######## hazard_scoreboard ########
Fig. 1: hazard_scoreboard, routed clock nets over the placement
Drawn at 4 px/um.
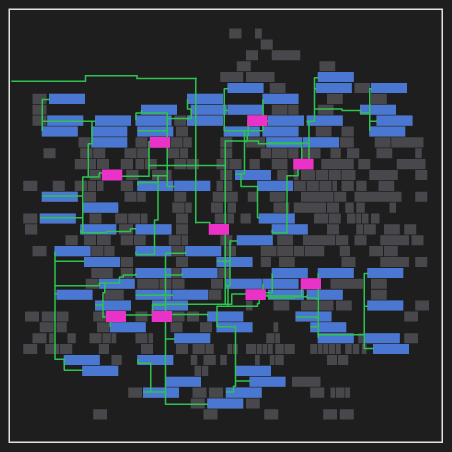

$ cat config.mk
export PLATFORM = sky130hd
export DESIGN_NAME = hazard_scoreboard
export DESIGN_NICKNAME = d
export VERILOG_FILES = /design/src/rtl/hazard_scoreboard.sv
export SDC_FILE = /design/constraint.sdc
export NUM_CORES = 1
export LEC_CHECK = 0
export CORE_MARGIN = 3
export CORE_UTILIZATION = 35
export CTS_CLUSTER_SIZE = 28
export DETAILED_ROUTE_END_ITERATION = 6
export SLEW_MARGIN = 20
export SYNTH_ARGS = -nofsm -noshare
export SYNTH_HDL_FRONTEND = slang
export SYNTH_SLANG_ARGS = --single-unit
$ cat constraint.sdc
create_clock -name clk -period 2.5 [get_ports clk]
set_input_delay 0.375 -clock clk [delete_from_list [all_inputs] [get_ports clk]]
set_output_delay 0.375 -clock clk [all_outputs]
set_load 0.005 [all_outputs]
$ cat src/rtl/hazard_scoreboard.sv
// Per-strand register hazard tracker: shift register of in-flight writers plus
// one outstanding long-latency destination per strand; chk_hazard is combinational.
module hazard_scoreboard #(
  parameter int STRANDS       = 4,
  parameter int PIPE_DEPTH    = 5,
  parameter int REG_IDX_WIDTH = 5,
  parameter int BYPASS_LAST   = 1,
  localparam int SW = $clog2(STRANDS)
) (
  input  logic                     clk,
  input  logic                     reset,
  input  logic                     issue_valid,
  input  logic [SW-1:0]            issue_strand,
  input  logic                     issue_writes,
  input  logic [REG_IDX_WIDTH-1:0] issue_dest,
  input  logic                     issue_dest_vector,
  input  logic                     issue_long_latency,
  input  logic [SW-1:0]            chk_strand,
  input  logic [REG_IDX_WIDTH-1:0] chk_src1,
  input  logic [REG_IDX_WIDTH-1:0] chk_src2,
  input  logic                     chk_src1_vector,
  input  logic                     chk_src2_vector,
  output logic                     chk_hazard,
  input  logic                     rollback_valid,
  input  logic [SW-1:0]            rollback_strand,
  input  logic [2:0]               rollback_stage,
  input  logic                     ll_complete_valid,
  input  logic [SW-1:0]            ll_complete_strand,
  output logic [STRANDS-1:0]       strand_ll_pending,
  output logic                     pipe_empty
);

  localparam int LAST     = PIPE_DEPTH - 1;
  localparam int CHK_LAST = (BYPASS_LAST != 0) ? PIPE_DEPTH - 2 : PIPE_DEPTH - 1;

  logic [PIPE_DEPTH-1:0]    valid_q, valid_d, vec_q, vec_d, ll_q, ll_d, live;
  logic [SW-1:0]            strand_q [PIPE_DEPTH];
  logic [SW-1:0]            strand_d [PIPE_DEPTH];
  logic [REG_IDX_WIDTH-1:0] dest_q   [PIPE_DEPTH];
  logic [REG_IDX_WIDTH-1:0] dest_d   [PIPE_DEPTH];
  logic [STRANDS-1:0]       pend_q, pend_d, pend_vec_q, pend_vec_d;
  logic [REG_IDX_WIDTH-1:0] pend_dest_q [STRANDS];
  logic [REG_IDX_WIDTH-1:0] pend_dest_d [STRANDS];
  logic                     ll_exit;
  logic [SW-1:0]            exit_strand;

  // Rollback masks the current entries first, so squashed writers never advance.
  always_comb begin
    for (int i = 0; i < PIPE_DEPTH; i++) begin
      live[i] = valid_q[i] && !(rollback_valid && (strand_q[i] == rollback_strand) &&
                                (i <= int'(rollback_stage)));
    end
    valid_d[0]  = issue_valid && issue_writes &&
                  !(rollback_valid && (issue_strand == rollback_strand));
    strand_d[0] = issue_strand;
    dest_d[0]   = issue_dest;
    vec_d[0]    = issue_dest_vector;
    ll_d[0]     = issue_long_latency;
    for (int i = 1; i < PIPE_DEPTH; i++) begin
      valid_d[i]  = live[i-1];
      strand_d[i] = strand_q[i-1];
      dest_d[i]   = dest_q[i-1];
      vec_d[i]    = vec_q[i-1];
      ll_d[i]     = ll_q[i-1];
    end
  end

  assign ll_exit     = live[LAST] && ll_q[LAST];
  assign exit_strand = strand_q[LAST];

  // Clear first so a simultaneous exit on the same strand wins.
  always_comb begin
    pend_d      = pend_q;
    pend_vec_d  = pend_vec_q;
    pend_dest_d = pend_dest_q;
    if (ll_complete_valid) pend_d[ll_complete_strand] = 1'b0;
    if (ll_exit) begin
      pend_d[exit_strand]      = 1'b1;
      pend_vec_d[exit_strand]  = vec_q[LAST];
      pend_dest_d[exit_strand] = dest_q[LAST];
    end
  end

  always_comb begin
    chk_hazard = 1'b0;
    for (int i = 0; i <= CHK_LAST; i++) begin
      if (valid_q[i] && (strand_q[i] == chk_strand) &&
          (((dest_q[i] == chk_src1) && (vec_q[i] == chk_src1_vector)) ||
           ((dest_q[i] == chk_src2) && (vec_q[i] == chk_src2_vector))))
        chk_hazard = 1'b1;
    end
    if (pend_q[chk_strand] &&
        (((pend_dest_q[chk_strand] == chk_src1) && (pend_vec_q[chk_strand] == chk_src1_vector)) ||
         ((pend_dest_q[chk_strand] == chk_src2) && (pend_vec_q[chk_strand] == chk_src2_vector))))
      chk_hazard = 1'b1;
  end

  assign strand_ll_pending = pend_q;
  assign pipe_empty        = (valid_q == '0) && (pend_q == '0);

  always_ff @(posedge clk or posedge reset) begin
    if (reset) begin
      valid_q    <= '0;
      vec_q      <= '0;
      ll_q       <= '0;
      pend_q     <= '0;
      pend_vec_q <= '0;
      for (int i = 0; i < PIPE_DEPTH; i++) begin
        strand_q[i] <= '0;
        dest_q[i]   <= '0;
      end
      for (int s = 0; s < STRANDS; s++) pend_dest_q[s] <= '0;
    end else begin
      valid_q    <= valid_d;
      vec_q      <= vec_d;
      ll_q       <= ll_d;
      pend_q     <= pend_d;
      pend_vec_q <= pend_vec_d;
      for (int i = 0; i < PIPE_DEPTH; i++) begin
        strand_q[i] <= strand_d[i];
        dest_q[i]   <= dest_d[i];
      end
      for (int s = 0; s < STRANDS; s++) pend_dest_q[s] <= pend_dest_d[s];
    end
  end

  // A second exit while pending overwrites the earlier destination.
  ll_overwrite_a: assert property (@(posedge clk) disable iff (reset)
    !(ll_exit && pend_q[exit_strand] &&
      !(ll_complete_valid && (ll_complete_strand == exit_strand))));

endmodule

######## sik_encoder ########
===== config.mk =====
export PLATFORM = sky130hd
export DESIGN_NAME = sik_encoder
export DESIGN_NICKNAME = d
export VERILOG_FILES = /design/src/rtl/sik_encoder.sv
export SDC_FILE = /design/constraint.sdc
export NUM_CORES = 1
export LEC_CHECK = 0
export CORE_MARGIN = 3
export CORE_UTILIZATION = 44
export CTS_BUF_LIST = sky130_fd_sc_hd__clkbuf_16
export CTS_CLUSTER_DIAMETER = 30
export DETAILED_ROUTE_END_ITERATION = 16
export GPL_ROUTABILITY_DRIVEN = 0
export GPL_TIMING_DRIVEN = 0
export HOLD_SLACK_MARGIN = 0.06
export PLACE_DENSITY = 0.75
export RECOVER_POWER = 50
export SLEW_MARGIN = 10
export SYNTH_ARGS = -nofsm -noshare
export SYNTH_HDL_FRONTEND = slang
export SYNTH_SLANG_ARGS = --single-unit
export TNS_END_PERCENT = 30

===== constraint.sdc =====
create_clock -name clk -period 3.5 [get_ports clk]
set_clock_uncertainty 0.1 [all_clocks]
set_input_delay 0.525 -clock clk [delete_from_list [all_inputs] [get_ports clk]]
set_output_delay 0.525 -clock clk [all_outputs]
set_load 0.1 [all_outputs]

===== src/rtl/sik_encoder.sv =====
// sik_encoder: turns (opcode, immediate) requests into SIK instruction words
// and streams them, with a `pre` prefix word when the immediate needs one,
// to the instruction-memory write port at consecutive addresses.
//
// Handshake rules for both ports: a transfer happens on a rising edge where
// valid and ready are both high. The request side may drop or change its
// fields at any time. The output side holds out_valid, out_data and out_addr
// stable until the transfer. req_ready depends combinationally on out_ready,
// so a new request can be taken in the same cycle as the last word drains.
module sik_encoder #(
   parameter logic [15:0] BASE_ADDR  = 16'h0000,
   parameter bit          ALWAYS_PRE = 1'b0
) (
   input  logic        clk,
   input  logic        reset,
   input  logic        req_valid,
   output logic        req_ready,
   input  logic        req_ext,
   input  logic [3:0]  req_op,
   input  logic [15:0] req_imm,
   output logic        out_valid,
   input  logic        out_ready,
   output logic [15:0] out_addr,
   output logic [15:0] out_data,
   output logic        err,
   output logic        wrapped,
   output logic [15:0] word_count
);

   // IDLE: nothing on the output; PRE: prefix word shown; MAIN: main/extended word shown
   typedef enum logic [1:0] {
      IDLE = 2'd0,
      PRE  = 2'd1,
      MAIN = 2'd2
   } state_t;

   state_t state;
   state_t state_next;
   state_t load_state;

   // Holding register: the request as captured at accept time
   logic        hold_ext;
   logic [3:0]  hold_op;
   logic [15:0] hold_imm;

   logic accept;
   logic out_fire;
   logic req_legal;
   logic req_pre;
   logic imm_fits;

   assign out_fire  = out_valid & out_ready;
   assign req_ready = (state == IDLE) | ((state == MAIN) & out_ready);
   assign accept    = req_valid & req_ready;

   // The immediate fits the 12-bit field when bits 15..11 are all copies of the sign
   assign imm_fits = (req_imm[15:11] == 5'b00000) | (req_imm[15:11] == 5'b11111);

   // Decode legality and prefix need of the request currently on the inputs
   always_comb begin
      req_legal  = 1'b0;
      req_pre    = 1'b0;
      load_state = IDLE;
      if (req_ext) begin
         req_legal = (req_op >= 4'd1) && (req_op <= 4'd12);
      end else begin
         req_legal = (req_op >= 4'd1) && (req_op <= 4'd8);
         req_pre   = ALWAYS_PRE || !imm_fits;
      end
      if (req_legal) begin
         load_state = req_pre ? PRE : MAIN;
      end
   end

   // State register
   always_ff @(posedge clk) begin
      if (reset) begin
         state <= IDLE;
      end else begin
         state <= state_next;
      end
   end

   // Next-state and output word selection
   always_comb begin
      state_next = state;
      out_valid  = 1'b0;
      out_data   = 16'h0000;
      case (state)
         IDLE: begin
            if (accept) begin
               state_next = load_state;
            end
         end
         PRE: begin
            out_valid = 1'b1;
            out_data  = {4'b1111, 8'h00, hold_imm[15:12]};
            if (out_fire) begin
               state_next = MAIN;
            end
         end
         MAIN: begin
            out_valid = 1'b1;
            if (hold_ext) begin
               out_data = {4'b0000, 8'h00, hold_op};
            end else begin
               out_data = {hold_op, hold_imm[11:0]};
            end
            // accept here implies out_ready, so the word drains this cycle too
            if (out_fire) begin
               state_next = accept ? load_state : IDLE;
            end
         end
         default: begin
            state_next = IDLE;
         end
      endcase
   end

   // Capture legal requests; illegal ones only raise err for a cycle
   always_ff @(posedge clk) begin
      if (reset) begin
         hold_ext <= 1'b0;
         hold_op  <= 4'h0;
         hold_imm <= 16'h0000;
         err      <= 1'b0;
      end else begin
         err <= accept & ~req_legal;
         if (accept & req_legal) begin
            hold_ext <= req_ext;
            hold_op  <= req_op;
            hold_imm <= req_imm;
         end
      end
   end

   // Write address, wrap flag and emitted-word counter advance per output transfer
   always_ff @(posedge clk) begin
      if (reset) begin
         out_addr   <= BASE_ADDR;
         wrapped    <= 1'b0;
         word_count <= 16'h0000;
      end else if (out_fire) begin
         out_addr   <= out_addr + 16'd1;
         word_count <= word_count + 16'd1;
         if (out_addr == 16'hFFFF) begin
            wrapped <= 1'b1;
         end
      end
   end

endmodule

######## sram_like_responder ########
==> src/rtl/sram_like_pkg.sv <==
// Shared SRAM-like bus definitions: transfer size encoding and byte-lane write-enable decode.
// Used by both the responder and initiator-side logic.
package sram_like_pkg;

   typedef enum logic [1:0] {
      SZ_BYTE = 2'd0,
      SZ_HALF = 2'd1,
      SZ_WORD = 2'd2
   } size_e;

   // Wide enough to hold an outstanding count of up to 4.
   localparam int unsigned CntW = 3;

   // Size code 3 falls through to a full-word enable.
   function automatic logic [3:0] wen_from_size(input logic [1:0] size, input logic [1:0] off);
      logic [3:0] wen;
      case (size)
         SZ_BYTE: wen = 4'b0001 << off;
         SZ_HALF: wen = 4'b0011 << {off[1], 1'b0};
         default: wen = 4'b1111;
      endcase
      return wen;
   endfunction

endpackage

==> src/rtl/sram_like_resp_pipe.sv <==
// LAT-stage response pipeline: shifts valid/wr per accepted request and carries the read data
// captured from the SRAM one cycle after acceptance out to the data_ok cycle.
module sram_like_resp_pipe #(
   parameter int unsigned LAT = 1
) (
   input  logic        clk_i,
   input  logic        rst_ni,
   input  logic        push_i,
   input  logic        push_wr_i,
   input  logic [31:0] ram_rdata_i,
   output logic        pop_o,
   output logic [31:0] rdata_o
);

   logic [LAT-1:0] valid_q, valid_d;
   logic [LAT-1:0] wr_q, wr_d;
   logic [31:0]    stage_data [LAT];

   always_comb begin
      valid_d    = '0;
      wr_d       = '0;
      valid_d[0] = push_i;
      wr_d[0]    = push_wr_i;
      for (int i = 1; i < LAT; i++) begin
         valid_d[i] = valid_q[i-1];
         wr_d[i]    = wr_q[i-1];
      end
   end

   always_ff @(posedge clk_i or negedge rst_ni) begin
      if (!rst_ni) begin
         valid_q <= '0;
         wr_q    <= '0;
      end else begin
         valid_q <= valid_d;
         wr_q    <= wr_d;
      end
   end

   // Stage 0 data is the SRAM output itself; later stages are registered copies.
   assign stage_data[0] = ram_rdata_i;

   if (LAT > 1) begin : g_data
      logic [31:0] data_q [LAT-1];

      always_ff @(posedge clk_i or negedge rst_ni) begin
         if (!rst_ni) begin
            for (int i = 0; i < LAT - 1; i++) data_q[i] <= '0;
         end else begin
            for (int i = 0; i < LAT - 1; i++) data_q[i] <= stage_data[i];
         end
      end

      for (genvar i = 1; i < LAT; i++) begin : g_stage
         assign stage_data[i] = data_q[i-1];
      end
   end

   assign pop_o   = valid_q[LAT-1];
   assign rdata_o = (pop_o && !wr_q[LAT-1]) ? stage_data[LAT-1] : 32'h0;

endmodule

==> src/rtl/sram_like_responder.sv <==
// SRAM-like slave: address handshake, synchronous SRAM drive and a data_ok return LAT cycles
// after each accept. Define SRAM_LIKE_STALL_EN to add LFSR-driven random addr_ok stalls.
module sram_like_responder
   import sram_like_pkg::*;
#(
   parameter int unsigned LAT       = 1,
   parameter int unsigned DEPTH     = 2,
   parameter logic [15:0] LFSR_SEED = 16'hACE1
) (
   input  logic        clk,
   input  logic        resetn,
   input  logic        req,
   input  logic        wr,
   input  logic [1:0]  size,
   input  logic [31:0] addr,
   input  logic [31:0] wdata,
   output logic        addr_ok,
   output logic        data_ok,
   output logic [31:0] rdata,
   output logic        ram_en,
   output logic [3:0]  ram_wen,
   output logic [31:0] ram_addr,
   output logic [31:0] ram_wdata,
   input  logic [31:0] ram_rdata
);

   logic [CntW-1:0] count_q, count_d;
   logic            stall;
   logic            accept;

`ifdef SRAM_LIKE_STALL_EN
   logic [15:0] lfsr_q, lfsr_d;

   // Taps 16,14,13,11: maximal-length Fibonacci sequence.
   assign lfsr_d = {lfsr_q[0] ^ lfsr_q[2] ^ lfsr_q[3] ^ lfsr_q[5], lfsr_q[15:1]};

   always_ff @(posedge clk or negedge resetn) begin
      if (!resetn) lfsr_q <= LFSR_SEED;
      else         lfsr_q <= lfsr_d;
   end

   assign stall = (lfsr_q[1:0] == 2'b00);
`else
   assign stall = 1'b0;
`endif

   // Registered count only, so addr_ok never sees req or a same-cycle retire.
   assign addr_ok   = resetn && !stall && (count_q < CntW'(DEPTH));
   assign accept    = req && addr_ok;
   assign ram_en    = accept;
   assign ram_wen   = (accept && wr) ? wen_from_size(size, addr[1:0]) : 4'b0000;
   assign ram_addr  = {addr[31:2], 2'b00};
   assign ram_wdata = wdata;

   always_comb begin
      count_d = count_q;
      if (accept && !data_ok)      count_d = count_q + CntW'(1);
      else if (!accept && data_ok) count_d = count_q - CntW'(1);
   end

   always_ff @(posedge clk or negedge resetn) begin
      if (!resetn) count_q <= '0;
      else         count_q <= count_d;
   end

   sram_like_resp_pipe #(
      .LAT (LAT)
   ) u_pipe (
      .clk_i       (clk),
      .rst_ni      (resetn),
      .push_i      (accept),
      .push_wr_i   (wr),
      .ram_rdata_i (ram_rdata),
      .pop_o       (data_ok),
      .rdata_o     (rdata)
   );

endmodule

==> config.mk <==
export PLATFORM = sky130hd
export DESIGN_NAME = sram_like_responder
export DESIGN_NICKNAME = d
export VERILOG_FILES = /design/src/rtl/sram_like_pkg.sv /design/src/rtl/sram_like_resp_pipe.sv /design/src/rtl/sram_like_responder.sv
export SDC_FILE = /design/constraint.sdc
export NUM_CORES = 1
export LEC_CHECK = 0
export CELL_PAD_IN_SITES_DETAIL_PLACEMENT = 1
export CELL_PAD_IN_SITES_GLOBAL_PLACEMENT = 1
export CORE_AREA = 8 8 73 75
export CTS_BUF_LIST = sky130_fd_sc_hd__clkbuf_4 sky130_fd_sc_hd__clkbuf_8 sky130_fd_sc_hd__clkbuf_16
export DETAILED_ROUTE_END_ITERATION = 6
export DIE_AREA = 0 0 81 83
export DONT_BUFFER_PORTS = 1
export GPL_TIMING_DRIVEN = 0
export HOLD_SLACK_MARGIN = 0.05
export PLACE_DENSITY = 0.67
export SLEW_MARGIN = 20
export SYNTH_ARGS = -nofsm -noshare
export SYNTH_HDL_FRONTEND = slang
export SYNTH_SLANG_ARGS = --single-unit
==> constraint.sdc <==
create_clock -name clk -period 2.4 [get_ports clk]
set_input_delay 0.24 -clock clk [delete_from_list [all_inputs] [get_ports clk]]
set_output_delay 0.24 -clock clk [all_outputs]
set_load 0.02 [all_outputs]
######## wts_ocm_bus_master_flat ########
--- config.mk ---
export PLATFORM = sky130hd
export DESIGN_NAME = wts_ocm_bus_master_flat
export DESIGN_NICKNAME = d
export VERILOG_FILES = /design/src/rtl/wts_ocm_bus_master_pkg.sv /design/src/rtl/wts_ocm_bus_master_if.sv /design/src/rtl/wts_ocm_cmd_fifo.sv /design/src/rtl/wts_ocm_bus_master.sv /design/src/flat_wrapper.sv
export SDC_FILE = /design/constraint.sdc
export NUM_CORES = 1
export LEC_CHECK = 0
export ABC_AREA = 0
export CORE_MARGIN = 4
export CORE_UTILIZATION = 26
export CTS_CLUSTER_DIAMETER = 200
export CTS_CLUSTER_SIZE = 14
export DETAILED_ROUTE_END_ITERATION = 10
export PLACE_DENSITY = 0.49
export SYNTH_ARGS = -nofsm -noshare
export SYNTH_HDL_FRONTEND = slang
export SYNTH_SLANG_ARGS = --single-unit
--- constraint.sdc ---
create_clock -name clk -period 4.4 [get_ports clk]
set_clock_uncertainty 0.2 [all_clocks]
set_input_delay 0.66 -clock clk [delete_from_list [all_inputs] [get_ports clk]]
set_output_delay 0.66 -clock clk [all_outputs]
set_load 0.03 [all_outputs]
--- src/rtl/wts_ocm_bus_master_pkg.sv ---
// ---------------------------------------------------------------------------
// wts_ocm_bus_master_pkg
// Shared definitions for the OCM bus master: FSM state encoding, the queued
// command word layout {wrt, adr[15:0], wdata[7:0]} and the data value that is
// returned for writes and timeouts.
// Optional feature macro: WTS_OCM_MASTER_GAP_EN adds the GAP state.
// ---------------------------------------------------------------------------
package wts_ocm_bus_master_pkg;

    localparam int         CMD_W   = 25;
    localparam logic [7:0] NO_DATA = 8'hFF;

    typedef enum logic [2:0] {
        ST_IDLE  = 3'd0,
        ST_ISSUE = 3'd1,
        ST_WAIT  = 3'd2,
        ST_RESP  = 3'd3
`ifdef WTS_OCM_MASTER_GAP_EN
        ,
        ST_GAP   = 3'd4
`endif
    } state_e;

    typedef struct packed {
        logic        wrt;
        logic [15:0] adr;
        logic [7:0]  wdata;
    } cmd_t;

    // Build a command word in the FIFO layout.
    function automatic cmd_t cmd_pack(input logic wrt, input logic [15:0] adr,
                                      input logic [7:0] wdata);
        cmd_t c;
        c.wrt   = wrt;
        c.adr   = adr;
        c.wdata = wdata;
        return c;
    endfunction

endpackage

--- src/rtl/wts_ocm_bus_master_if.sv ---
// ---------------------------------------------------------------------------
// wts_ocm_bus_master_if
// OCM-style slave bus: req (single-cycle request), wrt (direction), adr,
// dbo (write data) from the initiator; ack and dbi (read data, valid in the
// ack cycle) from the slave.
// Modports: master (initiator side), slave (target side).
// ---------------------------------------------------------------------------
interface wts_ocm_bus_master_if;
    logic        req;
    logic        wrt;
    logic [15:0] adr;
    logic [7:0]  dbo;
    logic        ack;
    logic [7:0]  dbi;

    modport master (output req, output wrt, output adr, output dbo,
                    input  ack, input  dbi);
    modport slave  (input  req, input  wrt, input  adr, input  dbo,
                    output ack, output dbi);
endinterface

--- src/rtl/wts_ocm_cmd_fifo.sv ---
// ---------------------------------------------------------------------------
// wts_ocm_cmd_fifo
// Synchronous first-word-fall-through FIFO for queued bus commands.
// Ports:
//   clk, nreset      clock, asynchronous active-low reset (empties the FIFO)
//   push, wdata      write side; push is ignored while full
//   pop, rdata       read side; rdata shows the head, pop is ignored while empty
//   full, empty      registered status flags
// Parameters: WIDTH (entry width), DEPTH_LOG2 (depth = 2**DEPTH_LOG2).
// ---------------------------------------------------------------------------
module wts_ocm_cmd_fifo #(
    parameter int WIDTH      = 25,
    parameter int DEPTH_LOG2 = 2
) (
    input  logic             clk,
    input  logic             nreset,
    input  logic             push,
    input  logic [WIDTH-1:0] wdata,
    input  logic             pop,
    output logic [WIDTH-1:0] rdata,
    output logic             full,
    output logic             empty
);
    localparam int                    DEPTH     = 1 << DEPTH_LOG2;
    localparam logic [DEPTH_LOG2-1:0] PTR_ONE   = DEPTH_LOG2'(1);
    localparam logic [DEPTH_LOG2:0]   CNT_ONE   = (DEPTH_LOG2 + 1)'(1);
    localparam logic [DEPTH_LOG2:0]   CNT_DEPTH = (DEPTH_LOG2 + 1)'(DEPTH);

    logic [WIDTH-1:0]      mem_q [DEPTH];
    logic [WIDTH-1:0]      mem_d [DEPTH];
    logic [DEPTH_LOG2-1:0] wr_ptr_q, wr_ptr_d;
    logic [DEPTH_LOG2-1:0] rd_ptr_q, rd_ptr_d;
    logic [DEPTH_LOG2:0]   count_q, count_d;
    logic                  full_q, full_d;
    logic                  empty_q, empty_d;
    logic                  do_push_s;
    logic                  do_pop_s;

    // Next-state for storage, pointers (wrapping modulo depth) and flags.
    always_comb begin
        mem_d     = mem_q;
        wr_ptr_d  = wr_ptr_q;
        rd_ptr_d  = rd_ptr_q;
        do_push_s = push && !full_q;
        do_pop_s  = pop && !empty_q;
        if (do_push_s) begin
            mem_d[wr_ptr_q] = wdata;
            wr_ptr_d        = wr_ptr_q + PTR_ONE;
        end else begin
            wr_ptr_d = wr_ptr_q;
        end
        if (do_pop_s) begin
            rd_ptr_d = rd_ptr_q + PTR_ONE;
        end else begin
            rd_ptr_d = rd_ptr_q;
        end
        case ({do_push_s, do_pop_s})
            2'b10:   count_d = count_q + CNT_ONE;
            2'b01:   count_d = count_q - CNT_ONE;
            default: count_d = count_q;
        endcase
        full_d  = (count_d == CNT_DEPTH);
        empty_d = (count_d == '0);
    end

    // FIFO state registers.
    always_ff @(posedge clk or negedge nreset) begin
        if (!nreset) begin
            for (int i = 0; i < DEPTH; i++) begin
                mem_q[i] <= '0;
            end
            wr_ptr_q <= '0;
            rd_ptr_q <= '0;
            count_q  <= '0;
            full_q   <= 1'b0;
            empty_q  <= 1'b1;
        end else begin
            mem_q    <= mem_d;
            wr_ptr_q <= wr_ptr_d;
            rd_ptr_q <= rd_ptr_d;
            count_q  <= count_d;
            full_q   <= full_d;
            empty_q  <= empty_d;
        end
    end

    assign rdata = mem_q[rd_ptr_q];
    assign full  = full_q;
    assign empty = empty_q;

endmodule

--- src/rtl/wts_ocm_bus_master.sv ---
// ---------------------------------------------------------------------------
// wts_ocm_bus_master
// Initiator for the OCM-style slave bus of the wave table sound cartridge.
// Queues byte read/write commands, issues one bus transaction at a time and
// returns read data or a timeout status for each command.
// Ports:
//   clk, nreset                      clock, asynchronous active-low reset
//   cmd_valid/cmd_ready              command handshake (cmd_ready = FIFO not full)
//   cmd_wrt, cmd_adr, cmd_wdata      command type, address, write data
//   rsp_valid/rsp_ready              response handshake
//   rsp_wrt, rsp_rdata, rsp_timeout  command type echo, read data (FF on
//                                    write/timeout), timeout flag
//   busy                             FSM not idle or commands queued
//   bus (master modport)             req, wrt, adr, dbo out; ack, dbi in
// Parameters: FIFO_DEPTH_LOG2 (queue depth 2**N), TIMEOUT (2..255 cycles
// after the req cycle in which ack is still honoured).
// Optional macro WTS_OCM_MASTER_GAP_EN: one extra idle GAP cycle after each
// response handshake so the slave's read countdown can settle.
// ---------------------------------------------------------------------------
module wts_ocm_bus_master
    import wts_ocm_bus_master_pkg::*;
#(
    parameter int FIFO_DEPTH_LOG2 = 2,
    parameter int TIMEOUT         = 64
) (
    input  logic        clk,
    input  logic        nreset,
    input  logic        cmd_valid,
    output logic        cmd_ready,
    input  logic        cmd_wrt,
    input  logic [15:0] cmd_adr,
    input  logic [7:0]  cmd_wdata,
    output logic        rsp_valid,
    input  logic        rsp_ready,
    output logic        rsp_wrt,
    output logic [7:0]  rsp_rdata,
    output logic        rsp_timeout,
    output logic        busy,
    wts_ocm_bus_master_if.master bus
);
    // Last WAIT count value; reached in cycle R+TIMEOUT.
    localparam logic [7:0] TO_LAST = 8'(TIMEOUT - 1);

    state_e      state_q, state_d;
    logic        req_q, req_d;
    logic        wrt_q, wrt_d;
    logic [15:0] adr_q, adr_d;
    logic [7:0]  dbo_q, dbo_d;
    logic [7:0]  cnt_q, cnt_d;
    logic        rsp_valid_q, rsp_valid_d;
    logic        rsp_wrt_q, rsp_wrt_d;
    logic [7:0]  rsp_rdata_q, rsp_rdata_d;
    logic        rsp_timeout_q, rsp_timeout_d;

    logic        fifo_full_s;
    logic        fifo_empty_s;
    logic        fifo_pop_s;
    cmd_t        fifo_head_s;
    logic        done_s;
    logic        done_to_s;

    wts_ocm_cmd_fifo #(
        .WIDTH      (CMD_W),
        .DEPTH_LOG2 (FIFO_DEPTH_LOG2)
    ) u_fifo (
        .clk    (clk),
        .nreset (nreset),
        .push   (cmd_valid),
        .wdata  (cmd_pack(cmd_wrt, cmd_adr, cmd_wdata)),
        .pop    (fifo_pop_s),
        .rdata  (fifo_head_s),
        .full   (fifo_full_s),
        .empty  (fifo_empty_s)
    );

    // Transaction sequencing: pop, single-cycle req, ack wait with timeout,
    // response hold until consumed.
    always_comb begin
        state_d       = state_q;
        req_d         = 1'b0;
        wrt_d         = wrt_q;
        adr_d         = adr_q;
        dbo_d         = dbo_q;
        cnt_d         = cnt_q;
        rsp_valid_d   = rsp_valid_q;
        rsp_wrt_d     = rsp_wrt_q;
        rsp_rdata_d   = rsp_rdata_q;
        rsp_timeout_d = rsp_timeout_q;
        fifo_pop_s    = 1'b0;
        done_s        = 1'b0;
        done_to_s     = 1'b0;

        case (state_q)
            ST_IDLE: begin
                if (!fifo_empty_s) begin
                    fifo_pop_s = 1'b1;
                    wrt_d      = fifo_head_s.wrt;
                    adr_d      = fifo_head_s.adr;
                    dbo_d      = fifo_head_s.wdata;
                    req_d      = 1'b1;
                    state_d    = ST_ISSUE;
                end else begin
                    state_d = ST_IDLE;
                end
            end
            ST_ISSUE: begin
                if (bus.ack) begin
                    done_s = 1'b1;
                end else begin
                    cnt_d   = 8'd0;
                    state_d = ST_WAIT;
                end
            end
            ST_WAIT: begin
                // An ack in the final counted cycle still wins over timeout.
                if (bus.ack) begin
                    done_s = 1'b1;
                end else if (cnt_q == TO_LAST) begin
                    done_s    = 1'b1;
                    done_to_s = 1'b1;
                end else begin
                    cnt_d = cnt_q + 8'd1;
                end
            end
            ST_RESP: begin
                if (rsp_ready) begin
                    rsp_valid_d = 1'b0;
`ifdef WTS_OCM_MASTER_GAP_EN
                    state_d     = ST_GAP;
`else
                    state_d     = ST_IDLE;
`endif
                end else begin
                    state_d = ST_RESP;
                end
            end
`ifdef WTS_OCM_MASTER_GAP_EN
            ST_GAP: begin
                state_d = ST_IDLE;
            end
`endif
            default: begin
                state_d = ST_IDLE;
            end
        endcase

        if (done_s) begin
            rsp_valid_d   = 1'b1;
            rsp_wrt_d     = wrt_q;
            rsp_timeout_d = done_to_s;
            rsp_rdata_d   = (done_to_s || wrt_q) ? NO_DATA : bus.dbi;
            state_d       = ST_RESP;
        end else begin
            rsp_timeout_d = rsp_timeout_q;
        end
    end

    // FSM and output registers; reset drops the bus outputs immediately.
    always_ff @(posedge clk or negedge nreset) begin
        if (!nreset) begin
            state_q       <= ST_IDLE;
            req_q         <= 1'b0;
            wrt_q         <= 1'b0;
            adr_q         <= 16'h0000;
            dbo_q         <= 8'h00;
            cnt_q         <= 8'd0;
            rsp_valid_q   <= 1'b0;
            rsp_wrt_q     <= 1'b0;
            rsp_rdata_q   <= NO_DATA;
            rsp_timeout_q <= 1'b0;
        end else begin
            state_q       <= state_d;
            req_q         <= req_d;
            wrt_q         <= wrt_d;
            adr_q         <= adr_d;
            dbo_q         <= dbo_d;
            cnt_q         <= cnt_d;
            rsp_valid_q   <= rsp_valid_d;
            rsp_wrt_q     <= rsp_wrt_d;
            rsp_rdata_q   <= rsp_rdata_d;
            rsp_timeout_q <= rsp_timeout_d;
        end
    end

    assign bus.req     = req_q;
    assign bus.wrt     = wrt_q;
    assign bus.adr     = adr_q;
    assign bus.dbo     = dbo_q;
    assign cmd_ready   = !fifo_full_s;
    assign rsp_valid   = rsp_valid_q;
    assign rsp_wrt     = rsp_wrt_q;
    assign rsp_rdata   = rsp_rdata_q;
    assign rsp_timeout = rsp_timeout_q;
    // Built only from flops, so it carries no combinational input paths.
    assign busy        = (state_q != ST_IDLE) || !fifo_empty_s;

endmodule

--- src/flat_wrapper.sv ---
// flat-port wrapper written by rule: the top's interface ports become plain ports
module wts_ocm_bus_master_flat import wts_ocm_bus_master_pkg::*;
#(
    parameter int FIFO_DEPTH_LOG2 = 2,
    parameter int TIMEOUT         = 64
)
  (clk, nreset, cmd_valid, cmd_ready, cmd_wrt, cmd_adr, cmd_wdata, rsp_valid, rsp_ready, rsp_wrt, rsp_rdata, rsp_timeout, busy, bus_req, bus_wrt, bus_adr, bus_dbo, bus_ack, bus_dbi);
  wts_ocm_bus_master_if bus_i ();
  input  logic clk;
  input  logic nreset;
  input  logic cmd_valid;
  output logic cmd_ready;
  input  logic cmd_wrt;
  input  logic [15:0] cmd_adr;
  input  logic [7:0] cmd_wdata;
  output logic rsp_valid;
  input  logic rsp_ready;
  output logic rsp_wrt;
  output logic [7:0] rsp_rdata;
  output logic rsp_timeout;
  output logic busy;
  output wire logic [$bits(bus_i.req)-1:0] bus_req;
  output wire logic [$bits(bus_i.wrt)-1:0] bus_wrt;
  output wire logic [$bits(bus_i.adr)-1:0] bus_adr;
  output wire logic [$bits(bus_i.dbo)-1:0] bus_dbo;
  input wire logic [$bits(bus_i.ack)-1:0] bus_ack;
  input wire logic [$bits(bus_i.dbi)-1:0] bus_dbi;
  assign bus_req = bus_i.req;
  assign bus_wrt = bus_i.wrt;
  assign bus_adr = bus_i.adr;
  assign bus_dbo = bus_i.dbo;
  assign bus_i.ack = bus_ack;
  assign bus_i.dbi = bus_dbi;
  wts_ocm_bus_master #(.FIFO_DEPTH_LOG2(FIFO_DEPTH_LOG2), .TIMEOUT(TIMEOUT)) u_core (.clk(clk), .nreset(nreset), .cmd_valid(cmd_valid), .cmd_ready(cmd_ready), .cmd_wrt(cmd_wrt), .cmd_adr(cmd_adr), .cmd_wdata(cmd_wdata), .rsp_valid(rsp_valid), .rsp_ready(rsp_ready), .rsp_wrt(rsp_wrt), .rsp_rdata(rsp_rdata), .rsp_timeout(rsp_timeout), .busy(busy), .bus(bus_i));
endmodule
Fig. 2: sram_like_responder, routing congestion
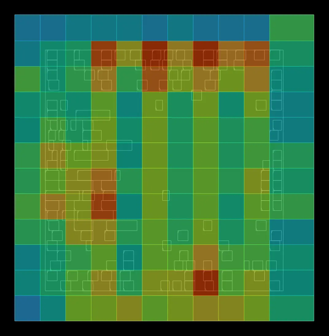
final core utilization: 0.278
wire per inst: 23.8 um
Top Usage Layer GRT: met2

==> run_results.csv, sram_like_responder <==
group,metric,value,unit
status,status,"complete, no violations",
route,dr_wl_met2,2640,um
clock_tree,cts-root-buf,"clkbuf_8",
hold_path,hold-path-cell-count,1,
clock_tree,clk_path_buf_depth,2,
sta,max_freq,445,MHz
sta,setup_tns,0,ps
route,topRoutingLayerUsed,"met4",
sta,setup_violations,0,
sta,finalHoldViolations,0,
global_routing,grt_max_degree,11,
route,drt-total-wl,4490,um
pwr,top_power_group,"combinational cells",
sta,slew_violations,0,
final_layout,final-comb-area,389,um2
global_routing,grt_pass1_wl,6150,um
setup_path,reg2reg_to,"count_q[2]",
sta,finClkSkew,1.28,ps
setup_path,end_kind,"register",
setup_path,critPathMaxFanout,3,
final_layout,comb_area_share,0.333,
synth,logic_family,"buffers and inverters",
synth,synthAdderAreaFrac,0.0324,
pwr,p_per_area,544,mW/mm2
setup_path,slowest_delay,420,ps
## sram_like_responder: placed cells by master, fill, tap and decap left out, drive strengths merged, types with 2 or more instances in the layout
cell type	count
xor2	2
o21ai	2
conb	2
nor2	4
dlygate4sd3	2
a21oi	4
buf	65
inv	4
and2	33
dfrtp	5
clkbuf	7
## sram_like_responder: repair_timing
action | in CTS | in global routing
endpoints found under the setup margin | 0 | 1
setup buffers | 0 | 1
hold endpoints to repair | 6 | 0
resized | 0 | 5
hold buffers | 2 | 0
## sram_like_responder: state kept, by name, summed over array words and instances (netlist names)
signal,flops
u_pipe.pop_o,1
count_q,3
u_pipe.wr_q,1
Fig. 3: sik_encoder, port wiring
Drawn at 6 px/um.
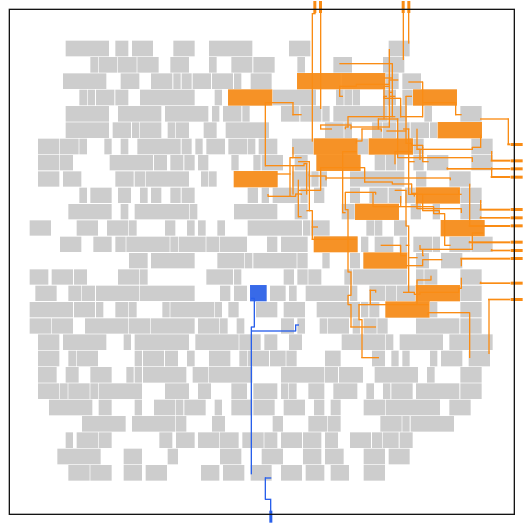
port	colour	bits	direction	end cells	buffers	wire
req_ready	blue	1	output	1	1	46.5 um
out_addr	orange	16	output	16	16	677 um
I/O pins: 77
IO buf count: 76

==> run_results.csv, sik_encoder <==
group,metric,value,unit
setup_path,reg2reg_to,"hold_ext",
pwr,power,1630,uW
floorplan,coreArea,0.00568,mm2
clock_tree,cts_made_buffers,9,
hold_path,hold-path-cell-count,2,
pwr,pg_clk,737,uW
final_layout,design_area,0.00369,mm2
setup_path,crit_path_top_delay_cell,"dlygate4sd2_1",
status,status,"complete, no violations",
clock_tree,h-tree-depth,3,
floorplan,taps,72,
route,detail_route.wl_per_cell,14.3,um
sta,slew_violations,0,
global_routing,grt_util_all_layers,0.189,
synth,syn_area,0.00267,mm2
synth,area_leaders,"dfxtp_1 (43%), mux2i_1 (7.9%), nor2_1 (7.4%)",
route,drt-total-wl,6570,um
setup_path,arrival,2760,ps
final_layout,nFillCells,493,
route,topRoutingLayerUsed,"met4",
## sik_encoder: worst max path at each step
stage	start	endpoint	slack [ps]	cells after the start
global placement	state[0]	out_data[15]	210	7
finish	state[0]	out_data[11]	120	6
detailed placement	state[0]	out_data[14]	180	7
global route	state[0]	out_data[14]	5	7
CTS	state[0]	out_data[15]	130	7
floorplan	state[0]	out_data[13]	-290	5
## sik_encoder: state kept, by name, summed over array words and instances (netlist names)
name        cells
word_count     16
hold_imm       16
out_addr       16
wrapped         1
err             1
hold_op         4
hold_ext        1
state           2
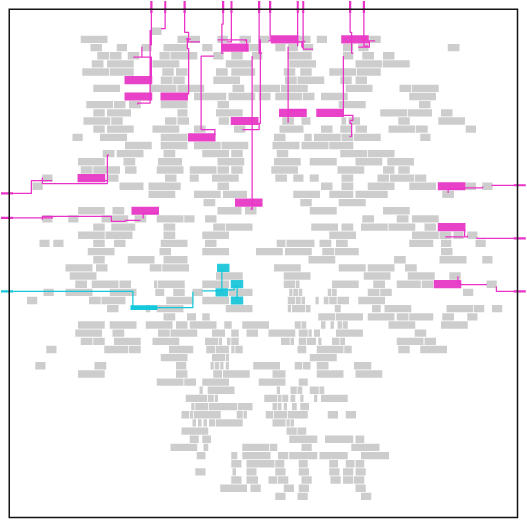
Fig. 4. Port wiring (wts_ocm_bus_master_flat).
Drawn at 3 px/um.
port	colour	bits	direction	end cells	buffers	wire
bus_adr	magenta	16	output	16	16	597 um
cmd_wrt	cyan	1	input	4	1	97.1 um
I/O pins: 77
IO buf count: 76

==> run_results.csv, wts_ocm_bus_master_flat <==
group,metric,value,unit
setup_path,crit_path_top_delay_cell,"nor2b_1",
sta,rsz0062_at_grt,"no",
clock_tree,postCtsSetupRepairBufs,0,
sta,slew_violations,0,
route,via_per_inst,4.50,
sta,max-slew-margin-rel,0.273,
clock_tree,clk_path_buf_depth,2,
route,vias,3864,
global_routing,grt_pass1_wl,24300,um
sta,setup_violations,0,
final_layout,nets,565,
floorplan,coreArea,0.0253,mm2
route,first_iter_violations,135,
route,topRoutingLayerUsed,"met5",
status,status,"complete, no violations",
route,drt-total-wl,14900,um
final_layout,regMostFlops,"u_core.u_fifo.mem_q",
clock_tree,h-tree-depth,4,
hold_path,hp-class,"input pin to asynchronous set/reset pin",
pwr,leakage,0.00350,uW
final_layout,diodes,0,
-- wts_ocm_bus_master_flat: area by class of cell --
cell class | count | area, um2
fill | 2430 | 16800
sequential | 156 | 3920
multi-input combinational | 246 | 2670
timing repair buffer | 83 | 815
clock buffer | 17 | 425
tap | 330 | 413
clock inverter | 15 | 203
inverter | 12 | 45.0
-- wts_ocm_bus_master_flat: worst max-delay path: cells and delay by family --
kind | cells | cell delay (ps)
AND/OR/NAND/NOR | 3 | 680
adder cells (fa/ha/maj) | 2 | 670
buffers and inverters | 3 | 630
AND-OR/OR-AND | 1 | 250
Fig. 5: hazard_scoreboard, routing congestion
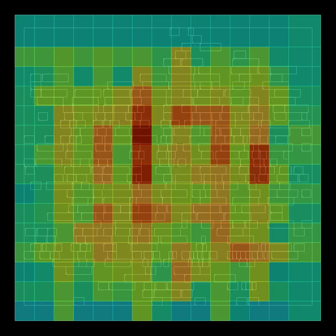
wire per inst: 16.0 um
met2 GRT Util: 0.238
Top Usage Layer GRT: met2

About Fig. 1:
[clock drivers] magenta | count: 9
[flip-flops] blue | count: 78
[clock wires] green | length: 932 um
routed clock nets	10
Clk power: 840 uW
Post-Route Skew: 7.49 ps

==> run_results.csv, hazard_scoreboard <==
group,metric,value,unit
status,status,"complete, no violations",
global_routing,grt_max_degree,28,
synth,synthAdderAreaFrac,0,
floorplan,io_pins,42,
clock_tree,clk_path_buf_depth,2,
route,via_per_inst,4.76,
sta,finalCriticalPeriod,2390,ps
final_layout,final_common_cell,"dfrtp_1",
synth,ys_chip_area,0.00363,mm2
floorplan,taps,133,
route,first_iter_violations,90,
placement,place_area,0.00438,mm2
setup_path,cp-endpoint,"chk_hazard",
setup_path,slowest_delay,520,ps
final_layout,most-common-layout-cells,"dfrtp_1 (78), xnor2_1 (58), clkdlybuf4s50_1 (26), mux2_2 (24), xor2_1 (24)",
job,warnings,26,
final_layout,nFillCells,916,
final_layout,bufAreaShareNonClock,0.154,
global_routing,grt_pass1_vias,2513,
final_layout,final_layout_size_suffix_gt1_frac,0.234,
job,drv_cap,0,
sta,max_freq,419,MHz
sta,period_used_share,0.955,
-- hazard_scoreboard: per-layer routing --
metal  track usage  vias to the layer above  routed length [um]
met1         0.201                     1146                3540
met5             0                        -                   0
met2         0.238                       58                3730
li1              -                     1092                   -
met4        0.0379                        0                  76
met3        0.0384                        6                 385
-- hazard_scoreboard: power by group --
part | internal (uW) | total [uW] | switching, uW
clock network | 430 | 840 | 410
registers | 1410 | 1530 | 122
logic | 371 | 622 | 251
-- hazard_scoreboard: worst reg2reg max path: stages (launching register included) --
cell	delay, ps
dfrtp_1	430
xnor2_1	140
nand3_1	100
o21a_1	150
nand4_1	390
mux2_2	420

######## acsu_param ########
Fig. 6: acsu_param, logic cells by family
Drawn at 2 px/um.
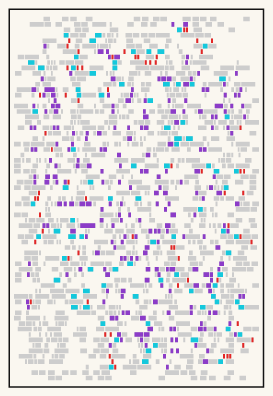

File: src/rtl/acsu_param.sv
// acsu_param: add-compare-select over a 2^M-state shift-register trellis with MSB-based
// metric normalisation and saturating adds. ACSU_BEST_STATE_EN adds best_state/best_pm outputs.
module acsu_param #(
  parameter int M    = 3,
  parameter int W    = 8,
  parameter int BMW  = 3,
  parameter int CNTW = 16
) (
  input  logic                    clock,
  input  logic                    reset,
  input  logic                    init,
  input  logic                    bm_valid,
  input  logic [(2**M)*2*BMW-1:0] bm_in,
  output logic                    dec_valid,
  output logic [(2**M)-1:0]       dec_out,
  output logic [(2**M)*W-1:0]     pm_out,
  output logic                    norm_pulse,
  output logic [CNTW-1:0]         stage_cnt
`ifdef ACSU_BEST_STATE_EN
  ,
  output logic [M-1:0]            best_state,
  output logic [W-1:0]            best_pm
`endif
);

  localparam int NS = 2**M;
  localparam logic [W-1:0] PM_SEED = W'(2**(W-2));

  logic [NS-1:0][W-1:0] pm_q, pm_d, pm_norm, pm_acs, pm_init;
  logic [NS-1:0]        dec_q, dec_d, dec_acs;
  logic                 dec_valid_q, dec_valid_d;
  logic                 norm_pulse_q, norm_pulse_d;
  logic                 all_msb;
  logic [CNTW-1:0]      stage_cnt_q, stage_cnt_d;

  // Normalise only when every metric has its MSB set, so relative order is preserved.
  always_comb begin
    all_msb = 1'b1;
    for (int s = 0; s < NS; s++) begin
      all_msb    = all_msb & pm_q[s][W-1];
      pm_init[s] = (s == 0) ? '0 : PM_SEED;
    end
    for (int s = 0; s < NS; s++) begin
      pm_norm[s] = all_msb ? {1'b0, pm_q[s][W-2:0]} : pm_q[s];
    end
  end

  for (genvar s = 0; s < NS; s++) begin : g_acs
    localparam int PA = (2*s) % NS;
    localparam int PB = (2*s + 1) % NS;
    logic [W:0]   ca_sum, cb_sum;
    logic [W-1:0] ca, cb;
    logic         sel_b;
    assign ca_sum     = {1'b0, pm_norm[PA]} + {{(W+1-BMW){1'b0}}, bm_in[(2*s)*BMW +: BMW]};
    assign cb_sum     = {1'b0, pm_norm[PB]} + {{(W+1-BMW){1'b0}}, bm_in[(2*s+1)*BMW +: BMW]};
    assign ca         = ca_sum[W] ? {W{1'b1}} : ca_sum[W-1:0];
    assign cb         = cb_sum[W] ? {W{1'b1}} : cb_sum[W-1:0];
    assign sel_b      = (cb < ca);
    assign dec_acs[s] = sel_b;
    assign pm_acs[s]  = sel_b ? cb : ca;
  end

  always_comb begin
    pm_d         = pm_q;
    dec_d        = dec_q;
    dec_valid_d  = 1'b0;
    norm_pulse_d = 1'b0;
    stage_cnt_d  = stage_cnt_q;
    if (init) begin
      pm_d        = pm_init;
      dec_d       = '0;
      stage_cnt_d = '0;
    end else if (bm_valid) begin
      pm_d         = pm_acs;
      dec_d        = dec_acs;
      dec_valid_d  = 1'b1;
      norm_pulse_d = all_msb;
      stage_cnt_d  = stage_cnt_q + 1'b1;
    end
  end

  always_ff @(posedge clock) begin
    if (reset) begin
      pm_q         <= pm_init;
      dec_q        <= '0;
      dec_valid_q  <= 1'b0;
      norm_pulse_q <= 1'b0;
      stage_cnt_q  <= '0;
    end else begin
      pm_q         <= pm_d;
      dec_q        <= dec_d;
      dec_valid_q  <= dec_valid_d;
      norm_pulse_q <= norm_pulse_d;
      stage_cnt_q  <= stage_cnt_d;
    end
  end

  assign pm_out     = pm_q;
  assign dec_out    = dec_q;
  assign dec_valid  = dec_valid_q;
  assign norm_pulse = norm_pulse_q;
  assign stage_cnt  = stage_cnt_q;

`ifdef ACSU_BEST_STATE_EN
  logic [M-1:0] best_state_q, best_state_d, best_idx;
  logic [W-1:0] best_pm_q, best_pm_d, best_val;

  // Strict less-than keeps the lowest index on ties.
  always_comb begin
    best_idx = '0;
    best_val = pm_acs[0];
    for (int s = 1; s < NS; s++) begin
      if (pm_acs[s] < best_val) begin
        best_val = pm_acs[s];
        best_idx = M'(s);
      end
    end
  end

  always_comb begin
    best_state_d = best_state_q;
    best_pm_d    = best_pm_q;
    if (init) begin
      best_state_d = '0;
      best_pm_d    = '0;
    end else if (bm_valid) begin
      best_state_d = best_idx;
      best_pm_d    = best_val;
    end
  end

  always_ff @(posedge clock) begin
    if (reset) begin
      best_state_q <= '0;
      best_pm_q    <= '0;
    end else begin
      best_state_q <= best_state_d;
      best_pm_q    <= best_pm_d;
    end
  end

  assign best_state = best_state_q;
  assign best_pm    = best_pm_q;
`endif

endmodule

File: config.mk
export PLATFORM = sky130hd
export DESIGN_NAME = acsu_param
export DESIGN_NICKNAME = d
export VERILOG_FILES = /design/src/rtl/acsu_param.sv
export SDC_FILE = /design/constraint.sdc
export NUM_CORES = 1
export LEC_CHECK = 0
export CAP_MARGIN = 20
export CORE_ASPECT_RATIO = 1.5
export CORE_MARGIN = 1.5
export CORE_UTILIZATION = 40
export CTS_BUF_LIST = sky130_fd_sc_hd__clkbuf_8
export CTS_CLUSTER_SIZE = 40
export DETAILED_ROUTE_END_ITERATION = 8
export PLACE_DENSITY_LB_ADDON = 0.05
export SLEW_MARGIN = 15
export SYNTH_ARGS = -nofsm -noshare
export SYNTH_HDL_FRONTEND = slang
export SYNTH_SLANG_ARGS = --single-unit
File: constraint.sdc
create_clock -name clock -period 10.83 [get_ports clock]
set_clock_uncertainty 0.1 [all_clocks]
set_input_delay 1.083 -clock clock [delete_from_list [all_inputs] [get_ports clock]]
set_output_delay 1.083 -clock clock [all_outputs]
set_load 0.02 [all_outputs]
######## ram_arbiter_flat ########
## src/rtl/ram_arbiter_pkg.sv

```systemverilog
// Shared types for the RAM arbiter: the debug view of the arbitration state.
package ram_arbiter_pkg;

   // Wide enough for the largest supported NUM_REQ (16).
   localparam int DBG_IDX_W = 4;

   typedef struct packed {
      logic [DBG_IDX_W-1:0] ptr;
      logic [DBG_IDX_W-1:0] owner;
      logic                 owner_valid;
   } arb_dbg_t;

endpackage

```

## src/rtl/ram_arbiter_if.sv

```systemverilog
// Requester-side bus of the RAM arbiter, one lane per requester.
interface ram_arbiter_if #(
   parameter int NUM_REQ    = 4,
   parameter int ADDR_WIDTH = 8,
   parameter int DATA_WIDTH = 32
);
   // Handshake: requester i holds req[i], lock[i], we[i] and its addr/wdata lanes
   // stable until it sees gnt[i]; the access completes in any cycle with
   // req[i] & gnt[i]. A completed read returns rdata qualified by rvalid[i] one
   // cycle later; a completed write returns nothing.
   logic [NUM_REQ-1:0]            req;
   logic [NUM_REQ-1:0]            lock;
   logic [NUM_REQ-1:0]            we;
   logic [NUM_REQ*ADDR_WIDTH-1:0] addr;
   logic [NUM_REQ*DATA_WIDTH-1:0] wdata;
   logic [NUM_REQ-1:0]            gnt;
   logic [NUM_REQ-1:0]            rvalid;
   logic [DATA_WIDTH-1:0]         rdata;

   modport master (output req, lock, we, addr, wdata, input gnt, rvalid, rdata);
   modport slave  (input req, lock, we, addr, wdata, output gnt, rvalid, rdata);

endinterface

```

## src/rtl/ram_arbiter_rr_pick.sv

```systemverilog
// Combinational round-robin pick: first requester at or after ptr, wrapping.
module ram_arbiter_rr_pick #(
   parameter int NUM_REQ = 4,
   parameter int IDX_W   = 2
) (
   input  logic [NUM_REQ-1:0] req,
   input  logic [IDX_W-1:0]   ptr,
   output logic [NUM_REQ-1:0] gnt,
   output logic [IDX_W-1:0]   idx
);

   // One extra bit so ptr + offset never overflows before the wrap subtract.
   logic [IDX_W:0] pos;
   logic           found;

   always_comb begin
      gnt   = '0;
      idx   = '0;
      found = 1'b0;
      pos   = '0;
      for (int k = 0; k < NUM_REQ; k++) begin
         pos = {1'b0, ptr} + (IDX_W+1)'(k);
         if (pos >= (IDX_W+1)'(NUM_REQ)) begin
            pos = pos - (IDX_W+1)'(NUM_REQ);
         end
         if (!found && req[pos[IDX_W-1:0]]) begin
            found                 = 1'b1;
            gnt[pos[IDX_W-1:0]] = 1'b1;
            idx                   = pos[IDX_W-1:0];
         end
      end
   end

endmodule

```

## src/rtl/ram_arbiter.sv

```systemverilog
// Round-robin arbiter sharing one synchronous RAM between NUM_REQ requesters,
// with locked bursts and a registered one-hot read-valid strobe.
module ram_arbiter
   import ram_arbiter_pkg::*;
#(
   parameter int NUM_REQ    = 4,
   parameter int ADDR_WIDTH = 8,
   parameter int DATA_WIDTH = 32
) (
   input  logic                  clk,
   input  logic                  reset_n,
   ram_arbiter_if.slave          bus,
   output logic                  ram_wen,
   output logic [ADDR_WIDTH-1:0] ram_w_addr,
   output logic [ADDR_WIDTH-1:0] ram_r_addr,
   output logic [DATA_WIDTH-1:0] ram_data_in,
   input  logic [DATA_WIDTH-1:0] ram_data_out,
   output arb_dbg_t              dbg
);

   localparam int IDX_W = $clog2(NUM_REQ);

   logic [IDX_W-1:0]   ptr;
   logic [IDX_W-1:0]   owner;
   logic               owner_valid;
   logic [NUM_REQ-1:0] rvalid_q;

   logic [NUM_REQ-1:0] pick_gnt;
   logic [IDX_W-1:0]   pick_idx;
   logic [NUM_REQ-1:0] gnt_int;
   logic [IDX_W-1:0]   g_idx;
   logic [IDX_W-1:0]   sel_idx;
   logic               hold;
   logic               any_gnt;

   ram_arbiter_rr_pick #(
      .NUM_REQ (NUM_REQ),
      .IDX_W   (IDX_W)
   ) u_rr_pick (
      .req (bus.req),
      .ptr (ptr),
      .gnt (pick_gnt),
      .idx (pick_idx)
   );

   // A locked owner that still requests wins outright; once it drops req the
   // round-robin pick takes over in the same cycle.
   assign hold = owner_valid & bus.req[owner];

   always_comb begin
      gnt_int = pick_gnt;
      g_idx   = pick_idx;
      if (hold) begin
         gnt_int = NUM_REQ'(1) << owner;
         g_idx   = owner;
      end
   end

   assign bus.gnt = reset_n ? gnt_int : '0;
   assign any_gnt = |bus.gnt;

   // Idle cycles park the RAM ports on requester 0's lanes.
   assign sel_idx     = any_gnt ? g_idx : '0;
   assign ram_w_addr  = bus.addr[sel_idx*ADDR_WIDTH +: ADDR_WIDTH];
   assign ram_r_addr  = ram_w_addr;
   assign ram_data_in = bus.wdata[sel_idx*DATA_WIDTH +: DATA_WIDTH];
   assign ram_wen     = bus.we[sel_idx] & any_gnt;

   assign bus.rdata  = ram_data_out;
   assign bus.rvalid = rvalid_q;

   always_ff @(posedge clk or negedge reset_n) begin
      if (!reset_n) begin
         ptr         <= '0;
         owner       <= '0;
         owner_valid <= 1'b0;
         rvalid_q    <= '0;
      end else if (any_gnt) begin
         ptr         <= (g_idx == IDX_W'(NUM_REQ-1)) ? '0 : g_idx + IDX_W'(1);
         owner       <= g_idx;
         owner_valid <= bus.lock[g_idx];
         rvalid_q    <= bus.we[g_idx] ? '0 : bus.gnt;
      end else begin
         owner_valid <= 1'b0;
         rvalid_q    <= '0;
      end
   end

   always_comb begin
      dbg             = '0;
      dbg.ptr         = DBG_IDX_W'(ptr);
      dbg.owner       = DBG_IDX_W'(owner);
      dbg.owner_valid = owner_valid;
   end

endmodule

```

## src/flat_wrapper.sv

```systemverilog
// flat-port wrapper written by rule: the top's interface ports become plain ports
module ram_arbiter_flat import ram_arbiter_pkg::*;
#(
   parameter int NUM_REQ    = 4,
   parameter int ADDR_WIDTH = 8,
   parameter int DATA_WIDTH = 32
)
  (clk, reset_n, ram_wen, ram_w_addr, ram_r_addr, ram_data_in, ram_data_out, dbg, bus_req, bus_lock, bus_we, bus_addr, bus_wdata, bus_gnt, bus_rvalid, bus_rdata);
  ram_arbiter_if #(.NUM_REQ(NUM_REQ), .ADDR_WIDTH(ADDR_WIDTH), .DATA_WIDTH(DATA_WIDTH)) bus_i ();
  input  logic clk;
  input  logic reset_n;
  output logic ram_wen;
  output logic [ADDR_WIDTH-1:0] ram_w_addr;
  output logic [ADDR_WIDTH-1:0] ram_r_addr;
  output logic [DATA_WIDTH-1:0] ram_data_in;
  input  logic [DATA_WIDTH-1:0] ram_data_out;
  output arb_dbg_t dbg;
  input wire logic [$bits(bus_i.req)-1:0] bus_req;
  input wire logic [$bits(bus_i.lock)-1:0] bus_lock;
  input wire logic [$bits(bus_i.we)-1:0] bus_we;
  input wire logic [$bits(bus_i.addr)-1:0] bus_addr;
  input wire logic [$bits(bus_i.wdata)-1:0] bus_wdata;
  output wire logic [$bits(bus_i.gnt)-1:0] bus_gnt;
  output wire logic [$bits(bus_i.rvalid)-1:0] bus_rvalid;
  output wire logic [$bits(bus_i.rdata)-1:0] bus_rdata;
  assign bus_i.req = bus_req;
  assign bus_i.lock = bus_lock;
  assign bus_i.we = bus_we;
  assign bus_i.addr = bus_addr;
  assign bus_i.wdata = bus_wdata;
  assign bus_gnt = bus_i.gnt;
  assign bus_rvalid = bus_i.rvalid;
  assign bus_rdata = bus_i.rdata;
  ram_arbiter #(.NUM_REQ(NUM_REQ), .ADDR_WIDTH(ADDR_WIDTH), .DATA_WIDTH(DATA_WIDTH)) u_core (.clk(clk), .reset_n(reset_n), .bus(bus_i), .ram_wen(ram_wen), .ram_w_addr(ram_w_addr), .ram_r_addr(ram_r_addr), .ram_data_in(ram_data_in), .ram_data_out(ram_data_out), .dbg(dbg));
endmodule
```

## config.mk

```make
export PLATFORM = sky130hd
export DESIGN_NAME = ram_arbiter_flat
export DESIGN_NICKNAME = d
export VERILOG_FILES = /design/src/rtl/ram_arbiter_pkg.sv /design/src/rtl/ram_arbiter_if.sv /design/src/rtl/ram_arbiter_rr_pick.sv /design/src/rtl/ram_arbiter.sv /design/src/flat_wrapper.sv
export SDC_FILE = /design/constraint.sdc
export NUM_CORES = 1
export LEC_CHECK = 0
export CAP_MARGIN = 20
export CORE_AREA = 2 2 119 121
export DETAILED_ROUTE_END_ITERATION = 6
export DIE_AREA = 0 0 121 123
export GPL_TIMING_DRIVEN = 0
export SLEW_MARGIN = 20
export SYNTH_ARGS = -nofsm -noshare
export SYNTH_HDL_FRONTEND = slang
export SYNTH_HIERARCHICAL = 1
export SYNTH_SLANG_ARGS = --single-unit
export TNS_END_PERCENT = 50
```

## constraint.sdc

```tcl
create_clock -name clk -period 12.45 [get_ports clk]
set_input_delay 3.735 -clock clk [delete_from_list [all_inputs] [get_ports clk]]
set_output_delay 3.735 -clock clk [all_outputs]
set_load 0.1 [all_outputs]
```

######## pool_1 ########
## src/rtl/lenet_pool_pkg.sv

```systemverilog
// Shared definitions for the LeNet pooling stages: default geometry,
// FSM state encoding and a signed max helper.
package lenet_pool_pkg;

    localparam int POOL_DATA_W = 16;
    localparam int POOL_FM_W   = 24;
    localparam int POOL_FM_H   = 24;
    localparam int POOL_CH_NUM = 6;

    typedef enum logic [1:0] {
        IDLE  = 2'd0,
        RUN   = 2'd1,
        FLUSH = 2'd2
    } pool_state_t;

    // Signed max on 32-bit operands; callers sign-extend narrower pixels
    // into it and truncate the result back (pixel width must be <= 32).
    function automatic logic signed [31:0] smax(input logic signed [31:0] a,
                                                input logic signed [31:0] b);
        if (a >= b) begin
            return a;
        end else begin
            return b;
        end
    endfunction

endpackage

```

## src/rtl/pool_line_buf.sv

```systemverilog
// One-row line buffer holding the horizontal maxima of the even input row.
// One synchronous write port, one combinational read port.
module pool_line_buf #(
    parameter int DATA_W = 16,
    parameter int DEPTH  = 12,
    parameter int IDX_W  = 4
) (
    input  logic                     clk,
    input  logic                     rst,
    input  logic                     we,
    input  logic [IDX_W-1:0]         wr_idx,
    input  logic signed [DATA_W-1:0] wr_data,
    input  logic [IDX_W-1:0]         rd_idx,
    output logic signed [DATA_W-1:0] rd_data
);

    logic signed [DATA_W-1:0] mem_r [DEPTH];

    // Storage update: clear on reset, otherwise write one slot when enabled.
    always_ff @(posedge clk) begin
        if (rst) begin
            for (int i = 0; i < DEPTH; i++) begin
                mem_r[i] <= '0;
            end
        end else if (we) begin
            mem_r[wr_idx] <= wr_data;
        end else begin
            mem_r[wr_idx] <= mem_r[wr_idx];
        end
    end

    // Combinational read of the slot under the current column pair.
    always_comb begin
        rd_data = mem_r[rd_idx];
    end

endmodule

```

## src/rtl/pool_1.sv

```systemverilog
// pool_1: 2x2 / stride-2 signed max pooling over a raster stream of
// CH_NUM channels of FM_H x FM_W pixels, writing into the pool BRAM.
// Optional build macro POOL_RELU_EN: clamps negative pooled results to 0.
// FM_W must be even and at least 4; FM_H must be even.
module pool_1
    import lenet_pool_pkg::*;
#(
    parameter int DATA_W = POOL_DATA_W,
    parameter int FM_W   = POOL_FM_W,
    parameter int FM_H   = POOL_FM_H,
    parameter int CH_NUM = POOL_CH_NUM,
    parameter int ADDR_W = 10
) (
    input  logic                     clk,
    input  logic                     rst,
    input  logic                     pool_1_en,
    input  logic                     in_vld,
    input  logic signed [DATA_W-1:0] in_data,
    output logic                     in_rdy,
    output logic                     pool_bram_en,
    output logic                     pool_bram_we,
    output logic [ADDR_W-1:0]        pool_bram_addr,
    output logic [DATA_W-1:0]        pool_bram_din,
    output logic                     busy,
    output logic                     pool_done
);

    localparam int COL_W = $clog2(FM_W);
    localparam int ROW_W = (FM_H > 1) ? $clog2(FM_H) : 1;
    localparam int CH_W  = (CH_NUM > 1) ? $clog2(CH_NUM) : 1;
    localparam int LB_W  = COL_W - 1;

    pool_state_t state_r, state_s;

    logic                     en_d_r;
    logic                     en_p_s;
    logic [COL_W-1:0]         col_r;
    logic [ROW_W-1:0]         row_r;
    logic [CH_W-1:0]          ch_r;
    logic [ADDR_W-1:0]        wr_addr_r;
    logic signed [DATA_W-1:0] hold_r;

    logic                     accept_s;
    logic                     last_col_s;
    logic                     last_row_s;
    logic                     last_ch_s;
    logic                     last_pix_s;
    logic                     wr_fire_s;
    logic                     lb_we_s;
    logic signed [DATA_W-1:0] hmax_s;
    logic signed [DATA_W-1:0] lb_rd_s;
    logic signed [DATA_W-1:0] pooled_s;
    logic signed [DATA_W-1:0] wr_data_s;

    pool_line_buf #(
        .DATA_W (DATA_W),
        .DEPTH  (FM_W / 2),
        .IDX_W  (LB_W)
    ) u_line_buf (
        .clk     (clk),
        .rst     (rst),
        .we      (lb_we_s),
        .wr_idx  (col_r[COL_W-1:1]),
        .wr_data (hmax_s),
        .rd_idx  (col_r[COL_W-1:1]),
        .rd_data (lb_rd_s)
    );

    // Datapath decode: start edge, accepted pixel, raster position and maxima.
    always_comb begin
        en_p_s     = pool_1_en & ~en_d_r;
        // A restart in RUN discards the pixel presented in the same cycle.
        accept_s   = (state_r == RUN) && in_vld && !en_p_s;
        last_col_s = (col_r == COL_W'(FM_W - 1));
        last_row_s = (row_r == ROW_W'(FM_H - 1));
        last_ch_s  = (ch_r == CH_W'(CH_NUM - 1));
        last_pix_s = last_col_s && last_row_s && last_ch_s;
        hmax_s     = DATA_W'(smax(32'(hold_r), 32'(in_data)));
        pooled_s   = DATA_W'(smax(32'(lb_rd_s), 32'(hmax_s)));
        lb_we_s    = accept_s && !row_r[0] && col_r[0];
        wr_fire_s  = accept_s && row_r[0] && col_r[0];
`ifdef POOL_RELU_EN
        if (pooled_s[DATA_W-1]) begin
            wr_data_s = '0;
        end else begin
            wr_data_s = pooled_s;
        end
`else
        wr_data_s = pooled_s;
`endif
    end

    // Next-state logic: start/restart, end-of-frame flush, return to idle.
    always_comb begin
        state_s = state_r;
        case (state_r)
            IDLE: begin
                if (en_p_s) begin
                    state_s = RUN;
                end else begin
                    state_s = IDLE;
                end
            end
            RUN: begin
                if (en_p_s) begin
                    state_s = RUN;
                end else if (accept_s && last_pix_s) begin
                    state_s = FLUSH;
                end else begin
                    state_s = RUN;
                end
            end
            FLUSH: begin
                if (en_p_s) begin
                    state_s = RUN;
                end else begin
                    state_s = IDLE;
                end
            end
            default: begin
                state_s = IDLE;
            end
        endcase
    end

    // State register and registered copy of the enable for edge detection.
    always_ff @(posedge clk) begin
        if (rst) begin
            state_r <= IDLE;
            en_d_r  <= 1'b0;
        end else begin
            state_r <= state_s;
            en_d_r  <= pool_1_en;
        end
    end

    // Raster counters, hold register and write address.
    always_ff @(posedge clk) begin
        if (rst || en_p_s) begin
            col_r     <= '0;
            row_r     <= '0;
            ch_r      <= '0;
            wr_addr_r <= '0;
            hold_r    <= '0;
        end else if (accept_s) begin
            if (!col_r[0]) begin
                hold_r <= in_data;
            end else begin
                hold_r <= hold_r;
            end
            if (wr_fire_s) begin
                wr_addr_r <= wr_addr_r + ADDR_W'(1);
            end else begin
                wr_addr_r <= wr_addr_r;
            end
            if (last_col_s) begin
                col_r <= '0;
                if (last_row_s) begin
                    row_r <= '0;
                    if (last_ch_s) begin
                        ch_r <= '0;
                    end else begin
                        ch_r <= ch_r + CH_W'(1);
                    end
                end else begin
                    row_r <= row_r + ROW_W'(1);
                end
            end else begin
                col_r <= col_r + COL_W'(1);
            end
        end else begin
            col_r     <= col_r;
            row_r     <= row_r;
            ch_r      <= ch_r;
            wr_addr_r <= wr_addr_r;
            hold_r    <= hold_r;
        end
    end

    // Registered outputs: BRAM write one cycle after the completing pixel,
    // status flags tracking the next state, done pulse on FLUSH -> IDLE.
    always_ff @(posedge clk) begin
        if (rst) begin
            pool_bram_en   <= 1'b0;
            pool_bram_we   <= 1'b0;
            pool_bram_addr <= '0;
            pool_bram_din  <= '0;
            in_rdy         <= 1'b0;
            busy           <= 1'b0;
            pool_done      <= 1'b0;
        end else begin
            pool_bram_en <= wr_fire_s;
            pool_bram_we <= wr_fire_s;
            if (wr_fire_s) begin
                pool_bram_addr <= wr_addr_r;
                pool_bram_din  <= wr_data_s;
            end else begin
                pool_bram_addr <= pool_bram_addr;
                pool_bram_din  <= pool_bram_din;
            end
            in_rdy    <= (state_s == RUN);
            busy      <= (state_s == RUN) || (state_s == FLUSH);
            pool_done <= (state_r == FLUSH) && (state_s == IDLE);
        end
    end

endmodule

```

## config.mk

```make
export PLATFORM = sky130hd
export DESIGN_NAME = pool_1
export DESIGN_NICKNAME = d
export VERILOG_FILES = /design/src/rtl/lenet_pool_pkg.sv /design/src/rtl/pool_line_buf.sv /design/src/rtl/pool_1.sv
export SDC_FILE = /design/constraint.sdc
export NUM_CORES = 1
export LEC_CHECK = 0
export CORE_MARGIN = 2
export CORE_UTILIZATION = 60
export CTS_BUF_LIST = sky130_fd_sc_hd__clkbuf_4 sky130_fd_sc_hd__clkbuf_8 sky130_fd_sc_hd__clkbuf_16
export CTS_CLUSTER_SIZE = 30
export DETAILED_ROUTE_END_ITERATION = 6
export PLACE_DENSITY = 0.78
export SYNTH_ARGS = -nofsm -noshare
export SYNTH_HDL_FRONTEND = slang
export SYNTH_HIERARCHICAL = 1
export SYNTH_SLANG_ARGS = --single-unit
export TNS_END_PERCENT = 5
```

## constraint.sdc

```tcl
create_clock -name clk -period 10 [get_ports clk]
set_input_delay 2 -clock clk [delete_from_list [all_inputs] [get_ports clk]]
set_output_delay 2 -clock clk [all_outputs]
set_load 0.02 [all_outputs]
```

######## fphub_adder_arbiter ########
==> config.mk <==
export PLATFORM = sky130hd
export DESIGN_NAME = fphub_adder_arbiter
export DESIGN_NICKNAME = d
export VERILOG_FILES = /design/src/rtl/fphub_adder_arbiter.sv
export SDC_FILE = /design/constraint.sdc
export NUM_CORES = 1
export LEC_CHECK = 0
export CORE_ASPECT_RATIO = 1.5
export CORE_UTILIZATION = 39
export CTS_CLUSTER_DIAMETER = 200
export DETAILED_ROUTE_END_ITERATION = 7
export PLACE_DENSITY = 0.89
export SYNTH_ARGS = -nofsm -noshare
export SYNTH_HDL_FRONTEND = slang
export SYNTH_SLANG_ARGS = --single-unit
==> constraint.sdc <==
create_clock -name clk -period 2.15 [get_ports clk]
set_input_delay 0.43 -clock clk [delete_from_list [all_inputs] [get_ports clk]]
set_output_delay 0.43 -clock clk [all_outputs]
set_load 0.01 [all_outputs]
==> src/rtl/fphub_adder_arbiter.sv <==
// Round-robin arbiter sharing one FPHUB adder between two requesters.
// One operation in flight; result returned on a per-requester response channel.
module fphub_adder_arbiter #(
  parameter int M   = 24,
  parameter int E   = 8,
  parameter int LAT = 1
) (
  input  logic           clk,
  input  logic           rst,
  input  logic           req0_valid,
  output logic           req0_ready,
  input  logic [E+M:0]   req0_x,
  input  logic [E+M:0]   req0_y,
  input  logic           req1_valid,
  output logic           req1_ready,
  input  logic [E+M:0]   req1_x,
  input  logic [E+M:0]   req1_y,
  output logic [E+M:0]   add_x,
  output logic [E+M:0]   add_y,
  input  logic [E+M:0]   add_z,
  output logic           rsp0_valid,
  input  logic           rsp0_ready,
  output logic           rsp1_valid,
  input  logic           rsp1_ready,
  output logic [E+M:0]   rsp_z,
  output logic           busy
);

  typedef enum logic [1:0] {
    IDLE,
    WAIT,
    RESP
  } state_t;

  state_t     state;
  state_t     state_nxt;
  logic       prio;
  logic       gnt;
  logic [3:0] cnt;
  logic       sel1;
  logic       acc;
  logic       rsp_take;

  // Requester 1 wins when alone, or when contended and favoured.
  assign sel1 = req1_valid & (~req0_valid | prio);

  always_comb begin
    state_nxt  = state;
    req0_ready = 1'b0;
    req1_ready = 1'b0;
    acc        = 1'b0;
    rsp_take   = gnt ? rsp1_ready : rsp0_ready;
    unique case (state)
      IDLE: begin
        if (!rst) begin
          req1_ready = sel1;
          req0_ready = req0_valid & ~sel1;
        end
        acc = req0_ready | req1_ready;
        if (acc) state_nxt = WAIT;
      end
      WAIT: begin
        if (cnt == 4'd0) state_nxt = RESP;
      end
      RESP: begin
        if (rsp_take) state_nxt = IDLE;
      end
      default: state_nxt = IDLE;
    endcase
  end

  always_ff @(posedge clk) begin
    if (rst) begin
      state <= IDLE;
      prio  <= 1'b0;
      gnt   <= 1'b0;
      cnt   <= 4'd0;
      add_x <= '0;
      add_y <= '0;
      rsp_z <= '0;
    end else begin
      state <= state_nxt;
      if (acc) begin
        add_x <= req1_ready ? req1_x : req0_x;
        add_y <= req1_ready ? req1_y : req0_y;
        gnt   <= req1_ready;
        prio  <= ~req1_ready;
        cnt   <= 4'(LAT - 1);
      end
      if (state == WAIT) begin
        if (cnt != 4'd0) cnt <= cnt - 4'd1;
        else rsp_z <= add_z;
      end
    end
  end

  assign rsp0_valid = (state == RESP) & ~gnt;
  assign rsp1_valid = (state == RESP) & gnt;
  assign busy       = (state != IDLE);

endmodule

Fig. 7: pool_1, port wiring
Drawn at 3 px/um.
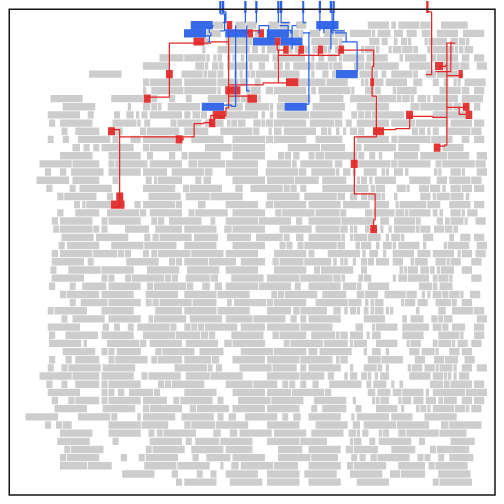
port	colour	bits	direction	end cells	buffers	wire
rst	red	1	input	33	2	457 um
pool_bram_addr	blue	10	output	10	10	222 um

==> run_results.csv, pool_1 <==
group,metric,value,unit
synth,synth_top_cell_by_count,"edfxtp_1",
global_routing,grt_max_degree,52,
floorplan,chipWidth,161,um
global_routing,grt_pass1_wl,50000,um
synth,syn_inst,1082,
placement,gp_routability_congestion,0.831,
floorplan,io_pins,51,
final_layout,multi_input_comb_cells,637,
synth,ff_type,"edfxtp_1",
final_layout,most-common-layout-cells,"edfxtp_1 (256), and2_1 (194), nand2_1 (70), dfxtp_1 (70), mux4_2 (64)",
final_layout,fin_util,0.687,
floorplan,taps,324,
final_layout,n_clock_buffer,38,
sta,worstMarginPinSlew,1150,ps
route,wl_met3,2040,um
final_layout,syn_to_final_growth,12.3,%
hold_path,hp-class,"register to register",
final_layout,diodes,0,
synth,synthXorXnorAreaFrac,0.00648,
final_layout,bufAreaShareNonClock,0.0371,
final_layout,final_layout_size_suffix_gt1_frac,0.136,
global_routing,grt_util_met3,0.0511,
synth,syn_nets,1137,
setup_path,r2r_start,"col_r[1]",
placement,dp_cells,1405,
final_layout,design_area,0.0167,mm2
setup_path,startpoint,"in_data[15]",
status,status,"complete, no violations",
==> pool_1: worst max-delay path: cells and delay by family <==
| family | cells | cell delay, ps |
|---|---|---|
| compound gates | 5 | 1530 |
| fa+ha+maj | 2 | 740 |
| buf+inv | 2 | 570 |
| mux | 2 | 450 |
| simple gates | 6 | 1600 |
Fig. 8: ram_arbiter_flat, logic cells by family
Drawn at 3 px/um.
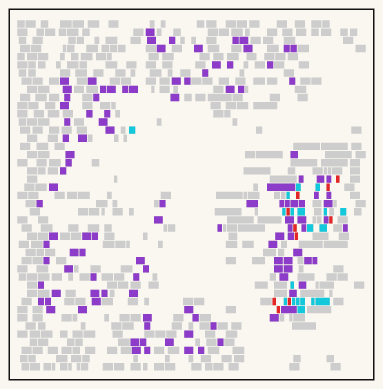
family	colour	cells
inv cells	red	10
aoi and oai cells	purple	115
nand cells	cyan	19

==> run_results.csv, ram_arbiter_flat <==
group,metric,value,unit
route,drtAntennaViolNets,0,
synth,syn_area,0.00265,mm2
final_layout,syn_to_final_growth,107,%
setup_path,slowest_delay,870,ps
hold_path,hp-class,"register to register",
clock_tree,clock_sinks,9,
floorplan,rows,43,
sta,finalHoldViolations,0,
final_layout,design_area,0.00549,mm2
final_layout,nFillCells,1420,
final_layout,fin_util,0.403,
status,status,"complete, no violations",
setup_path,end_kind,"primary output",
hold_path,min_from,"u_core/ptr[0]",
final_layout,diodes,1,
synth,synthSimpleGateAreaFrac,0.0922,
route,drc,0,
ram_arbiter_flat: per-layer routing:
layer / global-route usage / routed length, um
met1: 0.193 / 5060
met2: 0.321 / 7370
met3: 0.0438 / 963
met4: 0.0153 / 89
met5: 0 / 0
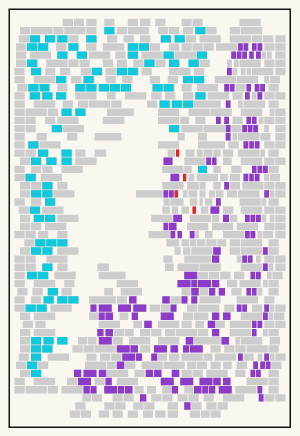
Fig. 9. Logic cells by family (fphub_adder_arbiter).
Drawn at 3 px/um.
family	colour	cells
aoi and oai cells	purple	150
non-inverting ao/oa cells	cyan	87
inv cells	red	4

==> run_results.csv, fphub_adder_arbiter <==
group,metric,value,unit
synth,ys_cells,496,
synth,logic_family,"AND-OR/OR-AND gates",
final_layout,fin_util,0.661,
sta,finalCriticalPeriod,2090,ps
synth,synthXorXnorAreaFrac,0,
floorplan,io_pins,275,
global_routing,grt_util_all_layers,0.243,
synth,seq_area_frac_synth,0.440,
global_routing,grt_pass1_wl,25300,um
route,firstDrtPassIters,5,
clock_tree,cts-resized-gates,2,
hold_path,hold-path-cell-count,2,
sta,max-slew-margin-rel,0.680,
route,wl_met3,1200,um
setup_path,crit_chain,"clkdlybuf4s50_1 > nand2b_1 > and3_1 > dlygate4sd2_1",
hold_path,min_from,"rsp_z[32]",
sta,finalHoldViolations,0,
route,vias,5201,
status,status,"complete, no violations",
setup_path,crit_path_top_delay_cell,"clkdlybuf4s50_1",
floorplan,die_h,139,um
==> fphub_adder_arbiter: cell type report <==
| type | count | area [um2] | area share |
|---|---|---|---|
| clock inverters | 6 | 57.6 | 0.00721 |
| inverters | 4 | 15.0 | 0.00188 |
| clock buffers | 10 | 239 | 0.0299 |
| repair buffers | 292 | 2910 | 0.365 |
| well taps | 153 | 191 | 0.0240 |
| flip-flops and latches | 107 | 2140 | 0.268 |
| multi-input cells | 317 | 2420 | 0.304 |
Fig. 10: acsu_param, wire density map
Drawn at 2 px/um. The die is cut into 25 by 38 equal tiles; white is low, dark blue is high, scaled to the fullest tile. Values are wire area over tile area, all layers added.
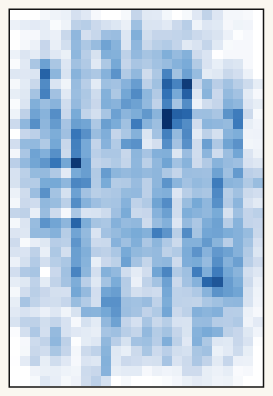
mean over tiles	0.20
tiles over half the peak	14%
fullest tile	0.66
nearly empty tiles	4.0%

Notes on Fig. 6 above:
family	colour	cells	most used	where
non-inverting ao/oa cells	cyan	86	a21o_1	spread over the die
aoi and oai cells	purple	232	o21ai_0	spread over the die
inv cells	red	65	inv_1	spread over the die
Comb/total area: 0.630
Non-Filler Instances: 1,589
most numerous logic cell after layout: clkdlybuf4s50_1

==> run_results.csv, acsu_param <==
group,metric,value,unit
setup_path,reg2reg_to,"pm_out[40]",
sta,fin_ws,5560,ps
clock_tree,cts_tree,"done",
final_layout,nFillCells,2289,
sta,worstMarginPinSlew,1080,ps
setup_path,r2r_setup_slack,6170,ps
synth,yosys.area_share.aoi,0.231,
global_routing,grt_overflow,0,
clock_tree,ctsHoldBuffers,0,
setup_path,setup.worst_path.start_class,"input pin",
global_routing,grt_util_all_layers,0.259,
sta,rsz0062_at_grt,"no",
final_layout,dominant_cells,"combinational gates",
status,status,"complete, no violations",
synth,edf_count,0,
setup_path,worst-path-stages,15,
==> acsu_param: cells by family (layout without fill, tap and decap cells) <==
kind of cell               after synthesis  in the layout
DFF                                     90             90
buffers and inverters                  122            229
AOI/OAI and AO/OA                      318            318
xor gates and xnor gates                62             62
adders and majority gates              121            121
muxes                                   29             29
and+or+nand+nor                        464            464
==> acsu_param: worst min-delay path, delay by kind of cell (launching register included) <==
kind | cells | cell delay (ps)
AOI/OAI and AO/OA | 1 | 50
DFF | 1 | 320
and+or+nand+nor | 1 | 60

==> screenshots <==
Routing congestion.
Plate I
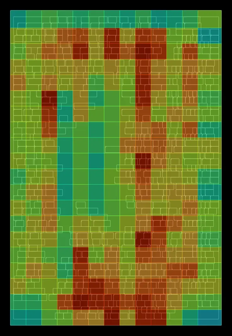
Plate II
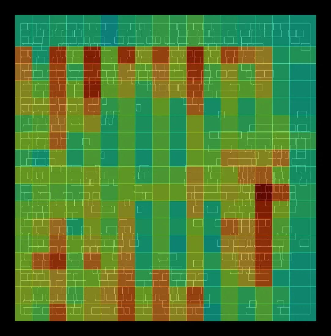
Plate III
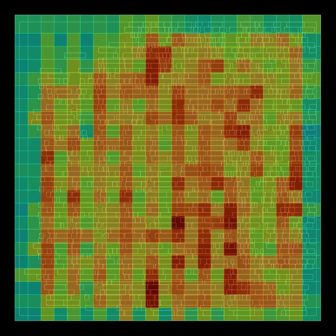
Plate IV
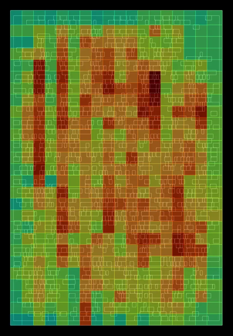
ram_arbiter_flat -> Plate II
acsu_param -> Plate IV
pool_1 -> Plate III
fphub_adder_arbiter -> Plate I



## Gallery

Routed clock nets over the placement.
panel A
Drawn at 3 px/um.
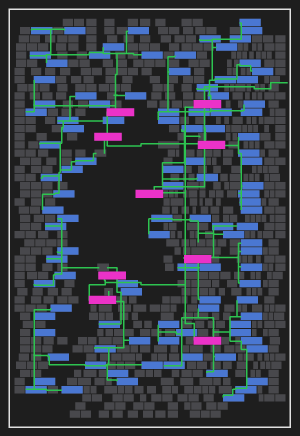
panel B
Drawn at 3 px/um.
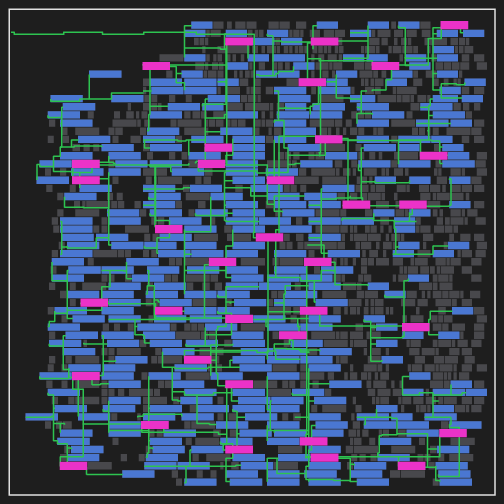
panel C
Drawn at 4 px/um.
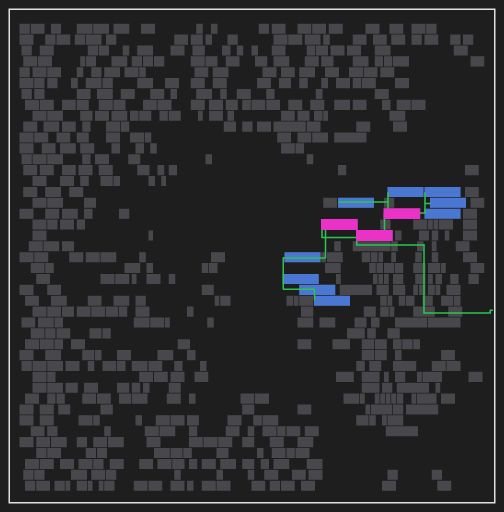
panel D
Drawn at 6 px/um.
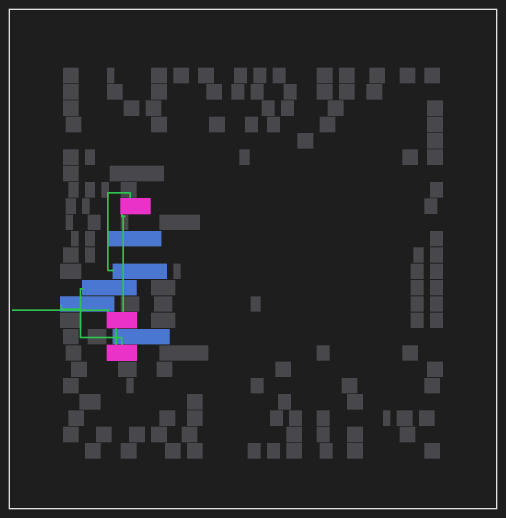
panel E
Drawn at 3 px/um.
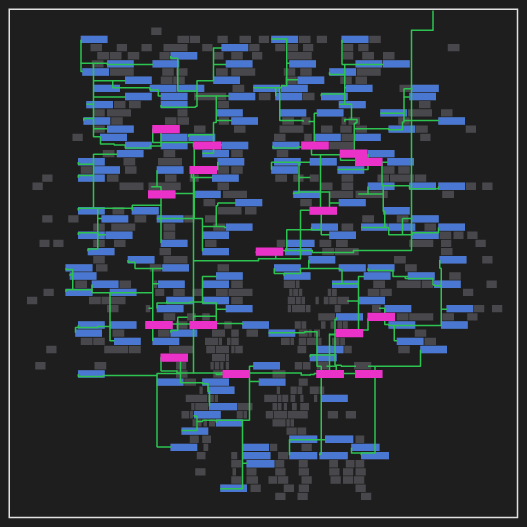
panel F
Drawn at 6 px/um.
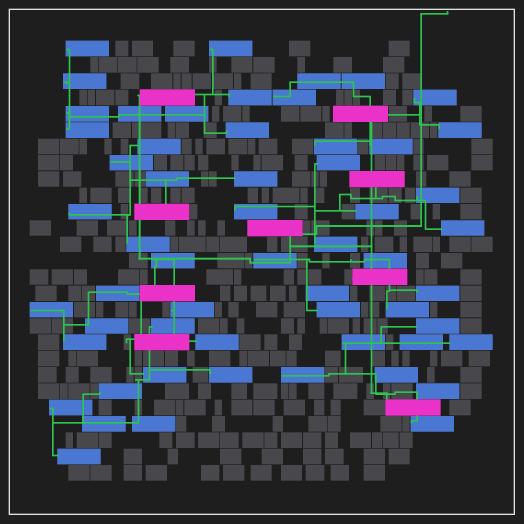
- panel E = wts_ocm_bus_master_flat
- panel A = fphub_adder_arbiter
- panel D = sram_like_responder
- panel F = sik_encoder
- panel C = ram_arbiter_flat
- panel B = pool_1
The one with the most sequential cells is panel B.
The one with the fewest sequential cells is panel D.

Key to panel C:
[clock wires] green | length: 151 um
[clock drivers] magenta | count: 3
[flip-flops] blue | count: 9
routed clock nets	4


==> screenshots <==
Logic cells by family.
image #1
Drawn at 4 px/um.
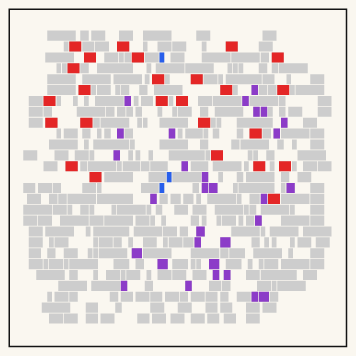
image #2
Drawn at 3 px/um.
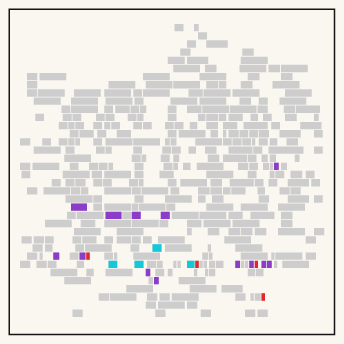
image #3
Drawn at 4 px/um.
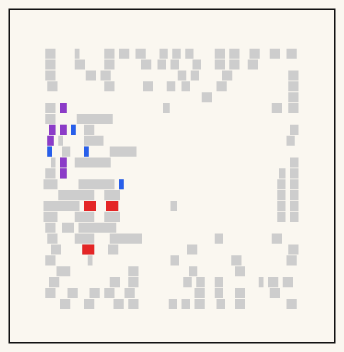
image #4
Drawn at 2 px/um.
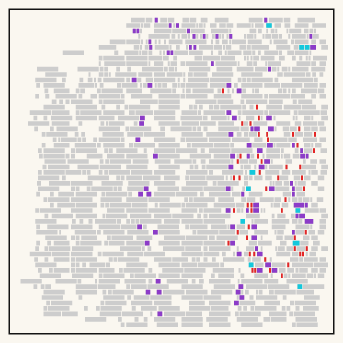
image #5
Drawn at 2 px/um.
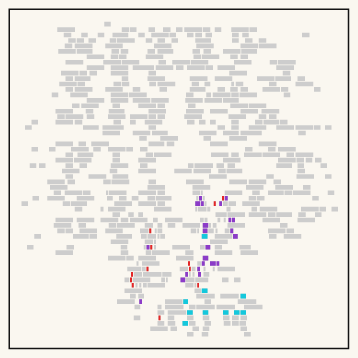
Image #4 is pool_1.
Image #3 is sram_like_responder.
Image #1 is sik_encoder.
Image #5 is wts_ocm_bus_master_flat.
Image #2 is hazard_scoreboard.

Power figures rest on the tool's default switching activity, not on a simulated workload.
